==================== msi_bus_ctrl
[src/rtl/msi_bus_ctrl.sv]
// ---------------------------------------------------------------------------
// msi_bus_ctrl -- two-core MSI snooping bus controller.
//
// Arbitrates coherence requests from two cores, snoops the other core for
// the requested word, falls back to a memory read when the snoop misses,
// returns the fill word on the bus and pulses done to the requester.
//
// Ports
//   clk, rst_n                      clock / asynchronous active-low reset
//   read_miss, write_miss,
//   invalidate [1:0]                per-core requests (bit i = core i)
//   req_addr0, req_addr1 [10:0]     per-core request word address
//   grant [1:0]                     one-hot bus ownership (SNOOP..DONE)
//   done [1:0]                      one-cycle completion pulse
//   boci [10:0], cpu_search [1:0]   snoop address and strobe
//   search_found [1:0],
//   other_data0/1 [15:0]            snoop responses (valid in SNOOP cycle)
//   snoop_inval [1:0]               invalidate strobe to the other core
//   bus_data [15:0], bus_valid      fill word and its qualifier (XFER)
//   mem_re, mem_addr [10:0],
//   mem_rdy, mem_rdata [15:0]       memory read port
//   bus_err                         memory timeout pulse
//
// Build option
//   MEM_TIMEOUT_EN  when defined, MEMRD gives up after 255 cycles without
//                   mem_rdy, pulses bus_err and returns a zero word.
//                   When undefined, MEMRD waits forever and bus_err is 0.
// ---------------------------------------------------------------------------
module msi_bus_ctrl (
  input  logic        clk,
  input  logic        rst_n,
  input  logic [1:0]  read_miss,
  input  logic [1:0]  write_miss,
  input  logic [1:0]  invalidate,
  input  logic [10:0] req_addr0,
  input  logic [10:0] req_addr1,
  output logic [1:0]  grant,
  output logic [1:0]  done,
  output logic [10:0] boci,
  output logic [1:0]  cpu_search,
  input  logic [1:0]  search_found,
  input  logic [15:0] other_data0,
  input  logic [15:0] other_data1,
  output logic [1:0]  snoop_inval,
  output logic [15:0] bus_data,
  output logic        bus_valid,
  output logic        mem_re,
  output logic [10:0] mem_addr,
  input  logic        mem_rdy,
  input  logic [15:0] mem_rdata,
  output logic        bus_err
);

  typedef enum logic [2:0] {IDLE, SNOOP, MEMRD, XFER, DONE} state_t;
  typedef enum logic [1:0] {T_READ, T_WRITE, T_INVAL} req_t;

  state_t      state_reg;
  logic        ptr_reg;
  logic        winner_reg;
  logic        contend_reg;
  req_t        type_reg;
  logic [10:0] addr_reg;

  logic [1:0]  grant_reg;
  logic [1:0]  done_reg;
  logic [10:0] boci_reg;
  logic [1:0]  cpu_search_reg;
  logic [1:0]  snoop_inval_reg;
  logic [15:0] bus_data_reg;
  logic        bus_valid_reg;
  logic        mem_re_reg;
  logic [10:0] mem_addr_reg;

  // Arbitration and snoop-response selection.
  logic [1:0]  req_vec;
  logic        win_sel;
  logic [10:0] addr_sel;
  req_t        type_sel;
  logic        other;
  logic        found_other;
  logic [15:0] other_word;

  function automatic logic [1:0] onehot(input logic idx);
    return idx ? 2'b10 : 2'b01;
  endfunction

  always_comb begin
    req_vec  = read_miss | write_miss | invalidate;
    // Round-robin pointer only matters when both cores are asking.
    win_sel  = (req_vec == 2'b11) ? ptr_reg : req_vec[1];
    addr_sel = win_sel ? req_addr1 : req_addr0;
    if (invalidate[win_sel])      type_sel = T_INVAL;
    else if (write_miss[win_sel]) type_sel = T_WRITE;
    else                          type_sel = T_READ;
    other       = ~winner_reg;
    found_other = search_found[other];
    other_word  = other ? other_data1 : other_data0;
  end

`ifdef MEM_TIMEOUT_EN
  logic [7:0] tmo_cnt_reg;
  logic       bus_err_reg;
  assign bus_err = bus_err_reg;
`else
  assign bus_err = 1'b0;
`endif

  always_ff @(posedge clk or negedge rst_n) begin
    if (!rst_n) begin
      state_reg       <= IDLE;
      ptr_reg         <= 1'b0;
      winner_reg      <= 1'b0;
      contend_reg     <= 1'b0;
      type_reg        <= T_READ;
      addr_reg        <= '0;
      grant_reg       <= '0;
      done_reg        <= '0;
      boci_reg        <= '0;
      cpu_search_reg  <= '0;
      snoop_inval_reg <= '0;
      bus_data_reg    <= '0;
      bus_valid_reg   <= 1'b0;
      mem_re_reg      <= 1'b0;
      mem_addr_reg    <= '0;
`ifdef MEM_TIMEOUT_EN
      tmo_cnt_reg     <= '0;
      bus_err_reg     <= 1'b0;
`endif
    end else begin
      // Single-cycle strobes fall back to zero unless a state re-asserts them.
      done_reg        <= '0;
      boci_reg        <= '0;
      cpu_search_reg  <= '0;
      snoop_inval_reg <= '0;
      bus_data_reg    <= '0;
      bus_valid_reg   <= 1'b0;
`ifdef MEM_TIMEOUT_EN
      bus_err_reg     <= 1'b0;
`endif
      case (state_reg)
        IDLE: begin
          if (req_vec != 2'b00) begin
            state_reg      <= SNOOP;
            winner_reg     <= win_sel;
            type_reg       <= type_sel;
            addr_reg       <= addr_sel;
            contend_reg    <= (req_vec == 2'b11);
            grant_reg      <= onehot(win_sel);
            boci_reg       <= addr_sel;
            cpu_search_reg <= onehot(~win_sel);
          end
        end
        SNOOP: begin
          if (type_reg == T_INVAL) begin
            state_reg       <= XFER;
            snoop_inval_reg <= onehot(other);
          end else if (found_other) begin
            state_reg       <= XFER;
            bus_valid_reg   <= 1'b1;
            bus_data_reg    <= other_word;
            snoop_inval_reg <= (type_reg == T_WRITE) ? onehot(other) : 2'b00;
          end else begin
            state_reg    <= MEMRD;
            mem_re_reg   <= 1'b1;
            mem_addr_reg <= addr_reg;
`ifdef MEM_TIMEOUT_EN
            tmo_cnt_reg  <= '0;
`endif
          end
        end
        MEMRD: begin
          if (mem_rdy) begin
            state_reg       <= XFER;
            mem_re_reg      <= 1'b0;
            mem_addr_reg    <= '0;
            bus_valid_reg   <= 1'b1;
            bus_data_reg    <= mem_rdata;
            snoop_inval_reg <= (type_reg == T_WRITE) ? onehot(other) : 2'b00;
          end
`ifdef MEM_TIMEOUT_EN
          // 255th MEMRD cycle without mem_rdy: give up with a zero word.
          else if (tmo_cnt_reg == 8'd254) begin
            state_reg       <= XFER;
            mem_re_reg      <= 1'b0;
            mem_addr_reg    <= '0;
            bus_valid_reg   <= 1'b1;
            bus_data_reg    <= 16'h0000;
            bus_err_reg     <= 1'b1;
            snoop_inval_reg <= (type_reg == T_WRITE) ? onehot(other) : 2'b00;
          end else begin
            tmo_cnt_reg <= tmo_cnt_reg + 8'd1;
          end
`endif
        end
        XFER: begin
          state_reg <= DONE;
          done_reg  <= onehot(winner_reg);
          // Hand priority to the loser only if there actually was one.
          if (contend_reg) ptr_reg <= ~winner_reg;
        end
        DONE: begin
          state_reg <= IDLE;
          grant_reg <= '0;
        end
        default: state_reg <= IDLE;
      endcase
    end
  end

  assign grant       = grant_reg;
  assign done        = done_reg;
  assign boci        = boci_reg;
  assign cpu_search  = cpu_search_reg;
  assign snoop_inval = snoop_inval_reg;
  assign bus_data    = bus_data_reg;
  assign bus_valid   = bus_valid_reg;
  assign mem_re      = mem_re_reg;
  assign mem_addr    = mem_addr_reg;

endmodule

[config.mk]
export PLATFORM = sky130hd
export DESIGN_NAME = msi_bus_ctrl
export DESIGN_NICKNAME = d
export VERILOG_FILES = /design/src/rtl/msi_bus_ctrl.sv
export SDC_FILE = /design/constraint.sdc
export NUM_CORES = 1
export LEC_CHECK = 0
export CAP_MARGIN = 20
export CELL_PAD_IN_SITES_DETAIL_PLACEMENT = 0
export CELL_PAD_IN_SITES_GLOBAL_PLACEMENT = 1
export CORE_AREA = 2 2 104 106
export DETAILED_ROUTE_END_ITERATION = 10
export DIE_AREA = 0 0 106 108
export PLACE_DENSITY_LB_ADDON = 0.1
export SETUP_SLACK_MARGIN = 0.05
export SYNTH_ARGS = -nofsm -noshare
export SYNTH_HDL_FRONTEND = slang
export SYNTH_SLANG_ARGS = --single-unit
[constraint.sdc]
create_clock -name clk -period 1.7 [get_ports clk]
set_clock_uncertainty 0.2 [all_clocks]
set_input_delay 0.255 -clock clk [delete_from_list [all_inputs] [get_ports clk]]
set_output_delay 0.255 -clock clk [all_outputs]
set_load 0.03 [all_outputs]
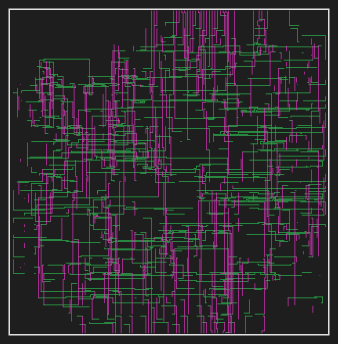
Figure 1: msi_bus_ctrl, metal layers overlaid.
Scale: 3 px per um. Two of the layers only.
- met2: magenta (wire length 4,190 um)
- met1: green (wire length 3,730 um)

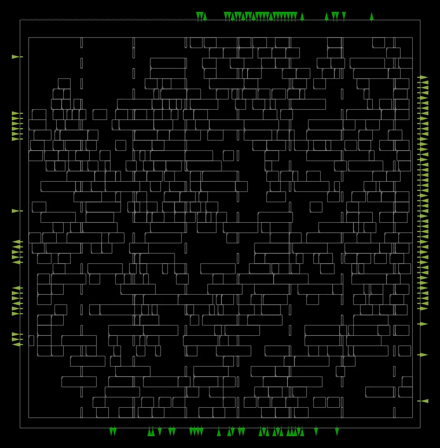
Figure 2: msi_bus_ctrl, placement view.
tap cell count: 136
core occupancy in the finished layout: 0.492
share of cell area taken by flip-flops and latches: 0.333

==> impl_report.txt <==
=== SYNTHESIS / PLACE & ROUTE SUMMARY ===
----------------------------------------------------
[Outcome]
  Run status ........................ finished, violations left
  Violated checks ........................ setup timing

[Die]
  Core region area ........................ 10,200 um^2

[STA]
  Setup TNS ........................ -5.01 ns
  RSZ-0062 raised after global routing ........................ true
  Final setup violation count ........................ 53
  Worst setup slack after layout ........................ -0.161 ns

[Setup path]
  Crit end category ........................ register

[Global route]
  Vias in the first global route ........................ 2,584

[Synth]
  Yosys cell types ........................ 36
  Aoi/oai-family share of the synthesized area ........................ 0.181
  Post-synth area from yosys stat ........................ 2810 um^2
  Post-synthesis instance area ........................ 2810 um^2
  Seq share, synth ........................ 0.596

[Finish]
  Storage element area ........................ 1680 um^2
  Clock-cell share of area ........................ 0.0336

[Job]
  Max-cap violations ........................ 0

----------------------------------------------------
power by group:
group	switching [mW]	total (mW)	internal, mW
clock	0.621	1.15	0.532
sequential	0.330	2.55	2.22
combinational	2.30	4.30	2.00
total	3.25	8.00	4.75
final timing paths:
path	cells past startpoint	end	start	slack [ns]
max	6	addr_reg[1]	state_reg[2]	-0.16
min	3	mem_addr[5]	rst_n	0.24
max reg2reg	6	addr_reg[1]	state_reg[2]	-0.16
min reg2reg	1	mem_re	mem_re	0.28
max in group asynchronous	3	bus_data[3]	rst_n	0.73
min in group clk	3	bus_data[4]	mem_rdata[4]	0.26

==================== writeback
Figure 3. Placement view (writeback).
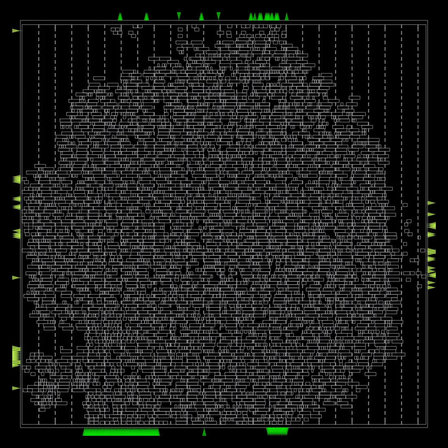
### config.mk
export PLATFORM = sky130hd
export DESIGN_NAME = writeback
export DESIGN_NICKNAME = d
export VERILOG_FILES = /design/src/rtl/riscv_pkg.sv /design/src/rtl/load_align.sv /design/src/rtl/writeback.sv
export SDC_FILE = /design/constraint.sdc
export NUM_CORES = 2
export LEC_CHECK = 0
export CAP_MARGIN = 20
export CORE_UTILIZATION = 47
export DETAILED_ROUTE_END_ITERATION = 8
export HOLD_SLACK_MARGIN = 0.08
export PLACE_DENSITY = 0.68
export SETUP_SLACK_MARGIN = 0.15
export SLEW_MARGIN = 5
export SYNTH_ARGS = -nofsm -noshare
export SYNTH_HDL_FRONTEND = slang
export SYNTH_SLANG_ARGS = --single-unit
### constraint.sdc
create_clock -name clk -period 69.1 [get_ports clk]
set_input_delay 20.73 -clock clk [delete_from_list [all_inputs] [get_ports clk]]
set_output_delay 20.73 -clock clk [all_outputs]
set_load 0.1 [all_outputs]
### src/rtl/riscv_pkg.sv
// Shared types for the writeback stage: load width codes, FSM states and the
// register-file write payload.
package riscv_pkg;

  localparam int unsigned XLEN   = 32;
  localparam int unsigned REG_AW = 5;
  localparam int unsigned F3_W   = 3;
  localparam int unsigned OFF_W  = 2;
  localparam int unsigned CNT_W  = 8;

  typedef enum logic [F3_W-1:0] {
    LB  = 3'b000,
    LH  = 3'b001,
    LW  = 3'b010,
    LBU = 3'b100,
    LHU = 3'b101
  } load_funct3_e;

  typedef enum logic {
    IDLE      = 1'b0,
    WAIT_LOAD = 1'b1
  } wb_state_e;

  typedef struct packed {
    logic              en;
    logic [REG_AW-1:0] addr;
    logic [XLEN-1:0]   data;
  } rf_write_t;

endpackage

### src/rtl/load_align.sv
// Combinational load extraction: selects the byte/half/word addressed by the
// offset, sign- or zero-extends it, and flags illegal or misaligned codes.
module load_align
  import riscv_pkg::*;
(
  input  logic [F3_W-1:0]  funct3,
  input  logic [OFF_W-1:0] offset,
  input  logic [XLEN-1:0]  word,
  output logic [XLEN-1:0]  result,
  output logic             ok
);

  logic [7:0]  byte_sel;
  logic [15:0] half_sel;

  always_comb begin
    byte_sel = word[{offset, 3'b000} +: 8];
    half_sel = word[{offset[1], 4'b0000} +: 16];
    result   = '0;
    ok       = 1'b0;
    case (funct3)
      LB: begin
        result = {{24{byte_sel[7]}}, byte_sel};
        ok     = 1'b1;
      end
      LH: begin
        result = {{16{half_sel[15]}}, half_sel};
        ok     = ~offset[0];
      end
      LW: begin
        result = word;
        ok     = (offset == 2'b00);
      end
      LBU: begin
        result = {24'h0, byte_sel};
        ok     = 1'b1;
      end
      LHU: begin
        result = {16'h0, half_sel};
        ok     = ~offset[0];
      end
      default: ;
    endcase
  end

endmodule

### src/rtl/writeback.sv
// Writeback stage with internal x1..x31 register file and load-wait FSM.
// Define WRITEBACK_FORWARD_EN to add the registered fwd_valid/fwd_rd/fwd_data outputs.
module writeback
  import riscv_pkg::*;
#(
  parameter int unsigned LOAD_TIMEOUT = 15
) (
  input  logic              clk,
  input  logic              rst,
  input  logic              clk_enable,
  input  logic              wb_valid,
  input  logic              is_load,
  input  logic [F3_W-1:0]   load_funct3,
  input  logic [OFF_W-1:0]  byte_offset,
  input  logic [REG_AW-1:0] rd,
  input  logic [XLEN-1:0]   pre_wb,
  input  logic [XLEN-1:0]   mem_rdata,
  input  logic              mem_valid,
  input  logic [REG_AW-1:0] rs1_addr,
  input  logic [REG_AW-1:0] rs2_addr,
  output logic [XLEN-1:0]   rs1_data,
  output logic [XLEN-1:0]   rs2_data,
  output logic              wb_busy,
`ifdef WRITEBACK_FORWARD_EN
  output logic              fwd_valid,
  output logic [REG_AW-1:0] fwd_rd,
  output logic [XLEN-1:0]   fwd_data,
`endif
  output logic              load_fault
);

  wb_state_e         state, state_n;
  logic [CNT_W-1:0]  cnt, cnt_n, cnt_inc;
  logic [REG_AW-1:0] lat_rd, lat_rd_n;
  logic [F3_W-1:0]   lat_f3, lat_f3_n;
  logic [OFF_W-1:0]  lat_off, lat_off_n;
  logic              fault_n;
  rf_write_t         wr_c;

  logic [F3_W-1:0]   al_f3;
  logic [OFF_W-1:0]  al_off;
  logic [XLEN-1:0]   al_result;
  logic              al_ok;

  logic [XLEN-1:0]   regs [1:31];

  // Legality is judged on live inputs in IDLE; extraction uses latched fields while waiting.
  assign al_f3  = (state == WAIT_LOAD) ? lat_f3  : load_funct3;
  assign al_off = (state == WAIT_LOAD) ? lat_off : byte_offset;

  load_align u_load_align (
    .funct3 (al_f3),
    .offset (al_off),
    .word   (mem_rdata),
    .result (al_result),
    .ok     (al_ok)
  );

  assign cnt_inc = cnt + CNT_W'(1);
  assign wb_busy = (state == WAIT_LOAD);

  always_comb begin
    state_n   = state;
    cnt_n     = cnt;
    lat_rd_n  = lat_rd;
    lat_f3_n  = lat_f3;
    lat_off_n = lat_off;
    fault_n   = 1'b0;
    wr_c      = '0;
    case (state)
      IDLE: begin
        if (wb_valid) begin
          if (!is_load) begin
            wr_c.en   = 1'b1;
            wr_c.addr = rd;
            wr_c.data = pre_wb;
          end else if (al_ok) begin
            state_n   = WAIT_LOAD;
            cnt_n     = '0;
            lat_rd_n  = rd;
            lat_f3_n  = load_funct3;
            lat_off_n = byte_offset;
          end else begin
            fault_n = 1'b1;
          end
        end
      end
      WAIT_LOAD: begin
        // mem_valid takes priority over a timeout landing on the same cycle
        if (mem_valid) begin
          wr_c.en   = 1'b1;
          wr_c.addr = lat_rd;
          wr_c.data = al_result;
          state_n   = IDLE;
        end else if (cnt_inc == CNT_W'(LOAD_TIMEOUT)) begin
          fault_n = 1'b1;
          state_n = IDLE;
          cnt_n   = cnt_inc;
        end else begin
          cnt_n = cnt_inc;
        end
      end
      default: state_n = IDLE;
    endcase
    wr_c.en = wr_c.en & clk_enable & (wr_c.addr != '0);
  end

  always_ff @(posedge clk or posedge rst) begin
    if (rst) begin
      state      <= IDLE;
      cnt        <= '0;
      lat_rd     <= '0;
      lat_f3     <= '0;
      lat_off    <= '0;
      load_fault <= 1'b0;
    end else if (clk_enable) begin
      state      <= state_n;
      cnt        <= cnt_n;
      lat_rd     <= lat_rd_n;
      lat_f3     <= lat_f3_n;
      lat_off    <= lat_off_n;
      load_fault <= fault_n;
    end
  end

  always_ff @(posedge clk or posedge rst) begin
    if (rst) begin
      for (int i = 1; i < 32; i++) regs[i] <= '0;
    end else if (wr_c.en) begin
      regs[wr_c.addr] <= wr_c.data;
    end
  end

  // Read ports bypass the pending write so a same-cycle reader sees the new value.
  always_comb begin
    rs1_data = '0;
    rs2_data = '0;
    if (rs1_addr != '0)
      rs1_data = (wr_c.en && wr_c.addr == rs1_addr) ? wr_c.data : regs[rs1_addr];
    if (rs2_addr != '0)
      rs2_data = (wr_c.en && wr_c.addr == rs2_addr) ? wr_c.data : regs[rs2_addr];
  end

`ifdef WRITEBACK_FORWARD_EN
  always_ff @(posedge clk or posedge rst) begin
    if (rst) begin
      fwd_valid <= 1'b0;
      fwd_rd    <= '0;
      fwd_data  <= '0;
    end else if (clk_enable) begin
      fwd_valid <= wr_c.en;
      if (wr_c.en) begin
        fwd_rd   <= wr_c.addr;
        fwd_data <= wr_c.data;
      end
    end
  end
`endif

endmodule

==> impl_report.txt <==
=== SYNTHESIS / PLACE & ROUTE SUMMARY ===
----------------------------------------------------
[Finish]
  Total of clock buffers placed in the layout ........................ 170
  Combinational share of cell area ........................ 0.445
  Total number of multi-input combinational cells ........................ 3,434
  Register with the most flip-flops ........................ regs
  Fraction of layout instances using a drive strength above 1 ........................ 0.181

[Synth]
  Yosys reg bits ........................ 1,012
  Post-synthesis async set-or-reset flop share ........................ 1.00
  XOR-XNOR Cells, Area Fraction ........................ 0.00179
  Portion of synthesized cell area occupied by the leading cell type ........................ 0.469

[Outcome]
  Run status ........................ finished, final reports clean

[Setup path]
  Critical path required time ........................ 48.37 ns
  Setup slack of the worst register-to-register path ........................ 64.67 ns
  Family with the most delay on the worst path ........................ buffers and inverters
  Reg2reg start ........................ wb_busy

[Job]
  Number of warning messages in the logs ........................ 34

[Place]
  Placed Instance Area ........................ 56,500 um^2

[Die]
  Tap cell count ........................ 1,500

[STA]
  Count of final max-slew check failures ........................ 0

[Clock network]
  Clock tree from TritonCTS ........................ built

----------------------------------------------------
Notes on Figure 3 above:
core region area: 113,000 um^2
flop count: 1,012
count of placed standard cells in the final layout, fillers left out: 6,442
share of cell area taken by flip-flops and latches: 0.422
standard-cell row count: 123

[power groups by stage]
stage / Clock (mW) / Sequential (mW) / Combinational [mW]
6_report: 0.581 / 0.675 / 0.234
5_1_grt: 0.609 / 0.680 / 0.252
4_1_cts: 0.586 / 0.673 / 0.234
3_5_place_dp: 0 / 0.683 / 0.233
3_3_place_gp: 0 / 0.680 / 0.229
2_1_floorplan: 0 / 0.675 / 0.171
[worst min-delay path: cells and delay by family (launching register included)]
kind             cells  cell delay [ns]
flip-flops           1             0.36
AND/OR/NAND/NOR      1             0.05
AND-OR/OR-AND        1             0.06

==================== gb_pulse_generator
==> src/rtl/gb_pulse_generator.sv <==
`default_nettype none
// ============================================================================
// Module   : gb_pulse_generator
// Purpose  : Waveform stage for APU channel 1 (pulse with sweep). Runs the
//            prescaled frequency timer and the 8-step duty sequencer, applies
//            the length counter and the DAC/overflow gating, and produces a
//            registered 4-bit sample for the mixer.
// Ports    : clk           - system clock (2^22 Hz)
//            rst_n         - asynchronous active-low reset
//            trigger       - channel trigger pulse, one clk wide
//            frequency     - 11-bit shadow frequency from the sweep unit
//            overflow      - sweep overflow, mutes the channel
//            duty          - duty pattern select
//            volume        - current envelope volume
//            dac_enable    - channel DAC power
//            clk_length    - length tick from the frame sequencer
//            length_enable - length counting enabled
//            length_write  - length register write strobe
//            length_load   - raw 6-bit length register value
//            channel_on    - channel active status
//            sample        - 4-bit digital sample to the mixer
// Revision : 1.0 - initial release
// ============================================================================
module gb_pulse_generator #(
    parameter int unsigned PRESCALE   = 4,   // clks per timer tick, >= 1
    parameter int unsigned LENGTH_MAX = 64   // length full scale, >= 63
) (
    input  logic        clk,
    input  logic        rst_n,
    input  logic        trigger,
    input  logic [10:0] frequency,
    input  logic        overflow,
    input  logic [1:0]  duty,
    input  logic [3:0]  volume,
    input  logic        dac_enable,
    input  logic        clk_length,
    input  logic        length_enable,
    input  logic        length_write,
    input  logic [5:0]  length_load,
    output logic        channel_on,
    output logic [3:0]  sample
);

    localparam int unsigned c_ps_w      = (PRESCALE > 1) ? $clog2(PRESCALE) : 1;
    localparam int unsigned c_len_w     = $clog2(LENGTH_MAX + 1);
    localparam logic [11:0] c_timer_max = 12'd2048;

    logic [c_ps_w-1:0]  prescale_q,   prescale_d;
    logic [11:0]        timer_q,      timer_d;
    logic [2:0]         step_q,       step_d;
    logic [c_len_w-1:0] length_q,     length_d;
    logic               channel_on_q, channel_on_d;
    logic [3:0]         sample_q,     sample_d;

    logic               w_tick;
    logic [11:0]        w_reload_value;
    logic [7:0]         w_pattern;
    logic               w_length_expire;

    // ------------------------------------------------------------------------
    // Prescaler, period timer and duty step
    // ------------------------------------------------------------------------
    always_comb begin
        w_tick         = (prescale_q == c_ps_w'(PRESCALE - 1));
        // frequency == 0 gives 2048, which still fits in 12 bits
        w_reload_value = c_timer_max - {1'b0, frequency};

        prescale_d = prescale_q;
        timer_d    = timer_q;
        step_d     = step_q;

        if (trigger) begin
            // Restart the period from scratch; the duty position is kept
            prescale_d = '0;
            timer_d    = w_reload_value;
        end else begin
            prescale_d = w_tick ? '0 : prescale_q + c_ps_w'(1);
            if (w_tick) begin
                if (timer_q == 12'd1) begin
                    timer_d = w_reload_value;
                    step_d  = step_q + 3'd1;
                end else begin
                    timer_d = timer_q - 12'd1;
                end
            end
        end
    end

    // ------------------------------------------------------------------------
    // Length counter and channel enable
    // ------------------------------------------------------------------------
    always_comb begin
        length_d        = length_q;
        channel_on_d    = channel_on_q;
        w_length_expire = 1'b0;

        if (trigger) begin
            // Trigger masks length ticks, writes and overflow in this clk
            channel_on_d = dac_enable;
            if (length_q == '0) begin
                length_d = c_len_w'(LENGTH_MAX);
            end
        end else begin
            if (length_write) begin
                length_d = c_len_w'(LENGTH_MAX) - c_len_w'(length_load);
            end else if (clk_length && length_enable && (length_q != '0)) begin
                length_d        = length_q - c_len_w'(1);
                w_length_expire = (length_q == c_len_w'(1));
            end

            if (overflow || !dac_enable || w_length_expire) begin
                channel_on_d = 1'b0;
            end
        end
    end

    // ------------------------------------------------------------------------
    // Duty pattern lookup (bit index = step) and sample gating
    // ------------------------------------------------------------------------
    always_comb begin
        w_pattern = 8'b0000_0001;
        case (duty)
            2'b00:   w_pattern = 8'b0000_0001;
            2'b01:   w_pattern = 8'b1000_0001;
            2'b10:   w_pattern = 8'b1000_0111;
            default: w_pattern = 8'b0111_1110;
        endcase

        sample_d = (channel_on_q && w_pattern[step_q]) ? volume : 4'd0;
    end

    // ------------------------------------------------------------------------
    // State registers
    // ------------------------------------------------------------------------
    always_ff @(posedge clk or negedge rst_n) begin
        if (!rst_n) begin
            prescale_q   <= '0;
            timer_q      <= c_timer_max;
            step_q       <= 3'd0;
            length_q     <= '0;
            channel_on_q <= 1'b0;
            sample_q     <= 4'd0;
        end else begin
            prescale_q   <= prescale_d;
            timer_q      <= timer_d;
            step_q       <= step_d;
            length_q     <= length_d;
            channel_on_q <= channel_on_d;
            sample_q     <= sample_d;
        end
    end

    assign channel_on = channel_on_q;
    assign sample     = sample_q;

endmodule
`default_nettype wire

==> config.mk <==
export PLATFORM = sky130hd
export DESIGN_NAME = gb_pulse_generator
export DESIGN_NICKNAME = d
export VERILOG_FILES = /design/src/rtl/gb_pulse_generator.sv
export SDC_FILE = /design/constraint.sdc
export NUM_CORES = 1
export LEC_CHECK = 0
export ABC_AREA = 1
export CAP_MARGIN = 25
export CELL_PAD_IN_SITES_DETAIL_PLACEMENT = 0
export CELL_PAD_IN_SITES_GLOBAL_PLACEMENT = 1
export CORE_UTILIZATION = 40
export DETAILED_ROUTE_END_ITERATION = 7
export PLACE_DENSITY = 0.94
export SLEW_MARGIN = 25
export SYNTH_ARGS = -nofsm -noshare
export SYNTH_HDL_FRONTEND = slang
export SYNTH_SLANG_ARGS = --single-unit
==> constraint.sdc <==
create_clock -name clk -period 4.5 [get_ports clk]
set_clock_uncertainty 0.2 [all_clocks]
set_input_delay 1.125 -clock clk [delete_from_list [all_inputs] [get_ports clk]]
set_output_delay 1.125 -clock clk [all_outputs]
set_load 0.02 [all_outputs]
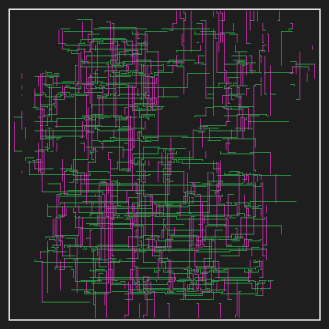
Figure 4: gb_pulse_generator, metal layers overlaid.
Scale: 4 px per um. Two of the layers only.
- met2: magenta (wire length 2,300 um)
- met1: green (wire length 2,510 um)

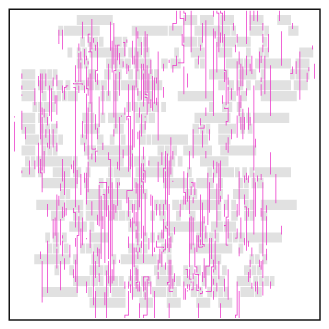
Figure 5: gb_pulse_generator, the metal 2 layer.
Scale: 4 px per um.
- main direction: vertical
- wire length on this layer: 2,300 um
- longest straight run: 33.3 um
- share of all routed wire: 46%
- nets with wire on the layer: 313
GR Util met2: 0.309
routed via count: 2,174
aggregate routed wire length: 4990 um

==> impl_report.txt <==
=== SYNTHESIS / PLACE & ROUTE SUMMARY ===
----------------------------------------------------
[Detailed routing]
  First drt pass iteration count ........................ 4
  Residual DRC count ........................ 0

[Synth]
  Number of instances in the synthesized netlist ........................ 341
  Mean post-synth cell area ........................ 6.65 um^2
  Yosys cell types ........................ 32
  Number of warnings reported in the yosys synthesis log ........................ 0

[Outcome]
  Run status ........................ finished, final reports clean

[Setup path]
  Critical path start-end classification ........................ in2reg
  Nature of the critical path startpoint ........................ input port

[STA]
  Final critical delay including setup and external delays ........................ 2.99 ns
  Worst hold slack after final layout ........................ 0.241 ns
  Final setup violation count ........................ 0

[Die]
  Tap cell count ........................ 72
  Die height ........................ 77.3 um

[Finish]
  Total number of multi-input combinational cells ........................ 256

[Power and ir drop]
  Power share of the sequential group ........................ 0.403

[Global route]
  Met3 demand-to-capacity share in global routing ........................ 0.0321

[Clock network]
  Gates resized, CTS repair ........................ 0

----------------------------------------------------
registers in the layout, summed over array words and instances (netlist names):
register	flops
sample	4
prescale_q	2
length_q	7
step_q	3
timer_q	12
channel_on	1
path summary, 6_finish.rpt:
path / cells after the start / start / slack (ns) / endpoint
min: 1 / prescale_q[0] / 0.24 / prescale_q[0]
max reg2reg: 7 / prescale_q[0] / 2.37 / timer_q[7]
max in group asynchronous: 2 / rst_n / 2.74 / timer_q[11]
min reg2reg: 1 / prescale_q[0] / 0.24 / prescale_q[0]
min in group asynchronous: 2 / rst_n / 1.03 / sample[0]
max: 7 / trigger / 1.51 / timer_q[7]

==================== pipe_fetch
$ cat src/rtl/pipe_pkg.sv
// Shared Y86-64 PIPE definitions: icodes, status codes,
// register-none code and the F->D bundle with its bubble value.
package pipe_pkg;
  localparam logic [3:0] I_HALT  = 4'h0;
  localparam logic [3:0] I_NOP   = 4'h1;
  localparam logic [3:0] I_CMOV  = 4'h2;
  localparam logic [3:0] I_IRMOV = 4'h3;
  localparam logic [3:0] I_RMMOV = 4'h4;
  localparam logic [3:0] I_MRMOV = 4'h5;
  localparam logic [3:0] I_OPQ   = 4'h6;
  localparam logic [3:0] I_JXX   = 4'h7;
  localparam logic [3:0] I_CALL  = 4'h8;
  localparam logic [3:0] I_RET   = 4'h9;
  localparam logic [3:0] I_PUSHQ = 4'hA;
  localparam logic [3:0] I_POPQ  = 4'hB;

  localparam logic [3:0] RNONE = 4'hF;

  localparam logic [2:0] STAT_AOK = 3'd1;
  localparam logic [2:0] STAT_HLT = 3'd2;
  localparam logic [2:0] STAT_ADR = 3'd3;
  localparam logic [2:0] STAT_INS = 4'd4;

  typedef struct packed {
    logic [2:0]  stat;
    logic [3:0]  icode;
    logic [3:0]  ifun;
    logic [3:0]  ra;
    logic [3:0]  rb;
    logic [63:0] valc;
    logic [63:0] valp;
  } if_id_t;

  localparam if_id_t D_BUBBLE = '{
    stat:  STAT_AOK,
    icode: I_NOP,
    ifun:  4'h0,
    ra:    RNONE,
    rb:    RNONE,
    valc:  64'h0,
    valp:  64'h0
  };
endpackage

$ cat src/rtl/pipe_predecode.sv
// Combinational fetch decode: splits the 10-byte window at pc into
// icode/ifun/ra/rb/valc, computes valp, stat and the predicted next PC.
module pipe_predecode
  import pipe_pkg::*;
(
  input  logic [79:0] imem_data,
  input  logic        imem_error,
  input  logic [63:0] f_pc,
  output logic [3:0]  icode,
  output logic [3:0]  ifun,
  output logic [3:0]  ra,
  output logic [3:0]  rb,
  output logic [63:0] valc,
  output logic [63:0] valp,
  output logic [2:0]  stat,
  output logic [63:0] pred_pc
);
  logic ifun_ok;
  logic valid;
  logic need_regids;
  logic need_valc;

  assign icode = imem_error ? I_NOP : imem_data[7:4];
  assign ifun  = imem_error ? 4'h0 : imem_data[3:0];

  always_comb begin
    ifun_ok = 1'b0;
    case (icode)
      I_OPQ:          ifun_ok = (ifun <= 4'd3);
      I_JXX, I_CMOV:  ifun_ok = (ifun <= 4'd6);
      default:        ifun_ok = (ifun == 4'd0);
    endcase
  end

  assign valid = (icode <= I_POPQ) && ifun_ok;

  assign need_regids = icode inside {I_CMOV, I_IRMOV,
    I_RMMOV, I_MRMOV, I_OPQ, I_PUSHQ, I_POPQ};
  assign need_valc = icode inside {I_IRMOV, I_RMMOV,
    I_MRMOV, I_JXX, I_CALL};

  assign ra = need_regids ? imem_data[15:12] : RNONE;
  assign rb = need_regids ? imem_data[11:8] : RNONE;

  always_comb begin
    valc = 64'h0;
    if (need_valc)
      valc = need_regids ? imem_data[79:16]
                         : imem_data[71:8];
  end

  assign valp = f_pc + 64'd1
              + {63'h0, need_regids}
              + (need_valc ? 64'd8 : 64'd0);

  always_comb begin
    stat = STAT_AOK;
    if (imem_error)          stat = STAT_ADR;
    else if (!valid)         stat = STAT_INS;
    else if (icode == I_HALT) stat = STAT_HLT;
  end

  // jXX is always predicted taken
  assign pred_pc = (icode == I_JXX || icode == I_CALL)
                 ? valc : valp;
endmodule

$ cat src/rtl/pipe_fetch.sv
// Y86-64 PIPE fetch stage + F->D register (macro FETCH_PERF_CNT_EN adds
// saturating perf counters). Ports: clk, reset (async, low), stall/bubble
// controls, M/W redirect inputs, imem_*, D_* outputs, perf_* counters.
module pipe_fetch
  import pipe_pkg::*;
#(
  parameter logic [63:0] RESET_PC = 64'h0,
  parameter int          CNT_W    = 32
) (
  input  logic             clk,
  input  logic             reset,
  input  logic             F_stall,
  input  logic             D_stall,
  input  logic             D_bubble,
  input  logic [3:0]       M_icode,
  input  logic             M_Cnd,
  input  logic [63:0]      M_valA,
  input  logic [3:0]       W_icode,
  input  logic [63:0]      W_valM,
  output logic [63:0]      imem_addr,
  input  logic [79:0]      imem_data,
  input  logic             imem_error,
  output logic [2:0]       D_stat,
  output logic [3:0]       D_icode,
  output logic [3:0]       D_ifun,
  output logic [3:0]       D_rA,
  output logic [3:0]       D_rB,
  output logic [63:0]      D_valC,
  output logic [63:0]      D_valP,
  output logic [CNT_W-1:0] perf_fetched,
  output logic [CNT_W-1:0] perf_bubbles,
  output logic [CNT_W-1:0] perf_stalls
);
  logic [63:0] pred_q;
  logic [63:0] f_pc;
  logic [63:0] pred_next;
  if_id_t      f_d;
  if_id_t      d_q;

  // mispredicted branch has priority over ret
  always_comb begin
    f_pc = pred_q;
    if (M_icode == I_JXX && !M_Cnd) f_pc = M_valA;
    else if (W_icode == I_RET)      f_pc = W_valM;
  end

  assign imem_addr = f_pc;

  pipe_predecode u_pre (
    .imem_data  (imem_data),
    .imem_error (imem_error),
    .f_pc       (f_pc),
    .icode      (f_d.icode),
    .ifun       (f_d.ifun),
    .ra         (f_d.ra),
    .rb         (f_d.rb),
    .valc       (f_d.valc),
    .valp       (f_d.valp),
    .stat       (f_d.stat),
    .pred_pc    (pred_next)
  );

  always_ff @(posedge clk or negedge reset) begin
    if (!reset)       pred_q <= RESET_PC;
    else if (!F_stall) pred_q <= pred_next;
  end

  always_ff @(posedge clk or negedge reset) begin
    if (!reset)        d_q <= D_BUBBLE;
    else if (D_stall)  d_q <= d_q;
    else if (D_bubble) d_q <= D_BUBBLE;
    else               d_q <= f_d;
  end

`ifndef SYNTHESIS
  always @(posedge clk)
    if (reset && D_stall && D_bubble)
      $error("pipe_fetch: D_stall and D_bubble both high");
`endif

  assign D_stat  = d_q.stat;
  assign D_icode = d_q.icode;
  assign D_ifun  = d_q.ifun;
  assign D_rA    = d_q.ra;
  assign D_rB    = d_q.rb;
  assign D_valC  = d_q.valc;
  assign D_valP  = d_q.valp;

`ifdef FETCH_PERF_CNT_EN
  logic [CNT_W-1:0] fet_q;
  logic [CNT_W-1:0] bub_q;
  logic [CNT_W-1:0] stl_q;

  always_ff @(posedge clk or negedge reset) begin
    if (!reset) begin
      fet_q <= '0;
      bub_q <= '0;
      stl_q <= '0;
    end else begin
      if (D_stall)
        stl_q <= stl_q + {{(CNT_W-1){1'b0}}, ~&stl_q};
      else if (D_bubble)
        bub_q <= bub_q + {{(CNT_W-1){1'b0}}, ~&bub_q};
      else
        fet_q <= fet_q + {{(CNT_W-1){1'b0}}, ~&fet_q};
    end
  end

  assign perf_fetched = fet_q;
  assign perf_bubbles = bub_q;
  assign perf_stalls  = stl_q;
`else
  assign perf_fetched = '0;
  assign perf_bubbles = '0;
  assign perf_stalls  = '0;
`endif
endmodule

$ cat config.mk
export PLATFORM = sky130hd
export DESIGN_NAME = pipe_fetch
export DESIGN_NICKNAME = d
export VERILOG_FILES = /design/src/rtl/pipe_pkg.sv /design/src/rtl/pipe_predecode.sv /design/src/rtl/pipe_fetch.sv
export SDC_FILE = /design/constraint.sdc
export NUM_CORES = 1
export LEC_CHECK = 0
export ABC_AREA = 0
export CORE_AREA = 5 5 205 207
export CTS_CLUSTER_DIAMETER = 200
export CTS_CLUSTER_SIZE = 14
export DETAILED_ROUTE_END_ITERATION = 12
export DIE_AREA = 0 0 210 212
export GPL_ROUTABILITY_DRIVEN = 0
export MAX_ROUTING_LAYER = met4
export PLACE_DENSITY = 0.66
export SYNTH_ARGS = -nofsm -noshare
export SYNTH_HDL_FRONTEND = slang
export SYNTH_SLANG_ARGS = --single-unit
$ cat constraint.sdc
create_clock -name clk -period 4.7 [get_ports clk]
set_input_delay 1.41 -clock clk [delete_from_list [all_inputs] [get_ports clk]]
set_output_delay 1.41 -clock clk [all_outputs]
set_load 0.02 [all_outputs]
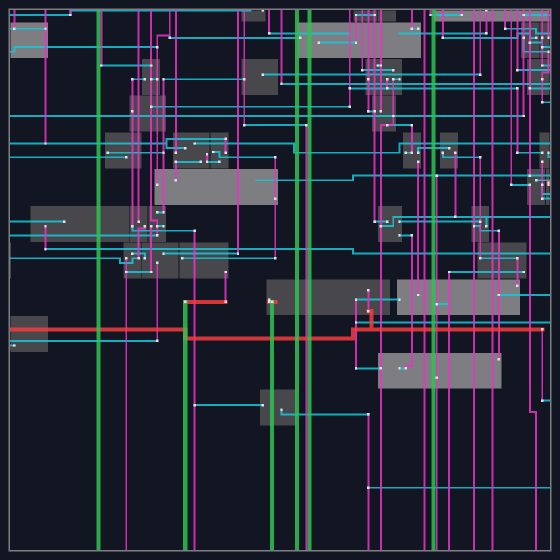
Figure 6: pipe_fetch, a small window of the routed layout.
Region (85, 86) to (125, 126) um. Cells in gray, sequential cells in the stronger gray; small squares are vias.
- met4: green
- met3: red
- met2: magenta
- met1: cyan
- sequential cells in the window: 4
- netlist names of flops here include: D_valP (3), pred_q (1)
- most frequent: nand2_1 (7), buf_4 (5), dfrtp_1 (4)
- cells with their middle in the window: 28

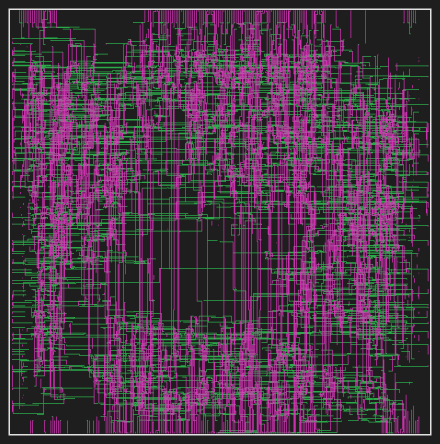
Figure 7: pipe_fetch, metal layers overlaid.
Scale: 2 px per um. Two of the layers only.
- met2: magenta (wire length 32.3 mm)
- met1: green (wire length 24.3 mm)
routed via count: 14,400
aggregate routed wire length: 64,200 um
global-route total usage across every layer: 0.283
wire length per cell: 23.9 um

==> impl_report.txt <==
=== SYNTHESIS / PLACE & ROUTE SUMMARY ===
----------------------------------------------------
[Global route]
  GRT busiest layer ........................ met2
  First-pass GRT wire length ........................ 94,300 um
  Congestion Overflow GR ........................ 0

[Synth]
  Portion of synthesized cell area occupied by the leading cell type ........................ 0.366
  Number of instances in the synthesized netlist ........................ 1,607
  Flip-flops with a built-in enable ........................ 0

[Die]
  Horizontal extent of the die ........................ 210 um
  Effective utilization at floorplan ........................ 0.342

[Setup path]
  Worst endpoint data arrival time ........................ 3.26 ns
  Crit end category ........................ output pin
  Crit path cell chain ........................ clkdlybuf4s50_1 > and4bb_4 > buf_12 > mux2i_1 > a21o_1 > inv_1 > clkdlybuf4s15_1

[Finish]
  Flop count ........................ 211
  Non-clock inverter instance count of the final layout ........................ 30
  Count of placed standard cells in the final layout, fillers left out ........................ 2,681
  Top class by area ........................ multi-input combinational cells

[Detailed routing]
  Count of nets left with antenna violations after detail routing ........................ 0
  Total met2 wirelength after detailed routing ........................ 32,300 um

[Power and ir drop]
  Power share of the sequential group ........................ 0.354
  Largest vdd supply drop ........................ 0.192 mV

[Clock network]
  Clk slew on worst S/H paths ........................ 0.07 ns
  Hold bufs inserted after CTS ........................ 0

[Outcome]
  Run status ........................ finished, final reports clean

[Place]
  Placed wire-length estimate after detailed placement ........................ 49,300 um
  Placed Instance Area ........................ 19,600 um^2

[Job]
  Number of warning messages in the logs ........................ 35

[Worst hold path]
  Worst Hold Path Cells ........................ 2

----------------------------------------------------
kinds of logic (layout without fill, tap and decap cells):
group / after synthesis / after routing / share of synthesized area
AND-OR/OR-AND: 444 / 444 / 0.226
adder cells (fa/ha/maj): 4 / 4 / 0.00364
XOR/XNOR: 52 / 52 / 0.0332
other: 1 / 98 / 0.000273
AND/OR/NAND/NOR: 598 / 599 / 0.213
flip-flops: 211 / 211 / 0.385
multiplexers: 51 / 51 / 0.0383
buffers and inverters: 246 / 690 / 0.101

==================== time_set_controller
Figure 8. A small window of the routed layout (time_set_controller).
Region (68, 68) to (108, 108) um. Cells in gray, sequential cells in the stronger gray; small squares are vias.
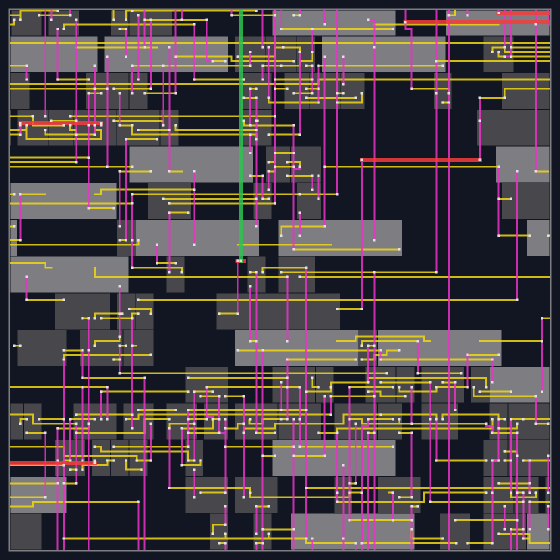
Figure 9. Ports around the boundary (time_set_controller).
Scale: 3 px per um. Pins as bars across the die edge, other pins in gray.
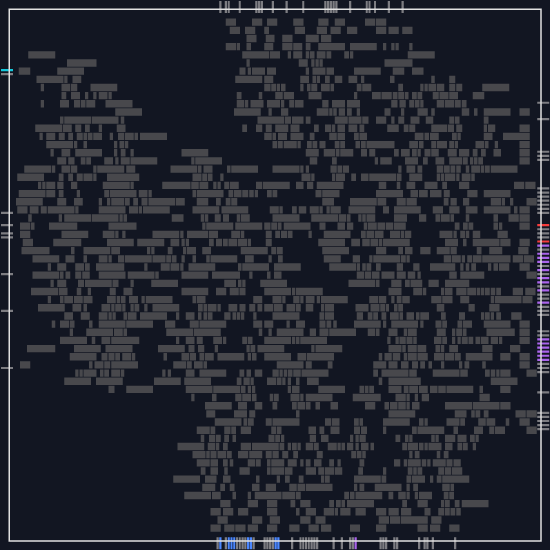
Figure 10. Placement view (time_set_controller).
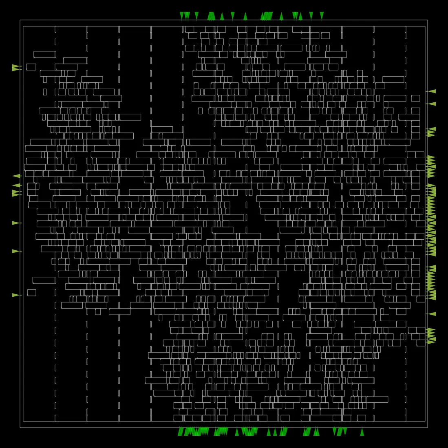
<file path="src/rtl/decade_clock_pkg.sv">
// Shared types and BCD helpers for the decade clock time/date editor.
// All arithmetic works on packed BCD so values go straight to the counter's load port.
package decade_clock_pkg;

    typedef enum logic [2:0] {
        ST_IDLE,
        ST_EDIT0,
        ST_EDIT1,
        ST_EDIT2,
        ST_COMMIT
    } edit_state_e;

    localparam logic [7:0]  HOUR_MAX   = 8'h23;
    localparam logic [7:0]  MINSEC_MAX = 8'h59;
    localparam logic [7:0]  MONTH_MAX  = 8'h12;
    localparam logic [7:0]  BCD_ZERO   = 8'h00;
    localparam logic [7:0]  BCD_ONE    = 8'h01;
    localparam logic [15:0] YEAR_MAX   = 16'h9999;

    // A two-digit decimal number is divisible by 4 iff (2*tens + units) is.
    function automatic logic div4_bcd(input logic [7:0] b);
        logic [4:0] s;
        s = {b[7:4], 1'b0} + {1'b0, b[3:0]};
        return (s[1:0] == 2'b00);
    endfunction

    function automatic logic is_leap_bcd(input logic [15:0] year);
        if (year[7:0] != 8'h00)
            return div4_bcd(year[7:0]);
        else
            return div4_bcd(year[15:8]);
    endfunction

    function automatic logic [7:0] days_in_month_bcd(input logic [7:0] month, input logic [15:0] year);
        case (month)
            8'h02:                      return is_leap_bcd(year) ? 8'h29 : 8'h28;
            8'h04, 8'h06, 8'h09, 8'h11: return 8'h30;
            default:                    return 8'h31;
        endcase
    endfunction

    function automatic logic [7:0] bcd_inc(input logic [7:0] v, input logic [7:0] lo, input logic [7:0] hi);
        if (v >= hi)          return lo;
        if (v[3:0] == 4'h9)   return {v[7:4] + 4'd1, 4'h0};
        return {v[7:4], v[3:0] + 4'd1};
    endfunction

    function automatic logic [7:0] bcd_dec(input logic [7:0] v, input logic [7:0] lo, input logic [7:0] hi);
        if (v <= lo)          return hi;
        if (v[3:0] == 4'h0)   return {v[7:4] - 4'd1, 4'h9};
        return {v[7:4], v[3:0] - 4'd1};
    endfunction

    function automatic logic [15:0] bcd_inc16(input logic [15:0] v);
        logic [15:0] r;
        logic        carry;
        if (v == YEAR_MAX) return 16'h0000;
        r     = v;
        carry = 1'b1;
        for (int i = 0; i < 4; i++) begin
            if (carry) begin
                if (r[i*4 +: 4] == 4'h9) begin
                    r[i*4 +: 4] = 4'h0;
                end else begin
                    r[i*4 +: 4] = r[i*4 +: 4] + 4'd1;
                    carry       = 1'b0;
                end
            end
        end
        return r;
    endfunction

    function automatic logic [15:0] bcd_dec16(input logic [15:0] v);
        logic [15:0] r;
        logic        borrow;
        if (v == 16'h0000) return YEAR_MAX;
        r      = v;
        borrow = 1'b1;
        for (int i = 0; i < 4; i++) begin
            if (borrow) begin
                if (r[i*4 +: 4] == 4'h0) begin
                    r[i*4 +: 4] = 4'h9;
                end else begin
                    r[i*4 +: 4] = r[i*4 +: 4] - 4'd1;
                    borrow      = 1'b0;
                end
            end
        end
        return r;
    endfunction

endpackage

</file>
<file path="src/rtl/button_debounce.sv">
// Synchronises an active-low raw key, debounces it, and emits a one-cycle pulse
// on each accepted released->pressed transition.
module button_debounce #(
    parameter int DEBOUNCE_CYCLES = 1_000_000
) (
    input  logic clk,
    input  logic rst_n,
    input  logic key_n,
    output logic pressed_pulse
);

    localparam int              CW       = (DEBOUNCE_CYCLES > 1) ? $clog2(DEBOUNCE_CYCLES) : 1;
    localparam logic [CW-1:0]   CNT_LAST = CW'(DEBOUNCE_CYCLES - 1);

    logic [1:0]    r_sync;
    logic          r_stable;
    logic [CW-1:0] r_cnt;
    logic          r_pulse;
    logic          w_settled;

    assign w_settled = (r_sync[1] != r_stable) && (r_cnt == CNT_LAST);

    // NOTE: sequential state uses non-blocking assignments so every flop samples pre-edge values.
    always_ff @(posedge clk or negedge rst_n) begin
        if (!rst_n) begin
            r_sync   <= 2'b11;
            r_stable <= 1'b1;
            r_cnt    <= '0;
            r_pulse  <= 1'b0;
        end else begin
            r_sync  <= {r_sync[0], key_n};
            r_pulse <= w_settled && r_stable;
            if (r_sync[1] == r_stable) begin
                r_cnt <= '0;
            end else if (w_settled) begin
                r_stable <= r_sync[1];
                r_cnt    <= '0;
            end else begin
                r_cnt <= r_cnt + 1'b1;
            end
        end
    end

    assign pressed_pulse = r_pulse;

endmodule

</file>
<file path="src/rtl/time_set_controller.sv">
// Key-driven time/date editor: captures live counter values, edits one BCD field at a time,
// then strobes load_valid so the decade counter loads the edited group.
module time_set_controller
    import decade_clock_pkg::*;
#(
    parameter int DEBOUNCE_CYCLES = 1_000_000,
    parameter int BLINK_CYCLES    = 12_499_999
) (
    input  logic        clk,
    input  logic        rst_n,
    input  logic        butt_increase,
    input  logic        butt_decrease,
    input  logic        butt_change,
    input  logic        sw_mode,
    input  logic [7:0]  cur_hour,
    input  logic [7:0]  cur_min,
    input  logic [7:0]  cur_sec,
    input  logic [7:0]  cur_day,
    input  logic [7:0]  cur_month,
    input  logic [15:0] cur_year,
    output logic [7:0]  set_hour,
    output logic [7:0]  set_min,
    output logic [7:0]  set_sec,
    output logic [7:0]  set_day,
    output logic [7:0]  set_month,
    output logic [15:0] set_year,
    output logic        load_valid,
    output logic        load_sel,
    output logic        edit_active,
    output logic [1:0]  field_sel,
    output logic        blink
);

    localparam int            BW         = $clog2(BLINK_CYCLES + 1);
    localparam logic [BW-1:0] BLINK_LAST = BW'(BLINK_CYCLES);

    logic w_inc_evt, w_dec_evt, w_chg_evt, w_do_inc, w_do_dec;

    button_debounce #(.DEBOUNCE_CYCLES(DEBOUNCE_CYCLES)) u_db_inc (
        .clk(clk), .rst_n(rst_n), .key_n(butt_increase), .pressed_pulse(w_inc_evt));
    button_debounce #(.DEBOUNCE_CYCLES(DEBOUNCE_CYCLES)) u_db_dec (
        .clk(clk), .rst_n(rst_n), .key_n(butt_decrease), .pressed_pulse(w_dec_evt));
    button_debounce #(.DEBOUNCE_CYCLES(DEBOUNCE_CYCLES)) u_db_chg (
        .clk(clk), .rst_n(rst_n), .key_n(butt_change), .pressed_pulse(w_chg_evt));

    // Change wins over inc/dec; inc and dec together cancel.
    assign w_do_inc = w_inc_evt && !w_dec_evt && !w_chg_evt;
    assign w_do_dec = w_dec_evt && !w_inc_evt && !w_chg_evt;

    edit_state_e r_state, w_state_next;
    logic [7:0]  r_hour, r_min, r_sec, r_day, r_month;
    logic [15:0] r_year;
    logic        r_load_sel;
    logic [7:0]  w_hour_n, w_min_n, w_sec_n, w_day_n, w_month_n, w_day_lim;
    logic [15:0] w_year_n;
    logic        w_load_sel_n, w_edit_active;
    logic [BW-1:0] r_blink_cnt;
    logic        r_blink;

    // NOTE: every always_comb output gets a default first so no path can infer a latch.
    always_comb begin
        w_state_next = r_state;
        field_sel    = 2'd0;
        case (r_state)
            ST_IDLE:   if (w_chg_evt) w_state_next = ST_EDIT0;
            ST_EDIT0:  if (w_chg_evt) w_state_next = ST_EDIT1;
            ST_EDIT1: begin
                field_sel = 2'd1;
                if (w_chg_evt) w_state_next = ST_EDIT2;
            end
            ST_EDIT2: begin
                field_sel = 2'd2;
                if (w_chg_evt) w_state_next = ST_COMMIT;
            end
            ST_COMMIT: w_state_next = ST_IDLE;
            default:   w_state_next = ST_IDLE;
        endcase
    end

    assign w_edit_active = (r_state != ST_IDLE);
    assign edit_active   = w_edit_active;
    assign load_valid    = (r_state == ST_COMMIT);

    always_comb begin
        w_hour_n     = r_hour;
        w_min_n      = r_min;
        w_sec_n      = r_sec;
        w_day_n      = r_day;
        w_month_n    = r_month;
        w_year_n     = r_year;
        w_load_sel_n = r_load_sel;
        w_day_lim    = days_in_month_bcd(r_month, r_year);
        if (r_state == ST_IDLE && w_chg_evt) begin
            w_hour_n     = cur_hour;
            w_min_n      = cur_min;
            w_sec_n      = cur_sec;
            w_day_n      = cur_day;
            w_month_n    = cur_month;
            w_year_n     = cur_year;
            w_load_sel_n = sw_mode;
        end else if (w_do_inc || w_do_dec) begin
            case (r_state)
                ST_EDIT0: begin
                    if (r_load_sel)
                        w_hour_n = w_do_inc ? bcd_inc(r_hour, BCD_ZERO, HOUR_MAX)
                                            : bcd_dec(r_hour, BCD_ZERO, HOUR_MAX);
                    else
                        w_day_n  = w_do_inc ? bcd_inc(r_day, BCD_ONE, w_day_lim)
                                            : bcd_dec(r_day, BCD_ONE, w_day_lim);
                end
                ST_EDIT1: begin
                    if (r_load_sel) begin
                        w_min_n = w_do_inc ? bcd_inc(r_min, BCD_ZERO, MINSEC_MAX)
                                           : bcd_dec(r_min, BCD_ZERO, MINSEC_MAX);
                    end else begin
                        w_month_n = w_do_inc ? bcd_inc(r_month, BCD_ONE, MONTH_MAX)
                                             : bcd_dec(r_month, BCD_ONE, MONTH_MAX);
                        w_day_lim = days_in_month_bcd(w_month_n, r_year);
                        if (r_day > w_day_lim) w_day_n = w_day_lim;
                    end
                end
                ST_EDIT2: begin
                    if (r_load_sel) begin
                        w_sec_n = w_do_inc ? bcd_inc(r_sec, BCD_ZERO, MINSEC_MAX)
                                           : bcd_dec(r_sec, BCD_ZERO, MINSEC_MAX);
                    end else begin
                        w_year_n  = w_do_inc ? bcd_inc16(r_year) : bcd_dec16(r_year);
                        w_day_lim = days_in_month_bcd(r_month, w_year_n);
                        if (r_day > w_day_lim) w_day_n = w_day_lim;
                    end
                end
                default: ;
            endcase
        end
    end

    always_ff @(posedge clk or negedge rst_n) begin
        if (!rst_n) begin
            r_state    <= ST_IDLE;
            r_hour     <= 8'h00;
            r_min      <= 8'h00;
            r_sec      <= 8'h00;
            r_day      <= 8'h01;
            r_month    <= 8'h01;
            r_year     <= 16'h2024;
            r_load_sel <= 1'b0;
        end else begin
            r_state    <= w_state_next;
            r_hour     <= w_hour_n;
            r_min      <= w_min_n;
            r_sec      <= w_sec_n;
            r_day      <= w_day_n;
            r_month    <= w_month_n;
            r_year     <= w_year_n;
            r_load_sel <= w_load_sel_n;
        end
    end

    always_ff @(posedge clk or negedge rst_n) begin
        if (!rst_n) begin
            r_blink_cnt <= '0;
            r_blink     <= 1'b0;
        end else if (!w_edit_active) begin
            r_blink_cnt <= '0;
            r_blink     <= 1'b0;
        end else if (r_blink_cnt == BLINK_LAST) begin
            r_blink_cnt <= '0;
            r_blink     <= !r_blink;
        end else begin
            r_blink_cnt <= r_blink_cnt + 1'b1;
        end
    end

    assign set_hour  = r_hour;
    assign set_min   = r_min;
    assign set_sec   = r_sec;
    assign set_day   = r_day;
    assign set_month = r_month;
    assign set_year  = r_year;
    assign load_sel  = r_load_sel;
    assign blink     = r_blink;

endmodule

</file>
<file path="config.mk">
export PLATFORM = sky130hd
export DESIGN_NAME = time_set_controller
export DESIGN_NICKNAME = d
export VERILOG_FILES = /design/src/rtl/decade_clock_pkg.sv /design/src/rtl/button_debounce.sv /design/src/rtl/time_set_controller.sv
export SDC_FILE = /design/constraint.sdc
export NUM_CORES = 1
export LEC_CHECK = 0
export ABC_CLOCK_PERIOD_IN_PS = 4900
export CAP_MARGIN = 40
export CORE_UTILIZATION = 35
export DETAILED_ROUTE_END_ITERATION = 10
export REMOVE_ABC_BUFFERS = 1
export SYNTH_ARGS = -nofsm -noshare
export SYNTH_HDL_FRONTEND = slang
export SYNTH_SLANG_ARGS = --single-unit
</file>
<file path="constraint.sdc">
create_clock -name clk -period 4.9 [get_ports clk]
set_clock_uncertainty 0.05 [all_clocks]
set_input_delay 0.98 -clock clk [delete_from_list [all_inputs] [get_ports clk]]
set_output_delay 0.98 -clock clk [all_outputs]
set_load 0.03 [all_outputs]
</file>
==> impl_report.txt <==
=== SYNTHESIS / PLACE & ROUTE SUMMARY ===
----------------------------------------------------
[Outcome]
  Run status ........................ finished, final reports clean

[STA]
  Least-Margin Pin Slew ........................ 0.872 ns
  RSZ-0062 raised after global routing ........................ false
  Tcrit/Tclk final ........................ 0.919
  Final Hold Violation Tally ........................ 0

[Setup path]
  Setup slack of the worst register-to-register path ........................ 0.40 ns
  Largest fanout on the critical path ........................ 8
  Crit path cell chain ........................ inv_1 > ha_1 > or3b_1 > a2111oi_0 > a31oi_1 > nand3_1 > and4_4 > nor4_1 > or2_2 > ha_1 > nor4b_1 > o21bai_1 > a31oi_1 > o31ai_1 > o21ai_1 > buf_4 > a21oi_1 > o211ai_1 > nand3_1
  Depth of the worst register-to-register path ........................ 19
  Reg2reg start ........................ set_month[4]

[Clock network]
  Clk slew on worst S/H paths ........................ 0.08 ns
  Clock tree from TritonCTS ........................ built
  Gates resized, CTS repair ........................ 0
  Clk buf depth ........................ 2

[Power and ir drop]
  Clock Power Share ........................ 0.497
  Reported clock group power ........................ 1.42 mW
  Leakage Power ........................ 5.23 nW

[Synth]
  Post-synthesis async set-or-reset flop share ........................ 1.00

[Global route]
  GRT busiest layer ........................ met2
  Vias in the first global route ........................ 9,019

[Place]
  RD Place Congestion ........................ 0.927

[Die]
  Top-level port count ........................ 124

----------------------------------------------------
Notes on Figure 8 above:
- met1: yellow
- met2: magenta
- met3: red
- met4: green
- sequential cells in the window: 14
- netlist names of flops here include: u_db_dec.r_cnt (8), u_db_inc.r_cnt (4)
- cells with their middle in the window: 90
- most frequent: nor2_1 (14), dfrtp_1 (13), xor2_1 (11)

Notes on Figure 9 above:
- clk: cyan (pins 1; direction input; edge left)
- field_sel: red (pins 2; direction output; edge right)
- set_sec: blue (pins 8; direction output; edge bottom)
- set_year: purple (pins 16; direction output; edge 15 right, 1 bottom)
horizontal extent of the die: 177 um
I/O Buffers: 123
die height: 177 um

Notes on Figure 10 above:
share of cell area taken by flip-flops and latches: 0.307
core region area: 29,900 um^2
flop count: 157
tally of filler cells in the layout: 2,953

==> layout make-up <==
type / count / area, um^2 / area share
multi-input combinational: 990 / 6240 / 0.486
timing repair buffer: 137 / 1370 / 0.107
antenna: 1 / 2.50 / 0.000195
clock buffer: 17 / 425 / 0.0331
clock inverter: 15 / 191 / 0.0149
tap: 390 / 488 / 0.0380
sequential: 157 / 3950 / 0.307
inverter: 49 / 184 / 0.0143

==================== fetch_stage
`config.mk`:
```
export PLATFORM = sky130hd
export DESIGN_NAME = fetch_stage
export DESIGN_NICKNAME = d
export VERILOG_FILES = /design/src/rtl/fetch_stage.sv
export SDC_FILE = /design/constraint.sdc
export NUM_CORES = 1
export LEC_CHECK = 0
export CELL_PAD_IN_SITES_DETAIL_PLACEMENT = 1
export CELL_PAD_IN_SITES_GLOBAL_PLACEMENT = 1
export CORE_AREA = 3 3 137 139
export CTS_BUF_LIST = sky130_fd_sc_hd__clkbuf_4
export DETAILED_ROUTE_END_ITERATION = 12
export DIE_AREA = 0 0 140 142
export PLACE_DENSITY = 0.95
export SYNTH_ARGS = -nofsm -noshare
export SYNTH_HDL_FRONTEND = slang
export SYNTH_SLANG_ARGS = --single-unit
```
`constraint.sdc`:
```
create_clock -name clk -period 4.55 [get_ports clk]
set_clock_uncertainty 0.2 [all_clocks]
set_input_delay 0.91 -clock clk [delete_from_list [all_inputs] [get_ports clk]]
set_output_delay 0.91 -clock clk [all_outputs]
set_load 0.02 [all_outputs]
```
`src/rtl/fetch_stage.sv`:
```
// IF stage and IF/ID register: owns the PC and fetches over a req/ack port with one request outstanding.
// Define FETCH_PERF_CNT_EN to add the perf_flush_cnt / perf_stall_cnt counters.
module fetch_stage #(
  parameter logic [31:0] RESET_PC = 32'h0000_0000,
  parameter logic [31:0] NOP_INST = 32'h0000_0000
) (
  input  logic        clk,
  input  logic        rst,
  input  logic        stall,
  input  logic        pc_src,
  input  logic        jmp,
  input  logic        jr,
  input  logic        if_flush,
  input  logic [31:0] br_target,
  input  logic [31:0] jr_target,
  output logic        imem_req,
  output logic [31:0] imem_addr,
  input  logic        imem_ack,
  input  logic [31:0] imem_rdata,
  output logic [31:0] id_inst,
  output logic [31:0] id_pc4,
  output logic        id_valid
`ifdef FETCH_PERF_CNT_EN
  ,
  output logic [31:0] perf_flush_cnt,
  output logic [31:0] perf_stall_cnt
`endif
);

  typedef enum logic [1:0] {IDLE, REQ, HOLD, DRAIN} state_t;

  state_t      state, state_nxt;
  logic [31:0] pc, pc_nxt;
  logic [31:0] hold_buf, hold_nxt;
  logic [31:0] inst_nxt, pc4_nxt;
  logic        valid_nxt;
  logic        redirect;
  logic [31:0] target;
  logic [31:0] pc_plus4;

  assign redirect  = if_flush & ~stall;
  assign pc_plus4  = pc + 32'd4;
  assign imem_addr = pc;

  always_comb begin
    target = id_pc4;
    if (jr)
      target = jr_target;
    else if (jmp)
      target = {id_pc4[31:28], id_inst[25:0], 2'b00};
    else if (pc_src)
      target = br_target;
  end

  // An unstalled cycle that loads nothing new leaves a bubble so ID never re-executes an instruction.
  always_comb begin
    state_nxt = state;
    pc_nxt    = pc;
    hold_nxt  = hold_buf;
    inst_nxt  = id_inst;
    pc4_nxt   = id_pc4;
    valid_nxt = id_valid;
    imem_req  = 1'b0;
    if (!stall) begin
      valid_nxt = 1'b0;
      inst_nxt  = NOP_INST;
    end
    case (state)
      IDLE: state_nxt = REQ;
      REQ: begin
        imem_req = 1'b1;
        if (imem_ack) begin
          if (stall) begin
            hold_nxt  = imem_rdata;
            state_nxt = HOLD;
          end else if (!redirect) begin
            inst_nxt  = imem_rdata;
            pc4_nxt   = pc_plus4;
            valid_nxt = 1'b1;
            pc_nxt    = pc_plus4;
          end
        end else if (redirect) begin
          state_nxt = DRAIN;
        end
      end
      HOLD: begin
        if (!stall) begin
          state_nxt = REQ;
          if (!redirect) begin
            inst_nxt  = hold_buf;
            pc4_nxt   = pc_plus4;
            valid_nxt = 1'b1;
            pc_nxt    = pc_plus4;
          end
        end
      end
      DRAIN: begin
        if (imem_ack)
          state_nxt = REQ;
      end
      default: state_nxt = IDLE;
    endcase
    if (redirect)
      pc_nxt = target & ~32'd3;
  end

  always_ff @(posedge clk) begin
    if (!rst) begin
      state    <= IDLE;
      pc       <= RESET_PC;
      hold_buf <= 32'd0;
      id_inst  <= NOP_INST;
      id_pc4   <= 32'd0;
      id_valid <= 1'b0;
    end else begin
      state    <= state_nxt;
      pc       <= pc_nxt;
      hold_buf <= hold_nxt;
      id_inst  <= inst_nxt;
      id_pc4   <= pc4_nxt;
      id_valid <= valid_nxt;
    end
  end

`ifdef FETCH_PERF_CNT_EN
  always_ff @(posedge clk) begin
    if (!rst) begin
      perf_flush_cnt <= 32'd0;
      perf_stall_cnt <= 32'd0;
    end else begin
      if (redirect)
        perf_flush_cnt <= perf_flush_cnt + 32'd1;
      if (stall && id_valid)
        perf_stall_cnt <= perf_stall_cnt + 32'd1;
    end
  end
`endif

endmodule
```
==> impl_report.txt <==
=== SYNTHESIS / PLACE & ROUTE SUMMARY ===
----------------------------------------------------
[Outcome]
  Run status ........................ finished, final reports clean

[Synth]
  # Cells Yosys ........................ 856
  Area contributors post-synth ........................ sky130_fd_sc_hd__dfxtp_1, sky130_fd_sc_hd__a21oi_1, sky130_fd_sc_hd__nand2_1
  Post-synthesis async set-or-reset flop share ........................ 0
  Aoi/oai-family share of the synthesized area ........................ 0.218
  Adder share ........................ 0.00748
  Commonest cells in the synthesized netlist ........................ sky130_fd_sc_hd__dfxtp_1, sky130_fd_sc_hd__nand2_1, sky130_fd_sc_hd__a21oi_1

[Setup path]
  Capture instance of the worst register-to-register path ........................ imem_addr[18]
  Worst endpoint data arrival time ........................ 1.98 ns

[Detailed routing]
  Detailed router's first-iteration violation count ........................ 294
  Residual DRC count ........................ 0
  Top routing layer used ........................ met5

[Finish]
  Registers with the most flip-flops ........................ hold_buf (32), id_inst (32)

[Place]
  I/O Buffers ........................ 193

[Clock network]
  Clk slew on worst S/H paths ........................ 0.12 ns
  Hold bufs inserted after CTS ........................ 0
  Late-Pin Clk Latency ........................ 0.56 ns

[Global route]
  Antenna violations before repair ........................ 2
  Vias in the first global route ........................ 7,328

[Die]
  Die height ........................ 142 um

----------------------------------------------------
-- final cells by class --
type,instances,share of cell area
Multi-Input combinational cell,649,0.421
Sequential cell,127,0.280
Timing Repair Buffer,211,0.228
Tap cell,229,0.0315
Clock inverter,15,0.0231
Clock buffer,17,0.0140
Inverter,6,0.00261
Antenna cell,1,0.000275
-- worst max-delay path: cells and delay by family, from the launching register on --
kind / cells / cell delay [ns]
adders and majority gates: 1 / 0.32
DFF: 1 / 0.36
buffers and inverters: 2 / 0.76
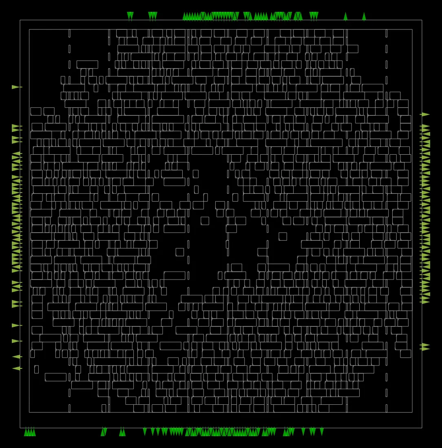
Figure 11: fetch_stage, placement view.
core occupancy in the finished layout: 0.511
count of placed standard cells in the final layout, fillers left out: 1,255

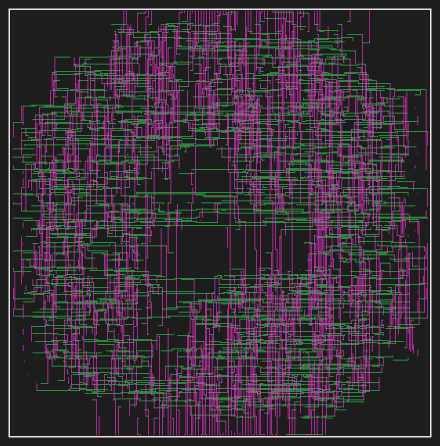
Figure 12: fetch_stage, metal layers overlaid.
Scale: 3 px per um. Two of the layers only.
- met1: green (wire length 10,700 um)
- met2: magenta (wire length 12,400 um)


==================== axi_sample_bridge_p
## src/rtl/axi_sample_bridge_p.sv

```systemverilog
// axi_sample_bridge_p
//  Collects a block of N samples from a valid/ready write channel into the FFT
//  working RAM. Once the core reports completion, it reads the N results back
//  and streams them out on a valid/ready read channel. A small FIFO with credit
//  accounting absorbs RAM read latency so downstream back-pressure never drops
//  a beat.
// Ports
//  i_clk, i_rst                clock, asynchronous active-high reset
//  i_SAMPLES_NUMBER, i_BITREV  block length N and read-out order, sampled on first write
//  i_AWDATA/i_AWVALID/o_AWREADY  sample input channel
//  o_SAMPLE_ram, o_SAMPLE_INDEX_ram, o_WRITE_ram, o_READ_ram, i_DATA_FROM_RAM  RAM side
//  o_DATA_LOADED, i_CALC_END   handshake with the FFT core
//  o_ARDATA/o_ARVALID/i_ARREADY/o_ARLAST  result output channel
//  o_ERR                       one-cycle pulse when N is out of range
module axi_sample_bridge_p #(
    parameter int unsigned SAMPLE_WIDTH = 16,
    parameter int unsigned DATA_WIDTH   = 32,
    parameter int unsigned ADDR_WIDTH   = 12,
    parameter int unsigned RD_LATENCY   = 1
) (
    input  logic                    i_clk,
    input  logic                    i_rst,
    input  logic [ADDR_WIDTH:0]     i_SAMPLES_NUMBER,
    input  logic                    i_BITREV,
    input  logic [SAMPLE_WIDTH-1:0] i_AWDATA,
    input  logic                    i_AWVALID,
    output logic                    o_AWREADY,
    output logic [SAMPLE_WIDTH-1:0] o_SAMPLE_ram,
    output logic [ADDR_WIDTH-1:0]   o_SAMPLE_INDEX_ram,
    output logic                    o_WRITE_ram,
    output logic                    o_READ_ram,
    input  logic [DATA_WIDTH-1:0]   i_DATA_FROM_RAM,
    output logic                    o_DATA_LOADED,
    input  logic                    i_CALC_END,
    output logic [DATA_WIDTH-1:0]   o_ARDATA,
    output logic                    o_ARVALID,
    input  logic                    i_ARREADY,
    output logic                    o_ARLAST,
    output logic                    o_ERR
);

    localparam int unsigned CW    = ADDR_WIDTH + 1;
    localparam int unsigned DEPTH = RD_LATENCY + 1;
    localparam int unsigned PTR_W = $clog2(DEPTH);
    localparam int unsigned OCC_W = $clog2(DEPTH + 1);
    localparam int unsigned LOG_W = $clog2(ADDR_WIDTH + 1);
    localparam logic [CW-1:0] N_MAX = {1'b1, {ADDR_WIDTH{1'b0}}};

    typedef enum logic [1:0] {S_IDLE, S_LOAD, S_WAIT, S_DRAIN} state_t;

    state_t                  state;
    logic [CW-1:0]           n_reg;
    logic [CW-1:0]           cnt;        // write index in LOAD, read issue index in DRAIN
    logic [CW-1:0]           beat;       // beats accepted downstream
    logic                    bitrev_q;
    logic [LOG_W-1:0]        log_q;
    logic                    err_blk;    // limits o_ERR to one pulse per bad request
    logic [DATA_WIDTH-1:0]   fifo_mem [DEPTH];
    logic [PTR_W-1:0]        wr_ptr;
    logic [PTR_W-1:0]        rd_ptr;
    logic [OCC_W-1:0]        occ;
    logic [OCC_W-1:0]        credits;    // FIFO occupancy plus reads still in flight
    logic [RD_LATENCY-1:0]   rd_pipe;

    logic                    n_ok;
    logic                    n_pow2;
    logic [LOG_W-1:0]        n_log;
    logic                    aw_hs;
    logic                    pop;
    logic                    push;
    logic                    issue;
    logic [ADDR_WIDTH-1:0]   rev_full;
    logic [ADDR_WIDTH-1:0]   rd_idx;

    assign n_ok   = (i_SAMPLES_NUMBER != '0) && (i_SAMPLES_NUMBER <= N_MAX);
    assign n_pow2 = ((i_SAMPLES_NUMBER & (i_SAMPLES_NUMBER - CW'(1))) == '0);
    assign aw_hs  = i_AWVALID && o_AWREADY && ((state == S_LOAD) || n_ok);
    assign pop    = o_ARVALID && i_ARREADY;
    assign push   = rd_pipe[RD_LATENCY-1];
    assign issue  = (state == S_DRAIN) && (cnt < n_reg)
                    && ((credits - OCC_W'(pop)) < OCC_W'(DEPTH));

    assign o_ARVALID = (occ != '0);
    assign o_ARDATA  = fifo_mem[rd_ptr];
    assign o_ARLAST  = o_ARVALID && (beat == n_reg - CW'(1));

    // log2 of N; exact whenever N is a power of two
    always_comb begin
        n_log = '0;
        for (int i = 0; i < CW; i++) begin
            if (i_SAMPLES_NUMBER[i]) n_log = LOG_W'(i);
        end
    end

    // Read index: reverse all address bits, then drop the unused upper ones
    always_comb begin
        rev_full = '0;
        for (int i = 0; i < ADDR_WIDTH; i++) begin
            rev_full[i] = cnt[ADDR_WIDTH-1-i];
        end
        rd_idx = bitrev_q ? (rev_full >> (LOG_W'(ADDR_WIDTH) - log_q)) : ADDR_WIDTH'(cnt);
    end

    // Control FSM with registered RAM-side and handshake outputs
    always_ff @(posedge i_clk or posedge i_rst) begin
        if (i_rst) begin
            state              <= S_IDLE;
            n_reg              <= '0;
            cnt                <= '0;
            beat               <= '0;
            bitrev_q           <= 1'b0;
            log_q              <= '0;
            err_blk            <= 1'b0;
            o_AWREADY          <= 1'b0;
            o_SAMPLE_ram       <= '0;
            o_SAMPLE_INDEX_ram <= '0;
            o_WRITE_ram        <= 1'b0;
            o_READ_ram         <= 1'b0;
            o_DATA_LOADED      <= 1'b0;
            o_ERR              <= 1'b0;
        end else begin
            o_WRITE_ram <= 1'b0;
            o_READ_ram  <= 1'b0;
            o_ERR       <= 1'b0;
            err_blk     <= 1'b0;
            case (state)
                S_IDLE: begin
                    o_AWREADY <= n_ok;
                    err_blk   <= i_AWVALID && !n_ok;
                    o_ERR     <= i_AWVALID && !n_ok && !err_blk;
                    if (aw_hs) begin
                        n_reg              <= i_SAMPLES_NUMBER;
                        bitrev_q           <= i_BITREV && n_pow2;
                        log_q              <= n_log;
                        o_WRITE_ram        <= 1'b1;
                        o_SAMPLE_ram       <= i_AWDATA;
                        o_SAMPLE_INDEX_ram <= '0;
                        cnt                <= CW'(1);
                        if (i_SAMPLES_NUMBER == CW'(1)) begin
                            state         <= S_WAIT;
                            o_AWREADY     <= 1'b0;
                            o_DATA_LOADED <= 1'b1;
                        end else begin
                            state <= S_LOAD;
                        end
                    end
                end
                S_LOAD: begin
                    if (aw_hs) begin
                        o_WRITE_ram        <= 1'b1;
                        o_SAMPLE_ram       <= i_AWDATA;
                        o_SAMPLE_INDEX_ram <= ADDR_WIDTH'(cnt);
                        cnt                <= cnt + CW'(1);
                        if (cnt == n_reg - CW'(1)) begin
                            state         <= S_WAIT;
                            o_AWREADY     <= 1'b0;
                            o_DATA_LOADED <= 1'b1;
                        end
                    end
                end
                S_WAIT: begin
                    if (i_CALC_END) begin
                        state         <= S_DRAIN;
                        o_DATA_LOADED <= 1'b0;
                        cnt           <= '0;
                        beat          <= '0;
                    end
                end
                S_DRAIN: begin
                    if (issue) begin
                        o_READ_ram         <= 1'b1;
                        o_SAMPLE_INDEX_ram <= rd_idx;
                        cnt                <= cnt + CW'(1);
                    end
                    if (pop) begin
                        beat <= beat + CW'(1);
                        if (beat == n_reg - CW'(1)) state <= S_IDLE;
                    end
                end
                default: state <= S_IDLE;
            endcase
        end
    end

    // RAM latency pipe, result FIFO and credit accounting
    always_ff @(posedge i_clk or posedge i_rst) begin
        if (i_rst) begin
            rd_pipe <= '0;
            wr_ptr  <= '0;
            rd_ptr  <= '0;
            occ     <= '0;
            credits <= '0;
            for (int i = 0; i < DEPTH; i++) fifo_mem[i] <= '0;
        end else begin
            rd_pipe[0] <= o_READ_ram;
            for (int i = 1; i < RD_LATENCY; i++) rd_pipe[i] <= rd_pipe[i-1];
            if (push) begin
                fifo_mem[wr_ptr] <= i_DATA_FROM_RAM;
                wr_ptr <= (wr_ptr == PTR_W'(DEPTH - 1)) ? '0 : wr_ptr + PTR_W'(1);
            end
            if (pop) begin
                rd_ptr <= (rd_ptr == PTR_W'(DEPTH - 1)) ? '0 : rd_ptr + PTR_W'(1);
            end
            occ     <= occ + OCC_W'(push) - OCC_W'(pop);
            credits <= credits + OCC_W'(issue) - OCC_W'(pop);
        end
    end

endmodule

```

## config.mk

```make
export PLATFORM = sky130hd
export DESIGN_NAME = axi_sample_bridge_p
export DESIGN_NICKNAME = d
export VERILOG_FILES = /design/src/rtl/axi_sample_bridge_p.sv
export SDC_FILE = /design/constraint.sdc
export NUM_CORES = 1
export LEC_CHECK = 0
export CAP_MARGIN = 10
export CORE_ASPECT_RATIO = 1.75
export CORE_MARGIN = 8
export CORE_UTILIZATION = 45
export CTS_CLUSTER_DIAMETER = 50
export DETAILED_ROUTE_END_ITERATION = 8
export PLACE_DENSITY = 0.65
export SLEW_MARGIN = 20
export SYNTH_ARGS = -nofsm -noshare
export SYNTH_HDL_FRONTEND = slang
export SYNTH_SLANG_ARGS = --single-unit
```

## constraint.sdc

```tcl
create_clock -name i_clk -period 17 [get_ports i_clk]
set_input_delay 5.1 -clock i_clk [delete_from_list [all_inputs] [get_ports i_clk]]
set_output_delay 5.1 -clock i_clk [all_outputs]
set_load 0.02 [all_outputs]
```

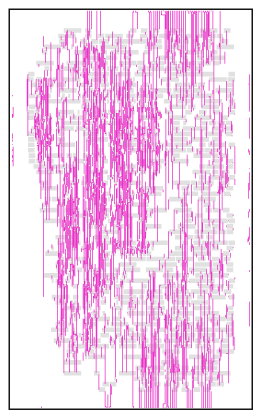
Figure 13: axi_sample_bridge_p, the metal 2 layer.
Scale: 2 px per um.
- wire length on this layer: 12,100 um
- nets with wire on the layer: 874

==> impl_report.txt <==
=== SYNTHESIS / PLACE & ROUTE SUMMARY ===
----------------------------------------------------
[Outcome]
  Run status ........................ finished, final reports clean

[Power and ir drop]
  Largest vdd supply drop ........................ 0.113 mV
  Combinational logic power ........................ 1.04 mW

[Detailed routing]
  Aggregate routed wire length ........................ 22,000 um
  Routed via count ........................ 6,452
  Wire length per cell ........................ 19.1 um
  Average vias per placed instance ........................ 5.58
  Count of nets left with antenna violations after detail routing ........................ 0

[Synth]
  Library cell with the highest instance count after synthesis ........................ sky130_fd_sc_hd__dfrtp_1
  Dominant register cell ........................ sky130_fd_sc_hd__dfrtp_1
  Number of instances in the synthesized netlist ........................ 793
  Proportion of synthesized area in mux cells ........................ 0.206
  Commonest cells in the synthesized netlist ........................ sky130_fd_sc_hd__dfrtp_1, sky130_fd_sc_hd__mux2_2, sky130_fd_sc_hd__o21ai_0

[Worst hold path]
  Worst min-delay path class ........................ reg2reg

[Die]
  Effective utilization at floorplan ........................ 0.454
  Die Outline Area ........................ 24,100 um^2

[Finish]
  Register with the most flip-flops ........................ fifo_mem
  Most frequent logic cells in the routed design ........................ sky130_fd_sc_hd__dfrtp_1, sky130_fd_sc_hd__mux2_2, sky130_fd_sc_hd__clkdlybuf4s50_1, sky130_fd_sc_hd__o21ai_0, sky130_fd_sc_hd__nand2_1
  Area growth from synthesis to final layout ........................ 24.1%

[STA]
  Final critical delay including setup and external delays ........................ 8.62 ns
  Remaining max-slew budget at the tightest pin ........................ 0.437

----------------------------------------------------
-- per-layer routing --
layer | up-vias | track usage | part of all wire
met4 | 0 | 0.133 | 0.055
met1 | 3155 | 0.185 | 0.36
met3 | 57 | 0.0317 | 0.035
li1 | 3074 | - | -
met5 | - | 0 | 0
met2 | 166 | 0.347 | 0.55
-- final cells by class --
class / instances / area [um^2]
clock inverter: 11 / 148
clock buffer: 21 / 460
timing repair buffer: 140 / 1380
multi-input combinational: 557 / 4510
sequential: 151 / 3780
inverter: 36 / 140
fill: 1703 / 8310
tap: 241 / 302

==================== pzcorebus_outstanding_limiter_flat
Figure 14. The metal 2 layer (pzcorebus_outstanding_limiter_flat).
Scale: 3 px per um.
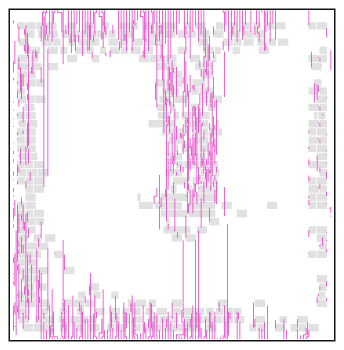
Figure 15. Placement view (pzcorebus_outstanding_limiter_flat).
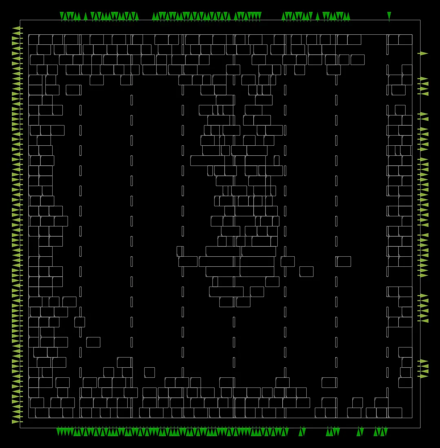
$ cat src/rtl/pzcorebus_pkg.sv
// pzcorebus shared types and command/response classification helpers,
// used by the switches and the outstanding limiter.
package pzcorebus_pkg;

    localparam int ID_WIDTH     = 4;
    localparam int ADDR_WIDTH   = 32;
    localparam int LENGTH_WIDTH = 8;
    localparam int INFO_WIDTH   = 4;
    localparam int DATA_WIDTH   = 32;

    typedef enum logic [1:0] {
        PZCOREBUS_MEMORY_H_PROFILE = 2'd0,
        PZCOREBUS_MEMORY_L_PROFILE = 2'd1,
        PZCOREBUS_CSR_PROFILE      = 2'd2
    } pzcorebus_profile;

    typedef struct packed {
        pzcorebus_profile profile;
    } pzcorebus_config;

    typedef enum logic [2:0] {
        PZCOREBUS_NULL_COMMAND     = 3'd0,
        PZCOREBUS_WRITE            = 3'd1,
        PZCOREBUS_WRITE_NON_POSTED = 3'd2,
        PZCOREBUS_READ             = 3'd3,
        PZCOREBUS_BROADCAST        = 3'd4,
        PZCOREBUS_MESSAGE          = 3'd5
    } pzcorebus_command_type;

    typedef enum logic [1:0] {
        PZCOREBUS_NULL_RESPONSE      = 2'd0,
        PZCOREBUS_RESPONSE           = 2'd1,
        PZCOREBUS_RESPONSE_WITH_DATA = 2'd2
    } pzcorebus_response_type;

    function automatic logic is_non_posted_command(pzcorebus_command_type mcmd);
        case (mcmd)
            PZCOREBUS_READ, PZCOREBUS_WRITE_NON_POSTED: return 1'b1;
            default:                                    return 1'b0;
        endcase
    endfunction

    // CSR responses are always single-beat, so every beat closes its command.
    function automatic logic is_last_response_beat(pzcorebus_config bus_config, logic [1:0] sresp_last);
        if (bus_config.profile == PZCOREBUS_CSR_PROFILE) begin
            return 1'b1;
        end else begin
            return sresp_last[0];
        end
    endfunction

endpackage

$ cat src/rtl/pzcorebus_if.sv
// pzcorebus command/data/response channel bundle with master and slave views.
interface pzcorebus_if;
    import pzcorebus_pkg::*;

    logic                        mcmd_valid;
    logic                        mcmd_accept;
    pzcorebus_command_type       mcmd;
    logic [ID_WIDTH-1:0]         mid;
    logic [ADDR_WIDTH-1:0]       maddr;
    logic [LENGTH_WIDTH-1:0]     mlength;
    logic [INFO_WIDTH-1:0]       minfo;
    logic                        mdata_valid;
    logic                        mdata_accept;
    logic [DATA_WIDTH-1:0]       mdata;
    logic                        mdata_last;
    logic                        sresp_valid;
    logic                        sresp_accept;
    pzcorebus_response_type      sresp;
    logic [ID_WIDTH-1:0]         sid;
    logic [DATA_WIDTH-1:0]       sdata;
    logic [1:0]                  sresp_last;

    modport master (
        output mcmd_valid, mcmd, mid, maddr, mlength, minfo,
        input  mcmd_accept,
        output mdata_valid, mdata, mdata_last,
        input  mdata_accept,
        input  sresp_valid, sresp, sid, sdata, sresp_last,
        output sresp_accept
    );

    modport slave (
        input  mcmd_valid, mcmd, mid, maddr, mlength, minfo,
        output mcmd_accept,
        input  mdata_valid, mdata, mdata_last,
        output mdata_accept,
        output sresp_valid, sresp, sid, sdata, sresp_last,
        input  sresp_accept
    );

endinterface

$ cat src/rtl/pzcorebus_outstanding_counter.sv
// Saturating in-flight counter with runtime limit clamp and full flag.
module pzcorebus_outstanding_counter #(
    parameter int MAX_OUTSTANDING = 16,
    parameter int COUNT_WIDTH     = $clog2(MAX_OUTSTANDING + 1)
) (
    input  logic                   i_clk,
    input  logic                   i_rst_n,
    input  logic [COUNT_WIDTH-1:0] i_limit,
    input  logic                   i_inc,
    input  logic                   i_dec,
    output logic [COUNT_WIDTH-1:0] o_count,
    output logic                   o_busy,
    output logic                   o_full
);

    localparam logic [COUNT_WIDTH-1:0] ZERO  = {COUNT_WIDTH{1'b0}};
    localparam logic [COUNT_WIDTH-1:0] ONE   = COUNT_WIDTH'(1);
    localparam logic [COUNT_WIDTH-1:0] MAX_C = COUNT_WIDTH'(MAX_OUTSTANDING);

    logic [COUNT_WIDTH-1:0] count_r;
    logic [COUNT_WIDTH-1:0] count_next_s;
    logic [COUNT_WIDTH-1:0] eff_limit_s;
    logic                   busy_r;

    // Clamp the runtime limit: zero or out-of-range means the hardware ceiling.
    always_comb begin
        eff_limit_s = MAX_C;
        if ((i_limit == ZERO) || (i_limit > MAX_C)) begin
            eff_limit_s = MAX_C;
        end else begin
            eff_limit_s = i_limit;
        end
    end

    // Next count; simultaneous inc and dec cancel, both ends saturate.
    always_comb begin
        count_next_s = count_r;
        case ({i_inc, i_dec})
            2'b10: begin
                if (count_r < MAX_C) begin
                    count_next_s = count_r + ONE;
                end else begin
                    count_next_s = count_r;
                end
            end
            2'b01: begin
                if (count_r != ZERO) begin
                    count_next_s = count_r - ONE;
                end else begin
                    count_next_s = count_r;
                end
            end
            default: count_next_s = count_r;
        endcase
    end

    // Count and busy registers.
    always_ff @(posedge i_clk or negedge i_rst_n) begin
        if (!i_rst_n) begin
            count_r <= ZERO;
            busy_r  <= 1'b0;
        end else begin
            count_r <= count_next_s;
            busy_r  <= (count_next_s != ZERO);
        end
    end

    // Full looks only at the registered count, so a retiring response frees a slot next cycle.
    assign o_full  = (count_r >= eff_limit_s);
    assign o_count = count_r;
    assign o_busy  = busy_r;

endmodule

$ cat src/rtl/pzcorebus_outstanding_limiter.sv
// Stalls non-posted commands once the in-flight count reaches a runtime limit.
// Optional watchdog enabled by PZCOREBUS_OUTSTANDING_LIMITER_TIMEOUT_EN.
module pzcorebus_outstanding_limiter
    import pzcorebus_pkg::*;
#(
    parameter pzcorebus_config BUS_CONFIG      = '0,
    parameter int              MAX_OUTSTANDING = 16,
    parameter int              COUNT_WIDTH     = $clog2(MAX_OUTSTANDING + 1),
    parameter int              TIMEOUT_CYCLES  = 1024
) (
    input  logic                   i_clk,
    input  logic                   i_rst_n,
    input  logic [COUNT_WIDTH-1:0] i_limit,
    output logic [COUNT_WIDTH-1:0] o_outstanding,
    output logic                   o_busy,
    output logic                   o_unexpected_response,
    output logic                   o_timeout,
    pzcorebus_if.slave             slave_if,
    pzcorebus_if.master            master_if
);

    if ((MAX_OUTSTANDING < 1) || (TIMEOUT_CYCLES < 1) ||
        (COUNT_WIDTH < $clog2(MAX_OUTSTANDING + 1))) begin : g_param_check
        $error("pzcorebus_outstanding_limiter: invalid parameters");
    end

    logic np_s;
    logic full_s;
    logic stall_s;
    logic inc_s;
    logic dec_s;
    logic unexpected_r;

    assign np_s    = is_non_posted_command(slave_if.mcmd);
    assign stall_s = np_s && full_s;

    assign master_if.mcmd_valid = slave_if.mcmd_valid && !stall_s;
    assign slave_if.mcmd_accept = master_if.mcmd_accept && !stall_s;
    assign master_if.mcmd       = slave_if.mcmd;
    assign master_if.mid        = slave_if.mid;
    assign master_if.maddr      = slave_if.maddr;
    assign master_if.mlength    = slave_if.mlength;
    assign master_if.minfo      = slave_if.minfo;

    assign master_if.mdata_valid = slave_if.mdata_valid;
    assign slave_if.mdata_accept = master_if.mdata_accept;
    assign master_if.mdata       = slave_if.mdata;
    assign master_if.mdata_last  = slave_if.mdata_last;

    assign slave_if.sresp_valid   = master_if.sresp_valid;
    assign master_if.sresp_accept = slave_if.sresp_accept;
    assign slave_if.sresp         = master_if.sresp;
    assign slave_if.sid           = master_if.sid;
    assign slave_if.sdata         = master_if.sdata;
    assign slave_if.sresp_last    = master_if.sresp_last;

    assign inc_s = slave_if.mcmd_valid && slave_if.mcmd_accept && np_s;
    assign dec_s = slave_if.sresp_valid && slave_if.sresp_accept &&
                   is_last_response_beat(BUS_CONFIG, slave_if.sresp_last);

    pzcorebus_outstanding_counter #(
        .MAX_OUTSTANDING (MAX_OUTSTANDING),
        .COUNT_WIDTH     (COUNT_WIDTH)
    ) u_counter (
        .i_clk   (i_clk),
        .i_rst_n (i_rst_n),
        .i_limit (i_limit),
        .i_inc   (inc_s),
        .i_dec   (dec_s),
        .o_count (o_outstanding),
        .o_busy  (o_busy),
        .o_full  (full_s)
    );

    // A final response with nothing in flight is flagged for one cycle.
    always_ff @(posedge i_clk or negedge i_rst_n) begin
        if (!i_rst_n) begin
            unexpected_r <= 1'b0;
        end else begin
            unexpected_r <= dec_s && !o_busy;
        end
    end

    assign o_unexpected_response = unexpected_r;

`ifdef PZCOREBUS_OUTSTANDING_LIMITER_TIMEOUT_EN
    localparam int                  WD_WIDTH = $clog2(TIMEOUT_CYCLES + 1);
    localparam logic [WD_WIDTH-1:0] WD_MAX   = WD_WIDTH'(TIMEOUT_CYCLES);

    logic [WD_WIDTH-1:0] wd_count_r;
    logic [WD_WIDTH-1:0] wd_next_s;
    logic                timeout_r;

    // Watchdog restarts on any retirement or when idle, saturates at the threshold.
    always_comb begin
        wd_next_s = wd_count_r;
        if (!o_busy || dec_s) begin
            wd_next_s = {WD_WIDTH{1'b0}};
        end else if (wd_count_r < WD_MAX) begin
            wd_next_s = wd_count_r + WD_WIDTH'(1);
        end else begin
            wd_next_s = wd_count_r;
        end
    end

    // Watchdog counter and sticky timeout flag.
    always_ff @(posedge i_clk or negedge i_rst_n) begin
        if (!i_rst_n) begin
            wd_count_r <= {WD_WIDTH{1'b0}};
            timeout_r  <= 1'b0;
        end else begin
            wd_count_r <= wd_next_s;
            timeout_r  <= timeout_r || (wd_next_s == WD_MAX);
        end
    end

    assign o_timeout = timeout_r;
`else
    assign o_timeout = 1'b0;
`endif

endmodule

$ cat src/flat_wrapper.sv
// flat-port wrapper written by rule: the top's interface ports become plain ports
module pzcorebus_outstanding_limiter_flat import pzcorebus_pkg::*;
#(
    parameter pzcorebus_config BUS_CONFIG      = '0,
    parameter int              MAX_OUTSTANDING = 16,
    parameter int              COUNT_WIDTH     = $clog2(MAX_OUTSTANDING + 1),
    parameter int              TIMEOUT_CYCLES  = 1024
)
  (i_clk, i_rst_n, i_limit, o_outstanding, o_busy, o_unexpected_response, o_timeout, slave_if_mcmd_valid, slave_if_mcmd, slave_if_mid, slave_if_maddr, slave_if_mlength, slave_if_minfo, slave_if_mcmd_accept, slave_if_mdata_valid, slave_if_mdata, slave_if_mdata_last, slave_if_mdata_accept, slave_if_sresp_valid, slave_if_sresp, slave_if_sid, slave_if_sdata, slave_if_sresp_last, slave_if_sresp_accept, master_if_mcmd_valid, master_if_mcmd, master_if_mid, master_if_maddr, master_if_mlength, master_if_minfo, master_if_mcmd_accept, master_if_mdata_valid, master_if_mdata, master_if_mdata_last, master_if_mdata_accept, master_if_sresp_valid, master_if_sresp, master_if_sid, master_if_sdata, master_if_sresp_last, master_if_sresp_accept);
  pzcorebus_if slave_if_i ();
  pzcorebus_if master_if_i ();
  input  logic i_clk;
  input  logic i_rst_n;
  input  logic [COUNT_WIDTH-1:0] i_limit;
  output logic [COUNT_WIDTH-1:0] o_outstanding;
  output logic o_busy;
  output logic o_unexpected_response;
  output logic o_timeout;
  input wire logic [$bits(slave_if_i.mcmd_valid)-1:0] slave_if_mcmd_valid;
  input wire logic [$bits(slave_if_i.mcmd)-1:0] slave_if_mcmd;
  input wire logic [$bits(slave_if_i.mid)-1:0] slave_if_mid;
  input wire logic [$bits(slave_if_i.maddr)-1:0] slave_if_maddr;
  input wire logic [$bits(slave_if_i.mlength)-1:0] slave_if_mlength;
  input wire logic [$bits(slave_if_i.minfo)-1:0] slave_if_minfo;
  output wire logic [$bits(slave_if_i.mcmd_accept)-1:0] slave_if_mcmd_accept;
  input wire logic [$bits(slave_if_i.mdata_valid)-1:0] slave_if_mdata_valid;
  input wire logic [$bits(slave_if_i.mdata)-1:0] slave_if_mdata;
  input wire logic [$bits(slave_if_i.mdata_last)-1:0] slave_if_mdata_last;
  output wire logic [$bits(slave_if_i.mdata_accept)-1:0] slave_if_mdata_accept;
  output wire logic [$bits(slave_if_i.sresp_valid)-1:0] slave_if_sresp_valid;
  output wire logic [$bits(slave_if_i.sresp)-1:0] slave_if_sresp;
  output wire logic [$bits(slave_if_i.sid)-1:0] slave_if_sid;
  output wire logic [$bits(slave_if_i.sdata)-1:0] slave_if_sdata;
  output wire logic [$bits(slave_if_i.sresp_last)-1:0] slave_if_sresp_last;
  input wire logic [$bits(slave_if_i.sresp_accept)-1:0] slave_if_sresp_accept;
  output wire logic [$bits(master_if_i.mcmd_valid)-1:0] master_if_mcmd_valid;
  output wire logic [$bits(master_if_i.mcmd)-1:0] master_if_mcmd;
  output wire logic [$bits(master_if_i.mid)-1:0] master_if_mid;
  output wire logic [$bits(master_if_i.maddr)-1:0] master_if_maddr;
  output wire logic [$bits(master_if_i.mlength)-1:0] master_if_mlength;
  output wire logic [$bits(master_if_i.minfo)-1:0] master_if_minfo;
  input wire logic [$bits(master_if_i.mcmd_accept)-1:0] master_if_mcmd_accept;
  output wire logic [$bits(master_if_i.mdata_valid)-1:0] master_if_mdata_valid;
  output wire logic [$bits(master_if_i.mdata)-1:0] master_if_mdata;
  output wire logic [$bits(master_if_i.mdata_last)-1:0] master_if_mdata_last;
  input wire logic [$bits(master_if_i.mdata_accept)-1:0] master_if_mdata_accept;
  input wire logic [$bits(master_if_i.sresp_valid)-1:0] master_if_sresp_valid;
  input wire logic [$bits(master_if_i.sresp)-1:0] master_if_sresp;
  input wire logic [$bits(master_if_i.sid)-1:0] master_if_sid;
  input wire logic [$bits(master_if_i.sdata)-1:0] master_if_sdata;
  input wire logic [$bits(master_if_i.sresp_last)-1:0] master_if_sresp_last;
  output wire logic [$bits(master_if_i.sresp_accept)-1:0] master_if_sresp_accept;
  assign slave_if_i.mcmd_valid = slave_if_mcmd_valid;
  assign slave_if_i.mcmd = slave_if_mcmd;
  assign slave_if_i.mid = slave_if_mid;
  assign slave_if_i.maddr = slave_if_maddr;
  assign slave_if_i.mlength = slave_if_mlength;
  assign slave_if_i.minfo = slave_if_minfo;
  assign slave_if_mcmd_accept = slave_if_i.mcmd_accept;
  assign slave_if_i.mdata_valid = slave_if_mdata_valid;
  assign slave_if_i.mdata = slave_if_mdata;
  assign slave_if_i.mdata_last = slave_if_mdata_last;
  assign slave_if_mdata_accept = slave_if_i.mdata_accept;
  assign slave_if_sresp_valid = slave_if_i.sresp_valid;
  assign slave_if_sresp = slave_if_i.sresp;
  assign slave_if_sid = slave_if_i.sid;
  assign slave_if_sdata = slave_if_i.sdata;
  assign slave_if_sresp_last = slave_if_i.sresp_last;
  assign slave_if_i.sresp_accept = slave_if_sresp_accept;
  assign master_if_mcmd_valid = master_if_i.mcmd_valid;
  assign master_if_mcmd = master_if_i.mcmd;
  assign master_if_mid = master_if_i.mid;
  assign master_if_maddr = master_if_i.maddr;
  assign master_if_mlength = master_if_i.mlength;
  assign master_if_minfo = master_if_i.minfo;
  assign master_if_i.mcmd_accept = master_if_mcmd_accept;
  assign master_if_mdata_valid = master_if_i.mdata_valid;
  assign master_if_mdata = master_if_i.mdata;
  assign master_if_mdata_last = master_if_i.mdata_last;
  assign master_if_i.mdata_accept = master_if_mdata_accept;
  assign master_if_i.sresp_valid = master_if_sresp_valid;
  assign master_if_i.sresp = master_if_sresp;
  assign master_if_i.sid = master_if_sid;
  assign master_if_i.sdata = master_if_sdata;
  assign master_if_i.sresp_last = master_if_sresp_last;
  assign master_if_sresp_accept = master_if_i.sresp_accept;
  pzcorebus_outstanding_limiter #(.BUS_CONFIG(BUS_CONFIG), .MAX_OUTSTANDING(MAX_OUTSTANDING), .COUNT_WIDTH(COUNT_WIDTH), .TIMEOUT_CYCLES(TIMEOUT_CYCLES)) u_core (.i_clk(i_clk), .i_rst_n(i_rst_n), .i_limit(i_limit), .o_outstanding(o_outstanding), .o_busy(o_busy), .o_unexpected_response(o_unexpected_response), .o_timeout(o_timeout), .slave_if(slave_if_i), .master_if(master_if_i));
endmodule
$ cat config.mk
export PLATFORM = sky130hd
export DESIGN_NAME = pzcorebus_outstanding_limiter_flat
export DESIGN_NICKNAME = d
export VERILOG_FILES = /design/src/rtl/pzcorebus_pkg.sv /design/src/rtl/pzcorebus_if.sv /design/src/rtl/pzcorebus_outstanding_counter.sv /design/src/rtl/pzcorebus_outstanding_limiter.sv /design/src/flat_wrapper.sv
export SDC_FILE = /design/constraint.sdc
export NUM_CORES = 1
export LEC_CHECK = 0
export CAP_MARGIN = 20
export CORE_AREA = 2 2 106 108
export DETAILED_ROUTE_END_ITERATION = 12
export DIE_AREA = 0 0 108 110
export GPL_TIMING_DRIVEN = 0
export PLACE_DENSITY = 0.62
export SYNTH_ARGS = -nofsm -noshare
export SYNTH_HDL_FRONTEND = slang
export SYNTH_SLANG_ARGS = --single-unit
$ cat constraint.sdc
create_clock -name i_clk -period 4.9 [get_ports i_clk]
set_input_delay 0.98 -clock i_clk [delete_from_list [all_inputs] [get_ports i_clk]]
set_output_delay 0.98 -clock i_clk [all_outputs]
set_load 0.01 [all_outputs]
==> impl_report.txt <==
=== SYNTHESIS / PLACE & ROUTE SUMMARY ===
----------------------------------------------------
[Global route]
  First-pass GRT wire length ........................ 6760 um

[Detailed routing]
  Wire length per cell ........................ 10.4 um
  Average vias per placed instance ........................ 3.55

[Power and ir drop]
  Reported clock group power ........................ 78.4 uW
  Clock Power Share ........................ 0.160
  Part of the total power dissipated in combinational logic ........................ 0.673
  Power Sequential ........................ 81.6 uW

[STA]
  Final setup violation count ........................ 0
  Achievable clock frequency ........................ 0.210 GHz
  Final critical delay including setup and external delays ........................ 4.75 ns
  Count of final max-slew check failures ........................ 0
  Worst hold slack after final layout ........................ 0.424 ns

[Die]
  Horizontal extent of the die ........................ 108 um

[Job]
  Max-cap violations ........................ 0
  Number of warning messages in the logs ........................ 28

[Synth]
  Post-synthesis async set-or-reset flop share ........................ 1.00
  Post-Syn Nets ........................ 354

[Outcome]
  Run status ........................ finished, final reports clean

[Finish]
  Total Nets Final ........................ 508

[Setup path]
  Critical Path Stages ........................ 15

----------------------------------------------------
## Picture notes: Figure 14
- longest straight run: 56.6 um
- main direction: vertical
- wire length on this layer: 3,120 um
- nets with wire on the layer: 451
- share of all routed wire: 60%

## Picture notes: Figure 15
count of placed standard cells in the final layout, fillers left out: 500
tap cell count: 140
core region area: 10,700 um^2

[state kept, by name, indices dropped and copies added (netlist names)]
signal                        flops
u_core.u_counter.o_busy           1
u_core.u_counter.o_count          5
u_core.o_unexpected_response      1
[layout make-up]
| class | instances | area [um^2] |
|---|---|---|
| Fill cell | 1069 | 7270 |
| Timing Repair Buffer | 150 | 1500 |
| Buffer | 131 | 987 |
| Multi-Input combinational cell | 62 | 522 |
| Sequential cell | 7 | 175 |
| Tap cell | 140 | 175 |
| Clock buffer | 4 | 45.0 |
| Inverter | 6 | 22.5 |

==================== reservation_station
`config.mk`:
```
export PLATFORM = sky130hd
export DESIGN_NAME = reservation_station
export DESIGN_NICKNAME = d
export VERILOG_FILES = /design/src/rtl/reservation_station_pkg.sv /design/src/rtl/reservation_station_select.sv /design/src/rtl/reservation_station.sv
export SDC_FILE = /design/constraint.sdc
export NUM_CORES = 2
export LEC_CHECK = 0
export CORE_AREA = 5 5 358 360
export DETAILED_ROUTE_END_ITERATION = 10
export DIE_AREA = 0 0 363 365
export PLACE_DENSITY_LB_ADDON = 0.25
export SLEW_MARGIN = 20
export SYNTH_ARGS = -nofsm -noshare
export SYNTH_HDL_FRONTEND = slang
export SYNTH_SLANG_ARGS = --single-unit
```
`constraint.sdc`:
```
create_clock -name in_clk -period 10 [get_ports in_clk]
set_input_delay 2 -clock in_clk [delete_from_list [all_inputs] [get_ports in_clk]]
set_output_delay 2 -clock in_clk [all_outputs]
set_load 0.1 [all_outputs]
```
`src/rtl/reservation_station_pkg.sv`:
```
// Shared types for the reservation station: operand/flag widths, FU and ALU op encodings,
// the per-entry record, the issue payload and small helpers for wakeup and readiness.
`ifndef RS_SIZE_DEFAULT
`define RS_SIZE_DEFAULT 4
`endif

package reservation_station_pkg;

    localparam int unsigned GPR_SIZE     = 64;
    localparam int unsigned ROB_IDX_SIZE = 4;
    localparam int unsigned AGE_FIELD_W  = 8;  // storage width; AGE_W <= AGE_FIELD_W
    localparam int unsigned RS_SIZE_DFLT = `RS_SIZE_DEFAULT;

    typedef logic [1:0] fu_t;
    localparam fu_t FU_ALU    = 2'd0;
    localparam fu_t FU_LSU    = 2'd1;
    localparam fu_t FU_BRANCH = 2'd2;
    localparam fu_t FU_MUL    = 2'd3;

    typedef logic [3:0] alu_op_t;
    localparam alu_op_t ALU_ADD = 4'd0;
    localparam alu_op_t ALU_SUB = 4'd1;
    localparam alu_op_t ALU_AND = 4'd2;
    localparam alu_op_t ALU_ORR = 4'd3;

    typedef logic [3:0] nzcv_t;

    typedef struct packed {
        logic                    busy;
        alu_op_t                 fu_op;
        logic [GPR_SIZE-1:0]     val_a;
        logic                    val_a_valid;
        logic [ROB_IDX_SIZE-1:0] val_a_tag;
        logic [GPR_SIZE-1:0]     val_b;
        logic                    val_b_valid;
        logic [ROB_IDX_SIZE-1:0] val_b_tag;
        nzcv_t                   nzcv;
        logic                    nzcv_valid;
        logic [ROB_IDX_SIZE-1:0] nzcv_tag;
        logic                    set_nzcv;
        logic [ROB_IDX_SIZE-1:0] dst_rob_idx;
        logic [AGE_FIELD_W-1:0]  age;
    } rs_entry_t;

    typedef struct packed {
        alu_op_t                 fu_op;
        logic [GPR_SIZE-1:0]     val_a;
        logic [GPR_SIZE-1:0]     val_b;
        nzcv_t                   nzcv;
        logic                    set_nzcv;
        logic [ROB_IDX_SIZE-1:0] dst_rob_idx;
    } issue_t;

    // Capture a broadcast result into any still-waiting operand whose tag matches.
    function automatic rs_entry_t rs_wakeup(input rs_entry_t e, input logic bc_valid,
                                            input logic [ROB_IDX_SIZE-1:0] bc_idx,
                                            input logic [GPR_SIZE-1:0] bc_value,
                                            input logic bc_set_nzcv, input nzcv_t bc_nzcv);
        rs_entry_t r;
        r = e;
        if (bc_valid) begin
            if (!r.val_a_valid && r.val_a_tag == bc_idx) begin
                r.val_a       = bc_value;
                r.val_a_valid = 1'b1;
            end
            if (!r.val_b_valid && r.val_b_tag == bc_idx) begin
                r.val_b       = bc_value;
                r.val_b_valid = 1'b1;
            end
            if (bc_set_nzcv && !r.nzcv_valid && r.nzcv_tag == bc_idx) begin
                r.nzcv       = bc_nzcv;
                r.nzcv_valid = 1'b1;
            end
        end
        return r;
    endfunction

    function automatic logic rs_all_valid(input rs_entry_t e);
        return e.val_a_valid && e.val_b_valid && e.nzcv_valid;
    endfunction

    function automatic issue_t rs_to_issue(input rs_entry_t e);
        issue_t p;
        p.fu_op       = e.fu_op;
        p.val_a       = e.val_a;
        p.val_b       = e.val_b;
        p.nzcv        = e.nzcv;
        p.set_nzcv    = e.set_nzcv;
        p.dst_rob_idx = e.dst_rob_idx;
        return p;
    endfunction

endpackage

```
`src/rtl/reservation_station_select.sv`:
```
// Oldest-ready picker: among ready entries choose the largest age, lowest index on ties.
module rs_select #(
    parameter int unsigned RS_SIZE = 4,
    parameter int unsigned AGE_W   = 3,
    localparam int unsigned IDX_W  = $clog2(RS_SIZE)
) (
    input  logic [RS_SIZE-1:0] ready_i,
    input  logic [AGE_W-1:0]   age_i [RS_SIZE],
    output logic [IDX_W-1:0]   sel_o,
    output logic               found_o
);

    logic [AGE_W-1:0] best_age;

    // Strict greater-than keeps the lowest index when ages tie.
    always_comb begin
        found_o  = 1'b0;
        sel_o    = '0;
        best_age = '0;
        for (int i = 0; i < int'(RS_SIZE); i++) begin
            if (ready_i[i] && (!found_o || age_i[i] > best_age)) begin
                found_o  = 1'b1;
                sel_o    = IDX_W'(i);
                best_age = age_i[i];
            end
        end
    end

endmodule

```
`src/rtl/reservation_station.sv`:
```
// Per-FU reservation station: buffers dispatched ops, wakes operands from the ROB result
// broadcast, and issues the oldest ready op over a valid/ready handshake.
// Optional macro RS_ISSUE_BYPASS_EN: an all-valid op arriving while nothing is ready and the
// issue register is free goes straight to issue, skipping the entry array.
module reservation_station
    import reservation_station_pkg::*;
#(
    parameter int unsigned RS_SIZE = RS_SIZE_DFLT,
    parameter fu_t         FU_ID   = FU_ALU,
    parameter int unsigned AGE_W   = 3
) (
    input  logic                    in_clk,
    input  logic                    in_rst,
    input  logic                    in_flush,
    input  logic                    in_rob_ready,
    input  logic [1:0]              in_rob_fu_id,
    input  logic [3:0]              in_rob_fu_op,
    input  logic                    in_rob_val_a_valid,
    input  logic                    in_rob_val_b_valid,
    input  logic                    in_rob_nzcv_valid,
    input  logic [GPR_SIZE-1:0]     in_rob_val_a_value,
    input  logic [GPR_SIZE-1:0]     in_rob_val_b_value,
    input  logic [3:0]              in_rob_nzcv,
    input  logic [ROB_IDX_SIZE-1:0] in_rob_val_a_rob_index,
    input  logic [ROB_IDX_SIZE-1:0] in_rob_val_b_rob_index,
    input  logic [ROB_IDX_SIZE-1:0] in_rob_nzcv_rob_idx,
    input  logic                    in_rob_set_nzcv,
    input  logic [ROB_IDX_SIZE-1:0] in_rob_dst_rob_idx,
    input  logic                    in_rob_should_broadcast,
    input  logic [ROB_IDX_SIZE-1:0] in_rob_broadcast_index,
    input  logic [GPR_SIZE-1:0]     in_rob_broadcast_value,
    input  logic                    in_rob_broadcast_set_nzcv,
    input  logic [3:0]              in_rob_broadcast_nzcv,
    input  logic                    in_fu_ready,
    output logic                    out_fu_valid,
    output logic [3:0]              out_fu_op,
    output logic [GPR_SIZE-1:0]     out_fu_val_a,
    output logic [GPR_SIZE-1:0]     out_fu_val_b,
    output logic [3:0]              out_fu_nzcv,
    output logic                    out_fu_set_nzcv,
    output logic [ROB_IDX_SIZE-1:0] out_fu_dst_rob_idx,
    output logic                    out_rob_stall,
    output logic                    out_overflow
);

    localparam int unsigned IDX_W = $clog2(RS_SIZE);
    localparam logic [AGE_FIELD_W-1:0] AGE_MAX = AGE_FIELD_W'((1 << AGE_W) - 1);

    rs_entry_t entries_q [RS_SIZE];
    rs_entry_t entries_d [RS_SIZE];
    logic      issue_valid_q, issue_valid_d;
    issue_t    issue_q, issue_d;
    logic      overflow_q, overflow_d;

    rs_entry_t        incoming;
    logic [RS_SIZE-1:0] ready;
    logic [AGE_W-1:0] ages [RS_SIZE];
    logic             full, free_found, found, accept, can_load, bypass;
    logic [IDX_W-1:0] free_idx, sel_idx;

    // Readiness, ages and the lowest free slot, all from registered state.
    always_comb begin
        free_found = 1'b0;
        free_idx   = '0;
        for (int i = 0; i < int'(RS_SIZE); i++) begin
            ready[i] = entries_q[i].busy && rs_all_valid(entries_q[i]);
            ages[i]  = entries_q[i].age[AGE_W-1:0];
            if (!entries_q[i].busy && !free_found) begin
                free_found = 1'b1;
                free_idx   = IDX_W'(i);
            end
        end
        full = !free_found;
    end

    rs_select #(
        .RS_SIZE (RS_SIZE),
        .AGE_W   (AGE_W)
    ) u_select (
        .ready_i (ready),
        .age_i   (ages),
        .sel_o   (sel_idx),
        .found_o (found)
    );

    // Incoming op with same-cycle broadcast already folded in.
    always_comb begin
        incoming             = '0;
        incoming.busy        = 1'b1;
        incoming.fu_op       = in_rob_fu_op;
        incoming.val_a       = in_rob_val_a_value;
        incoming.val_a_valid = in_rob_val_a_valid;
        incoming.val_a_tag   = in_rob_val_a_rob_index;
        incoming.val_b       = in_rob_val_b_value;
        incoming.val_b_valid = in_rob_val_b_valid;
        incoming.val_b_tag   = in_rob_val_b_rob_index;
        incoming.nzcv        = in_rob_nzcv;
        incoming.nzcv_valid  = in_rob_nzcv_valid;
        incoming.nzcv_tag    = in_rob_nzcv_rob_idx;
        incoming.set_nzcv    = in_rob_set_nzcv;
        incoming.dst_rob_idx = in_rob_dst_rob_idx;
        incoming = rs_wakeup(incoming, in_rob_should_broadcast, in_rob_broadcast_index,
                             in_rob_broadcast_value, in_rob_broadcast_set_nzcv,
                             in_rob_broadcast_nzcv);
    end

    assign accept   = in_rob_ready && (in_rob_fu_id == FU_ID);
    assign can_load = !issue_valid_q || in_fu_ready;
`ifdef RS_ISSUE_BYPASS_EN
    assign bypass   = accept && can_load && !found && rs_all_valid(incoming);
`else
    assign bypass   = 1'b0;
`endif

    // Entry array next state: wakeup, aging, free on issue, allocate on accept.
    always_comb begin
        for (int i = 0; i < int'(RS_SIZE); i++) begin
            entries_d[i] = entries_q[i];
            if (entries_q[i].busy) begin
                entries_d[i] = rs_wakeup(entries_q[i], in_rob_should_broadcast,
                                         in_rob_broadcast_index, in_rob_broadcast_value,
                                         in_rob_broadcast_set_nzcv, in_rob_broadcast_nzcv);
                if (entries_q[i].age != AGE_MAX) begin
                    entries_d[i].age = entries_q[i].age + 1'b1;
                end
            end
        end
        if (can_load && found) begin
            entries_d[sel_idx].busy = 1'b0;
        end
        if (accept && !bypass && !full) begin
            entries_d[free_idx] = incoming;
        end
        overflow_d = accept && !bypass && full;
    end

    // Issue register: load when empty or firing, otherwise hold the payload.
    always_comb begin
        issue_valid_d = issue_valid_q;
        issue_d       = issue_q;
        if (can_load) begin
            if (found) begin
                issue_valid_d = 1'b1;
                issue_d       = rs_to_issue(entries_q[sel_idx]);
            end else if (bypass) begin
                issue_valid_d = 1'b1;
                issue_d       = rs_to_issue(incoming);
            end else begin
                issue_valid_d = 1'b0;
            end
        end
    end

    // State update; reset beats flush, flush beats dispatch and issue.
    always_ff @(posedge in_clk) begin
        if (!in_rst) begin
            for (int i = 0; i < int'(RS_SIZE); i++) entries_q[i] <= '0;
            issue_valid_q <= 1'b0;
            issue_q       <= '0;
            overflow_q    <= 1'b0;
        end else if (in_flush) begin
            for (int i = 0; i < int'(RS_SIZE); i++) entries_q[i] <= '0;
            issue_valid_q <= 1'b0;
            overflow_q    <= 1'b0;
        end else begin
            entries_q     <= entries_d;
            issue_valid_q <= issue_valid_d;
            issue_q       <= issue_d;
            overflow_q    <= overflow_d;
        end
    end

    assign out_fu_valid       = issue_valid_q;
    assign out_fu_op          = issue_q.fu_op;
    assign out_fu_val_a       = issue_q.val_a;
    assign out_fu_val_b       = issue_q.val_b;
    assign out_fu_nzcv        = issue_q.nzcv;
    assign out_fu_set_nzcv    = issue_q.set_nzcv;
    assign out_fu_dst_rob_idx = issue_q.dst_rob_idx;
    assign out_rob_stall      = full;
    assign out_overflow       = overflow_q;

endmodule

```
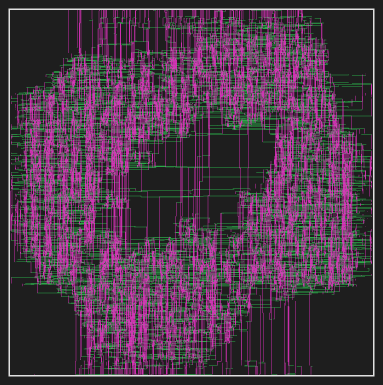
Figure 16: reservation_station, metal layers overlaid.
Scale: 1 px per um. Two of the layers only.
- met1: green (wire length 66.2 mm)
- met2: magenta (wire length 73.9 mm)
aggregate routed wire length: 155,000 um
wire length per cell: 27.2 um

==> impl_report.txt <==
=== SYNTHESIS / PLACE & ROUTE SUMMARY ===
----------------------------------------------------
[Outcome]
  Run status ........................ finished, final reports clean

[Setup path]
  CP bufs+invs ........................ 2
  Critical Path Stages ........................ 20
  Critical path required time ........................ 10.61 ns
  Worst endpoint data arrival time ........................ 7.43 ns
  Most used cell, CP ........................ sky130_fd_sc_hd__ha_1
  Critical path start-end classification ........................ reg2reg

[Clock network]
  H-Tree Depth ........................ 3
  Hold bufs inserted after CTS ........................ 0

[Synth]
  Flip-flops with a built-in enable ........................ 0
  Portion of synthesized cell area occupied by the leading cell type ........................ 0.434
  Yosys cell types ........................ 64

[Detailed routing]
  Residual DRC count ........................ 0

[Finish]
  Total of clock buffers placed in the layout ........................ 129
  Largest register FFs ........................ 648
  Share of cell area taken by flip-flops and latches ........................ 0.360
  Top class by area ........................ multi-input combinational cells

[Place]
  Number of placed cells counting well taps ........................ 5,530
  Placed Instance Area ........................ 41,500 um^2
  RD Place Congestion ........................ 0.769

[STA]
  Clock tree skew after final layout ........................ 0.0211 ns

[Power and ir drop]
  Total power ........................ 7.10 mW
  Combinational logic power ........................ 393 uW

[Global route]
  Global-route total usage across every layer ........................ 0.222

----------------------------------------------------
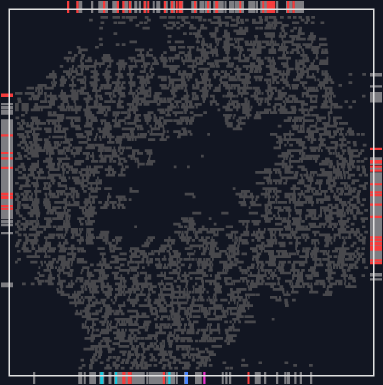
Figure 17: reservation_station, ports around the boundary.
Scale: 1 px per um. Pins as bars across the die edge, other pins in gray.
- out_overflow: magenta (pins 1; direction output; edge bottom)
- in_rob_fu_id: blue (pins 2; direction input; edge bottom)
- in_rob_dst_rob_idx: cyan (pins 4; direction input; edge bottom)
- in_rob_broadcast_value: red (pins 64; direction input; edge 27 top, 19 right, 11 left, 7 bottom)
- all pins by edge: 112 top, 91 bottom, 90 right, 88 left

-- kinds of logic after synthesis --
logic type | Yosys count
adder cells (fa/ha/maj) | 13
flip-flops | 803
AND-OR/OR-AND | 1381
buffers and inverters | 470
XOR/XNOR | 84
multiplexers | 661
AND/OR/NAND/NOR | 480
-- worst max path at each step --
| stage | endpoint |
|---|---|
| 2_1_floorplan | out_fu_op[0] |
| 3_5_place_dp | entries_q[329] |
| 3_3_place_gp | entries_q[329] |
| 4_1_cts | entries_q[329] |
| 6_report | out_fu_val_b[24] |
| 5_1_grt | out_fu_val_b[30] |

==================== axi_lite_cmd_master
Figure 18. A small window of the routed layout (axi_lite_cmd_master).
Region (31, 31) to (71, 71) um. Cells in gray, sequential cells in the stronger gray; small squares are vias.
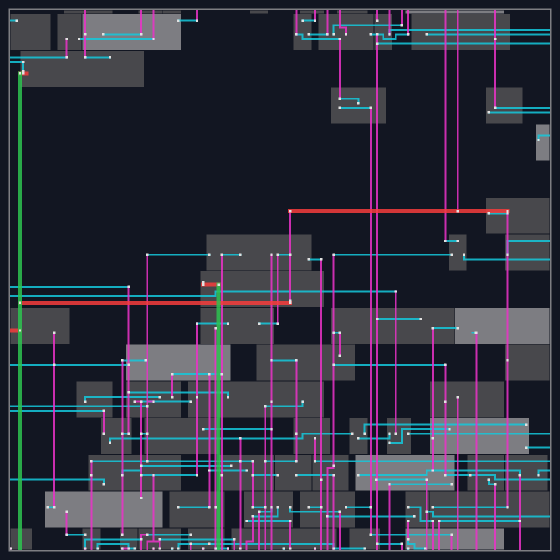
`src/rtl/axi_lite_cmd_master.sv`:
```
// rtl/axi_lite_cmd_master.sv - single-outstanding AXI4-Lite master driven by a command/response stream
// Optional watchdog: define AXI_MASTER_TIMEOUT_EN.
module axi_lite_cmd_master #(
  parameter int DATA_WIDTH     = 32,
  parameter int ADDR_WIDTH     = 8,
  parameter int RESP_WIDTH     = 3,
  parameter int TIMEOUT_CYCLES = 64
) (
  input  logic                    m3_axi_aclk,
  input  logic                    m3_axi_areset,
  input  logic                    cmd_valid,
  output logic                    cmd_ready,
  input  logic                    cmd_write,
  input  logic [ADDR_WIDTH-1:0]   cmd_addr,
  input  logic [DATA_WIDTH-1:0]   cmd_wdata,
  input  logic [DATA_WIDTH/8-1:0] cmd_wstrb,
  output logic                    rsp_valid,
  input  logic                    rsp_ready,
  output logic                    rsp_write,
  output logic [DATA_WIDTH-1:0]   rsp_rdata,
  output logic [RESP_WIDTH-1:0]   rsp_resp,
  output logic [ADDR_WIDTH-1:0]   m3_axi_awaddr,
  output logic                    m3_axi_awvalid,
  input  logic                    m3_axi_awready,
  output logic [DATA_WIDTH-1:0]   m3_axi_wdata,
  output logic [DATA_WIDTH/8-1:0] m3_axi_wstrb,
  output logic                    m3_axi_wvalid,
  input  logic                    m3_axi_wready,
  input  logic [RESP_WIDTH-1:0]   m3_axi_bresp,
  input  logic                    m3_axi_bvalid,
  output logic                    m3_axi_bready,
  output logic [ADDR_WIDTH-1:0]   m3_axi_araddr,
  output logic                    m3_axi_arvalid,
  input  logic                    m3_axi_arready,
  input  logic [DATA_WIDTH-1:0]   m3_axi_rdata,
  input  logic [RESP_WIDTH-1:0]   m3_axi_rresp,
  input  logic                    m3_axi_rvalid,
  output logic                    m3_axi_rready
);

  localparam int STRB_WIDTH = DATA_WIDTH / 8;

  typedef enum logic [2:0] {
    S_IDLE = 3'd0,
    S_WR   = 3'd1,
    S_WR_B = 3'd2,
    S_RD   = 3'd3,
    S_RD_R = 3'd4,
    S_RSP  = 3'd5
  } state_t;

  state_t                  state;
  state_t                  next_state;
  logic [ADDR_WIDTH-1:0]   addr_q;
  logic [DATA_WIDTH-1:0]   wdata_q;
  logic [STRB_WIDTH-1:0]   wstrb_q;
  logic                    write_q;
  logic                    aw_done;
  logic                    w_done;
  logic                    cmd_ready_q;
  logic                    accept;
  logic                    aw_hs;
  logic                    w_hs;
  logic                    ar_hs;
  logic                    capture_b;
  logic                    capture_r;
  logic                    busy;
  logic                    timeout;
  logic                    tmo_fire;

  assign busy = (state == S_WR) || (state == S_WR_B) || (state == S_RD) || (state == S_RD_R);

  // Valids are derived from registered state only, so they cannot glitch or
  // change while waiting for a ready.
  assign m3_axi_awvalid = (state == S_WR) && !aw_done;
  assign m3_axi_wvalid  = (state == S_WR) && !w_done;
  assign m3_axi_bready  = (state == S_WR_B);
  assign m3_axi_arvalid = (state == S_RD);
  assign m3_axi_rready  = (state == S_RD_R);
  assign rsp_valid      = (state == S_RSP);

  assign m3_axi_awaddr = addr_q;
  assign m3_axi_araddr = addr_q;
  assign m3_axi_wdata  = wdata_q;
  assign m3_axi_wstrb  = wstrb_q;
  assign rsp_write     = write_q;
  assign cmd_ready     = cmd_ready_q;

  assign accept    = cmd_valid && cmd_ready_q && (state == S_IDLE);
  assign aw_hs     = m3_axi_awvalid && m3_axi_awready;
  assign w_hs      = m3_axi_wvalid && m3_axi_wready;
  assign ar_hs     = m3_axi_arvalid && m3_axi_arready;
  assign capture_b = m3_axi_bready && m3_axi_bvalid;
  assign capture_r = m3_axi_rready && m3_axi_rvalid;

`ifdef AXI_MASTER_TIMEOUT_EN
  localparam int CNT_W = $clog2(TIMEOUT_CYCLES + 1);
  logic [CNT_W-1:0] tmo_cnt;

  // Restarts on every state change so each channel phase gets its own budget.
  always_ff @(posedge m3_axi_aclk) begin
    if (m3_axi_areset || (state != next_state)) begin
      tmo_cnt <= '0;
    end else if (busy) begin
      tmo_cnt <= tmo_cnt + 1'b1;
    end
  end

  assign timeout = busy && (tmo_cnt == CNT_W'(TIMEOUT_CYCLES - 1));
`else
  assign timeout = busy && (TIMEOUT_CYCLES < 0);
`endif

  always_ff @(posedge m3_axi_aclk) begin
    if (m3_axi_areset) begin
      state <= S_IDLE;
    end else begin
      state <= next_state;
    end
  end

  always_comb begin
    next_state = state;
    tmo_fire   = 1'b0;
    case (state)
      S_IDLE: begin
        if (accept) begin
          next_state = cmd_write ? S_WR : S_RD;
        end
      end
      S_WR: begin
        if (aw_done && w_done) begin
          next_state = S_WR_B;
        end else if (timeout) begin
          next_state = S_RSP;
          tmo_fire   = 1'b1;
        end
      end
      S_WR_B: begin
        if (capture_b) begin
          next_state = S_RSP;
        end else if (timeout) begin
          next_state = S_RSP;
          tmo_fire   = 1'b1;
        end
      end
      S_RD: begin
        if (ar_hs) begin
          next_state = S_RD_R;
        end else if (timeout) begin
          next_state = S_RSP;
          tmo_fire   = 1'b1;
        end
      end
      S_RD_R: begin
        if (capture_r) begin
          next_state = S_RSP;
        end else if (timeout) begin
          next_state = S_RSP;
          tmo_fire   = 1'b1;
        end
      end
      S_RSP: begin
        if (rsp_ready) begin
          next_state = S_IDLE;
        end
      end
      default: begin
        next_state = S_IDLE;
      end
    endcase
  end

  always_ff @(posedge m3_axi_aclk) begin
    if (m3_axi_areset) begin
      cmd_ready_q <= 1'b0;
      addr_q      <= '0;
      wdata_q     <= '0;
      wstrb_q     <= '0;
      write_q     <= 1'b0;
      aw_done     <= 1'b0;
      w_done      <= 1'b0;
      rsp_rdata   <= '0;
      rsp_resp    <= '0;
    end else begin
      // Registered so the next command waits one cycle after the rsp handshake.
      cmd_ready_q <= (next_state == S_IDLE);
      if (accept) begin
        addr_q  <= cmd_addr;
        wdata_q <= cmd_wdata;
        wstrb_q <= cmd_wstrb;
        write_q <= cmd_write;
        aw_done <= 1'b0;
        w_done  <= 1'b0;
      end else begin
        if (aw_hs) begin
          aw_done <= 1'b1;
        end
        if (w_hs) begin
          w_done <= 1'b1;
        end
      end
      if (capture_b) begin
        rsp_rdata <= '0;
        rsp_resp  <= m3_axi_bresp;
      end else if (capture_r) begin
        rsp_rdata <= m3_axi_rdata;
        rsp_resp  <= m3_axi_rresp;
      end else if (tmo_fire) begin
        rsp_rdata <= '0;
        rsp_resp  <= RESP_WIDTH'(2);
      end
    end
  end

endmodule

```
`config.mk`:
```
export PLATFORM = sky130hd
export DESIGN_NAME = axi_lite_cmd_master
export DESIGN_NICKNAME = d
export VERILOG_FILES = /design/src/rtl/axi_lite_cmd_master.sv
export SDC_FILE = /design/constraint.sdc
export NUM_CORES = 1
export LEC_CHECK = 0
export CORE_MARGIN = 2
export CORE_UTILIZATION = 35
export CTS_BUF_LIST = sky130_fd_sc_hd__clkbuf_16
export DETAILED_ROUTE_END_ITERATION = 10
export GPL_TIMING_DRIVEN = 0
export PLACE_DENSITY = 0.87
export SYNTH_ARGS = -nofsm -noshare
export SYNTH_HDL_FRONTEND = slang
export SYNTH_SLANG_ARGS = --single-unit
```
`constraint.sdc`:
```
create_clock -name m3_axi_aclk -period 1.5 [get_ports m3_axi_aclk]
set_input_delay 0.15 -clock m3_axi_aclk [delete_from_list [all_inputs] [get_ports m3_axi_aclk]]
set_output_delay 0.15 -clock m3_axi_aclk [all_outputs]
set_load 0.01 [all_outputs]
```
==> impl_report.txt <==
=== SYNTHESIS / PLACE & ROUTE SUMMARY ===
----------------------------------------------------
[Global route]
  GR Util met2 ........................ 0.357
  GRT busiest layer ........................ met2

[STA]
  Clock tree skew after final layout ........................ 0.00916 ns
  Remaining max-slew budget at the tightest pin ........................ 0.586
  Final setup violation count ........................ 2
  Worst setup slack after layout ........................ -0.00585 ns
  Worst hold slack after final layout ........................ 0.358 ns

[Outcome]
  Violated checks ........................ setup timing
  Run status ........................ finished, violations left

[Clock network]
  Total clock buffers created by CTS ........................ 9
  Clock tree from TritonCTS ........................ built

[Finish]
  Flop count ........................ 86
  Count of placed standard cells in the final layout, fillers left out ........................ 731

[Synth]
  Dominant register cell ........................ sky130_fd_sc_hd__dfxtp_1
  Area contributors post-synth ........................ sky130_fd_sc_hd__dfxtp_1, sky130_fd_sc_hd__nand2_1, sky130_fd_sc_hd__a21oi_1
  Aoi/oai-family share of the synthesized area ........................ 0.142

[Detailed routing]
  Aggregate routed wire length ........................ 10,700 um
  Total met2 wirelength after detailed routing ........................ 5420 um

[Setup path]
  Critical Path Stages ........................ 5

[Place]
  Placed Instance Area ........................ 5310 um^2

----------------------------------------------------
About Figure 18:
- met3: red
- met4: green
- met1: cyan
- met2: magenta
- sequential cells in the window: 7
- most frequent: dfxtp_1 (5), clkbuf_16 (5)
- cells with their middle in the window: 50
- netlist names of flops here include: state (2)

[sequential cells by signal, summed over array words and instances (netlist names)]
signal         count
w_done             1
m3_axi_wdata      32
rsp_rdata         32
cmd_ready          1
m3_axi_araddr      8
state              3
aw_done            1
m3_axi_wstrb       4
rsp_resp           3
rsp_write          1
[power groups by stage]
stage	clock network [mW]	logic, mW	registers (mW)
2_1_floorplan	0	1.04	2.85
3_3_place_gp	0	2.17	2.74
3_5_place_dp	0	2.22	2.76
4_1_cts	2.14	2.31	2.72
5_1_grt	2.23	2.93	2.79
6_report	2.09	2.72	2.76


==> gallery <==
The metal 2 layer.
Plate I
Scale: 2 px per um.
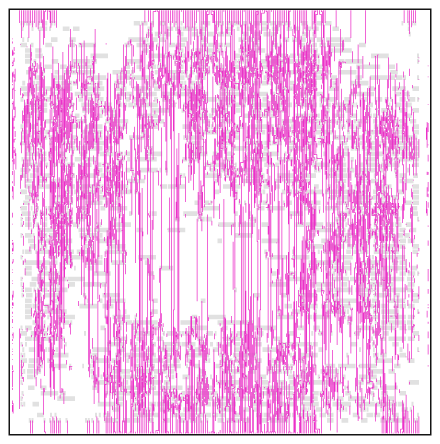
Plate II
Scale: 4 px per um.
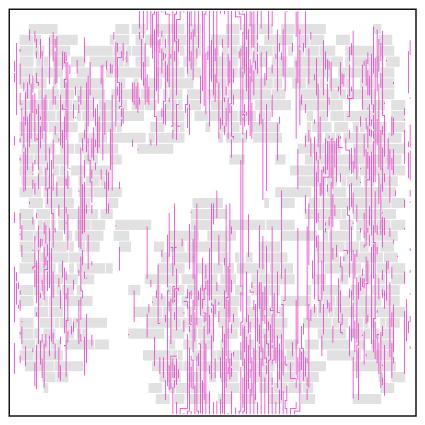
Plate III
Scale: 2 px per um.
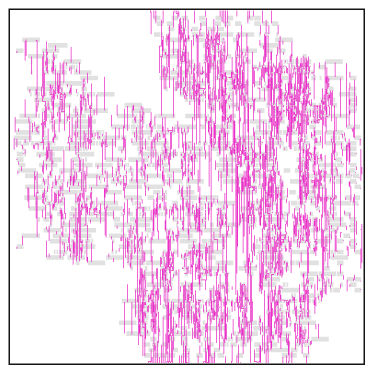
Plate IV
Scale: 3 px per um.
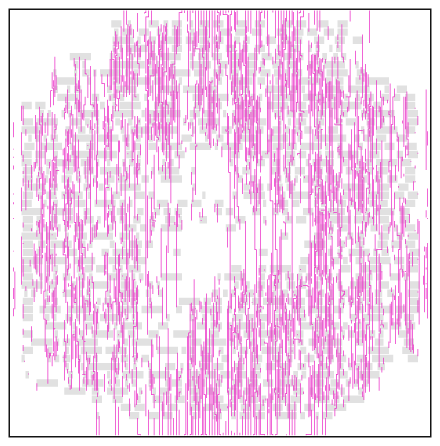
Plate V
Scale: 1 px per um.
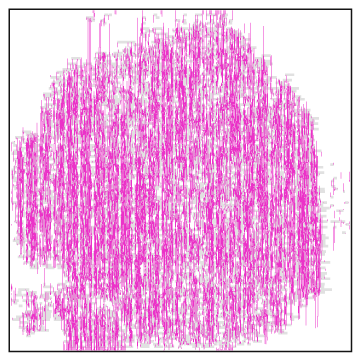
Plate VI
Scale: 3 px per um.
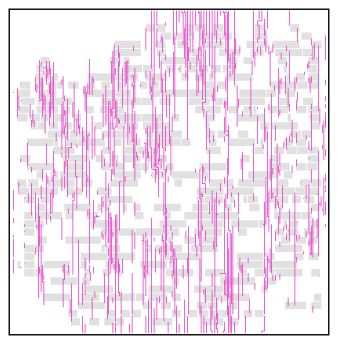
time_set_controller: Plate III
msi_bus_ctrl: Plate VI
pipe_fetch: Plate I
fetch_stage: Plate IV
writeback: Plate V
axi_lite_cmd_master: Plate II
- largest die: Plate V


==> screenshots <==
Placement view.
image #1
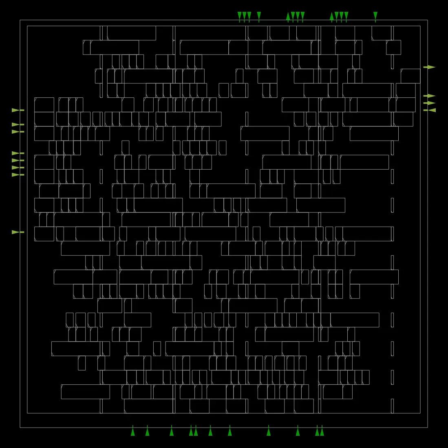
image #2
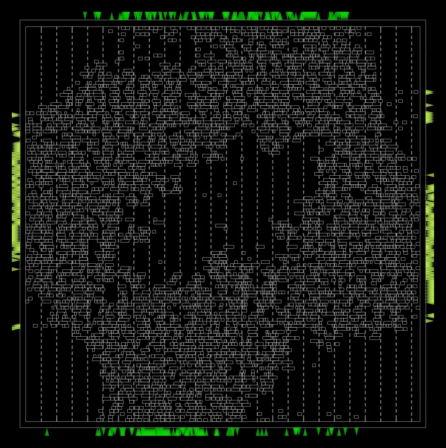
image #3
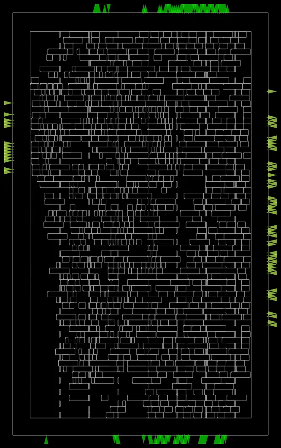
image #4
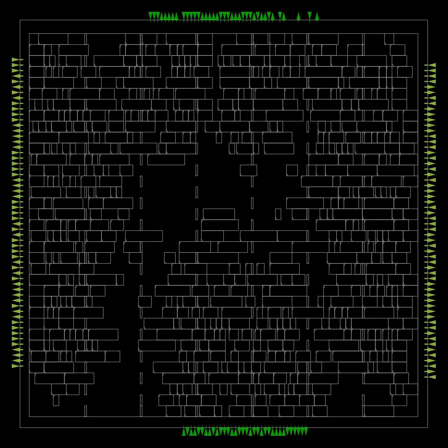
image #5
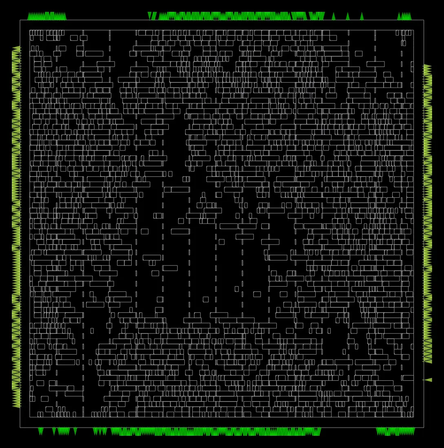
Of these, most sequential cells: image #2
- image #4 = axi_lite_cmd_master
- image #1 = gb_pulse_generator
- image #2 = reservation_station
- image #5 = pipe_fetch
- image #3 = axi_sample_bridge_p

Power figures rest on the tool's default switching activity, not on a simulated workload.
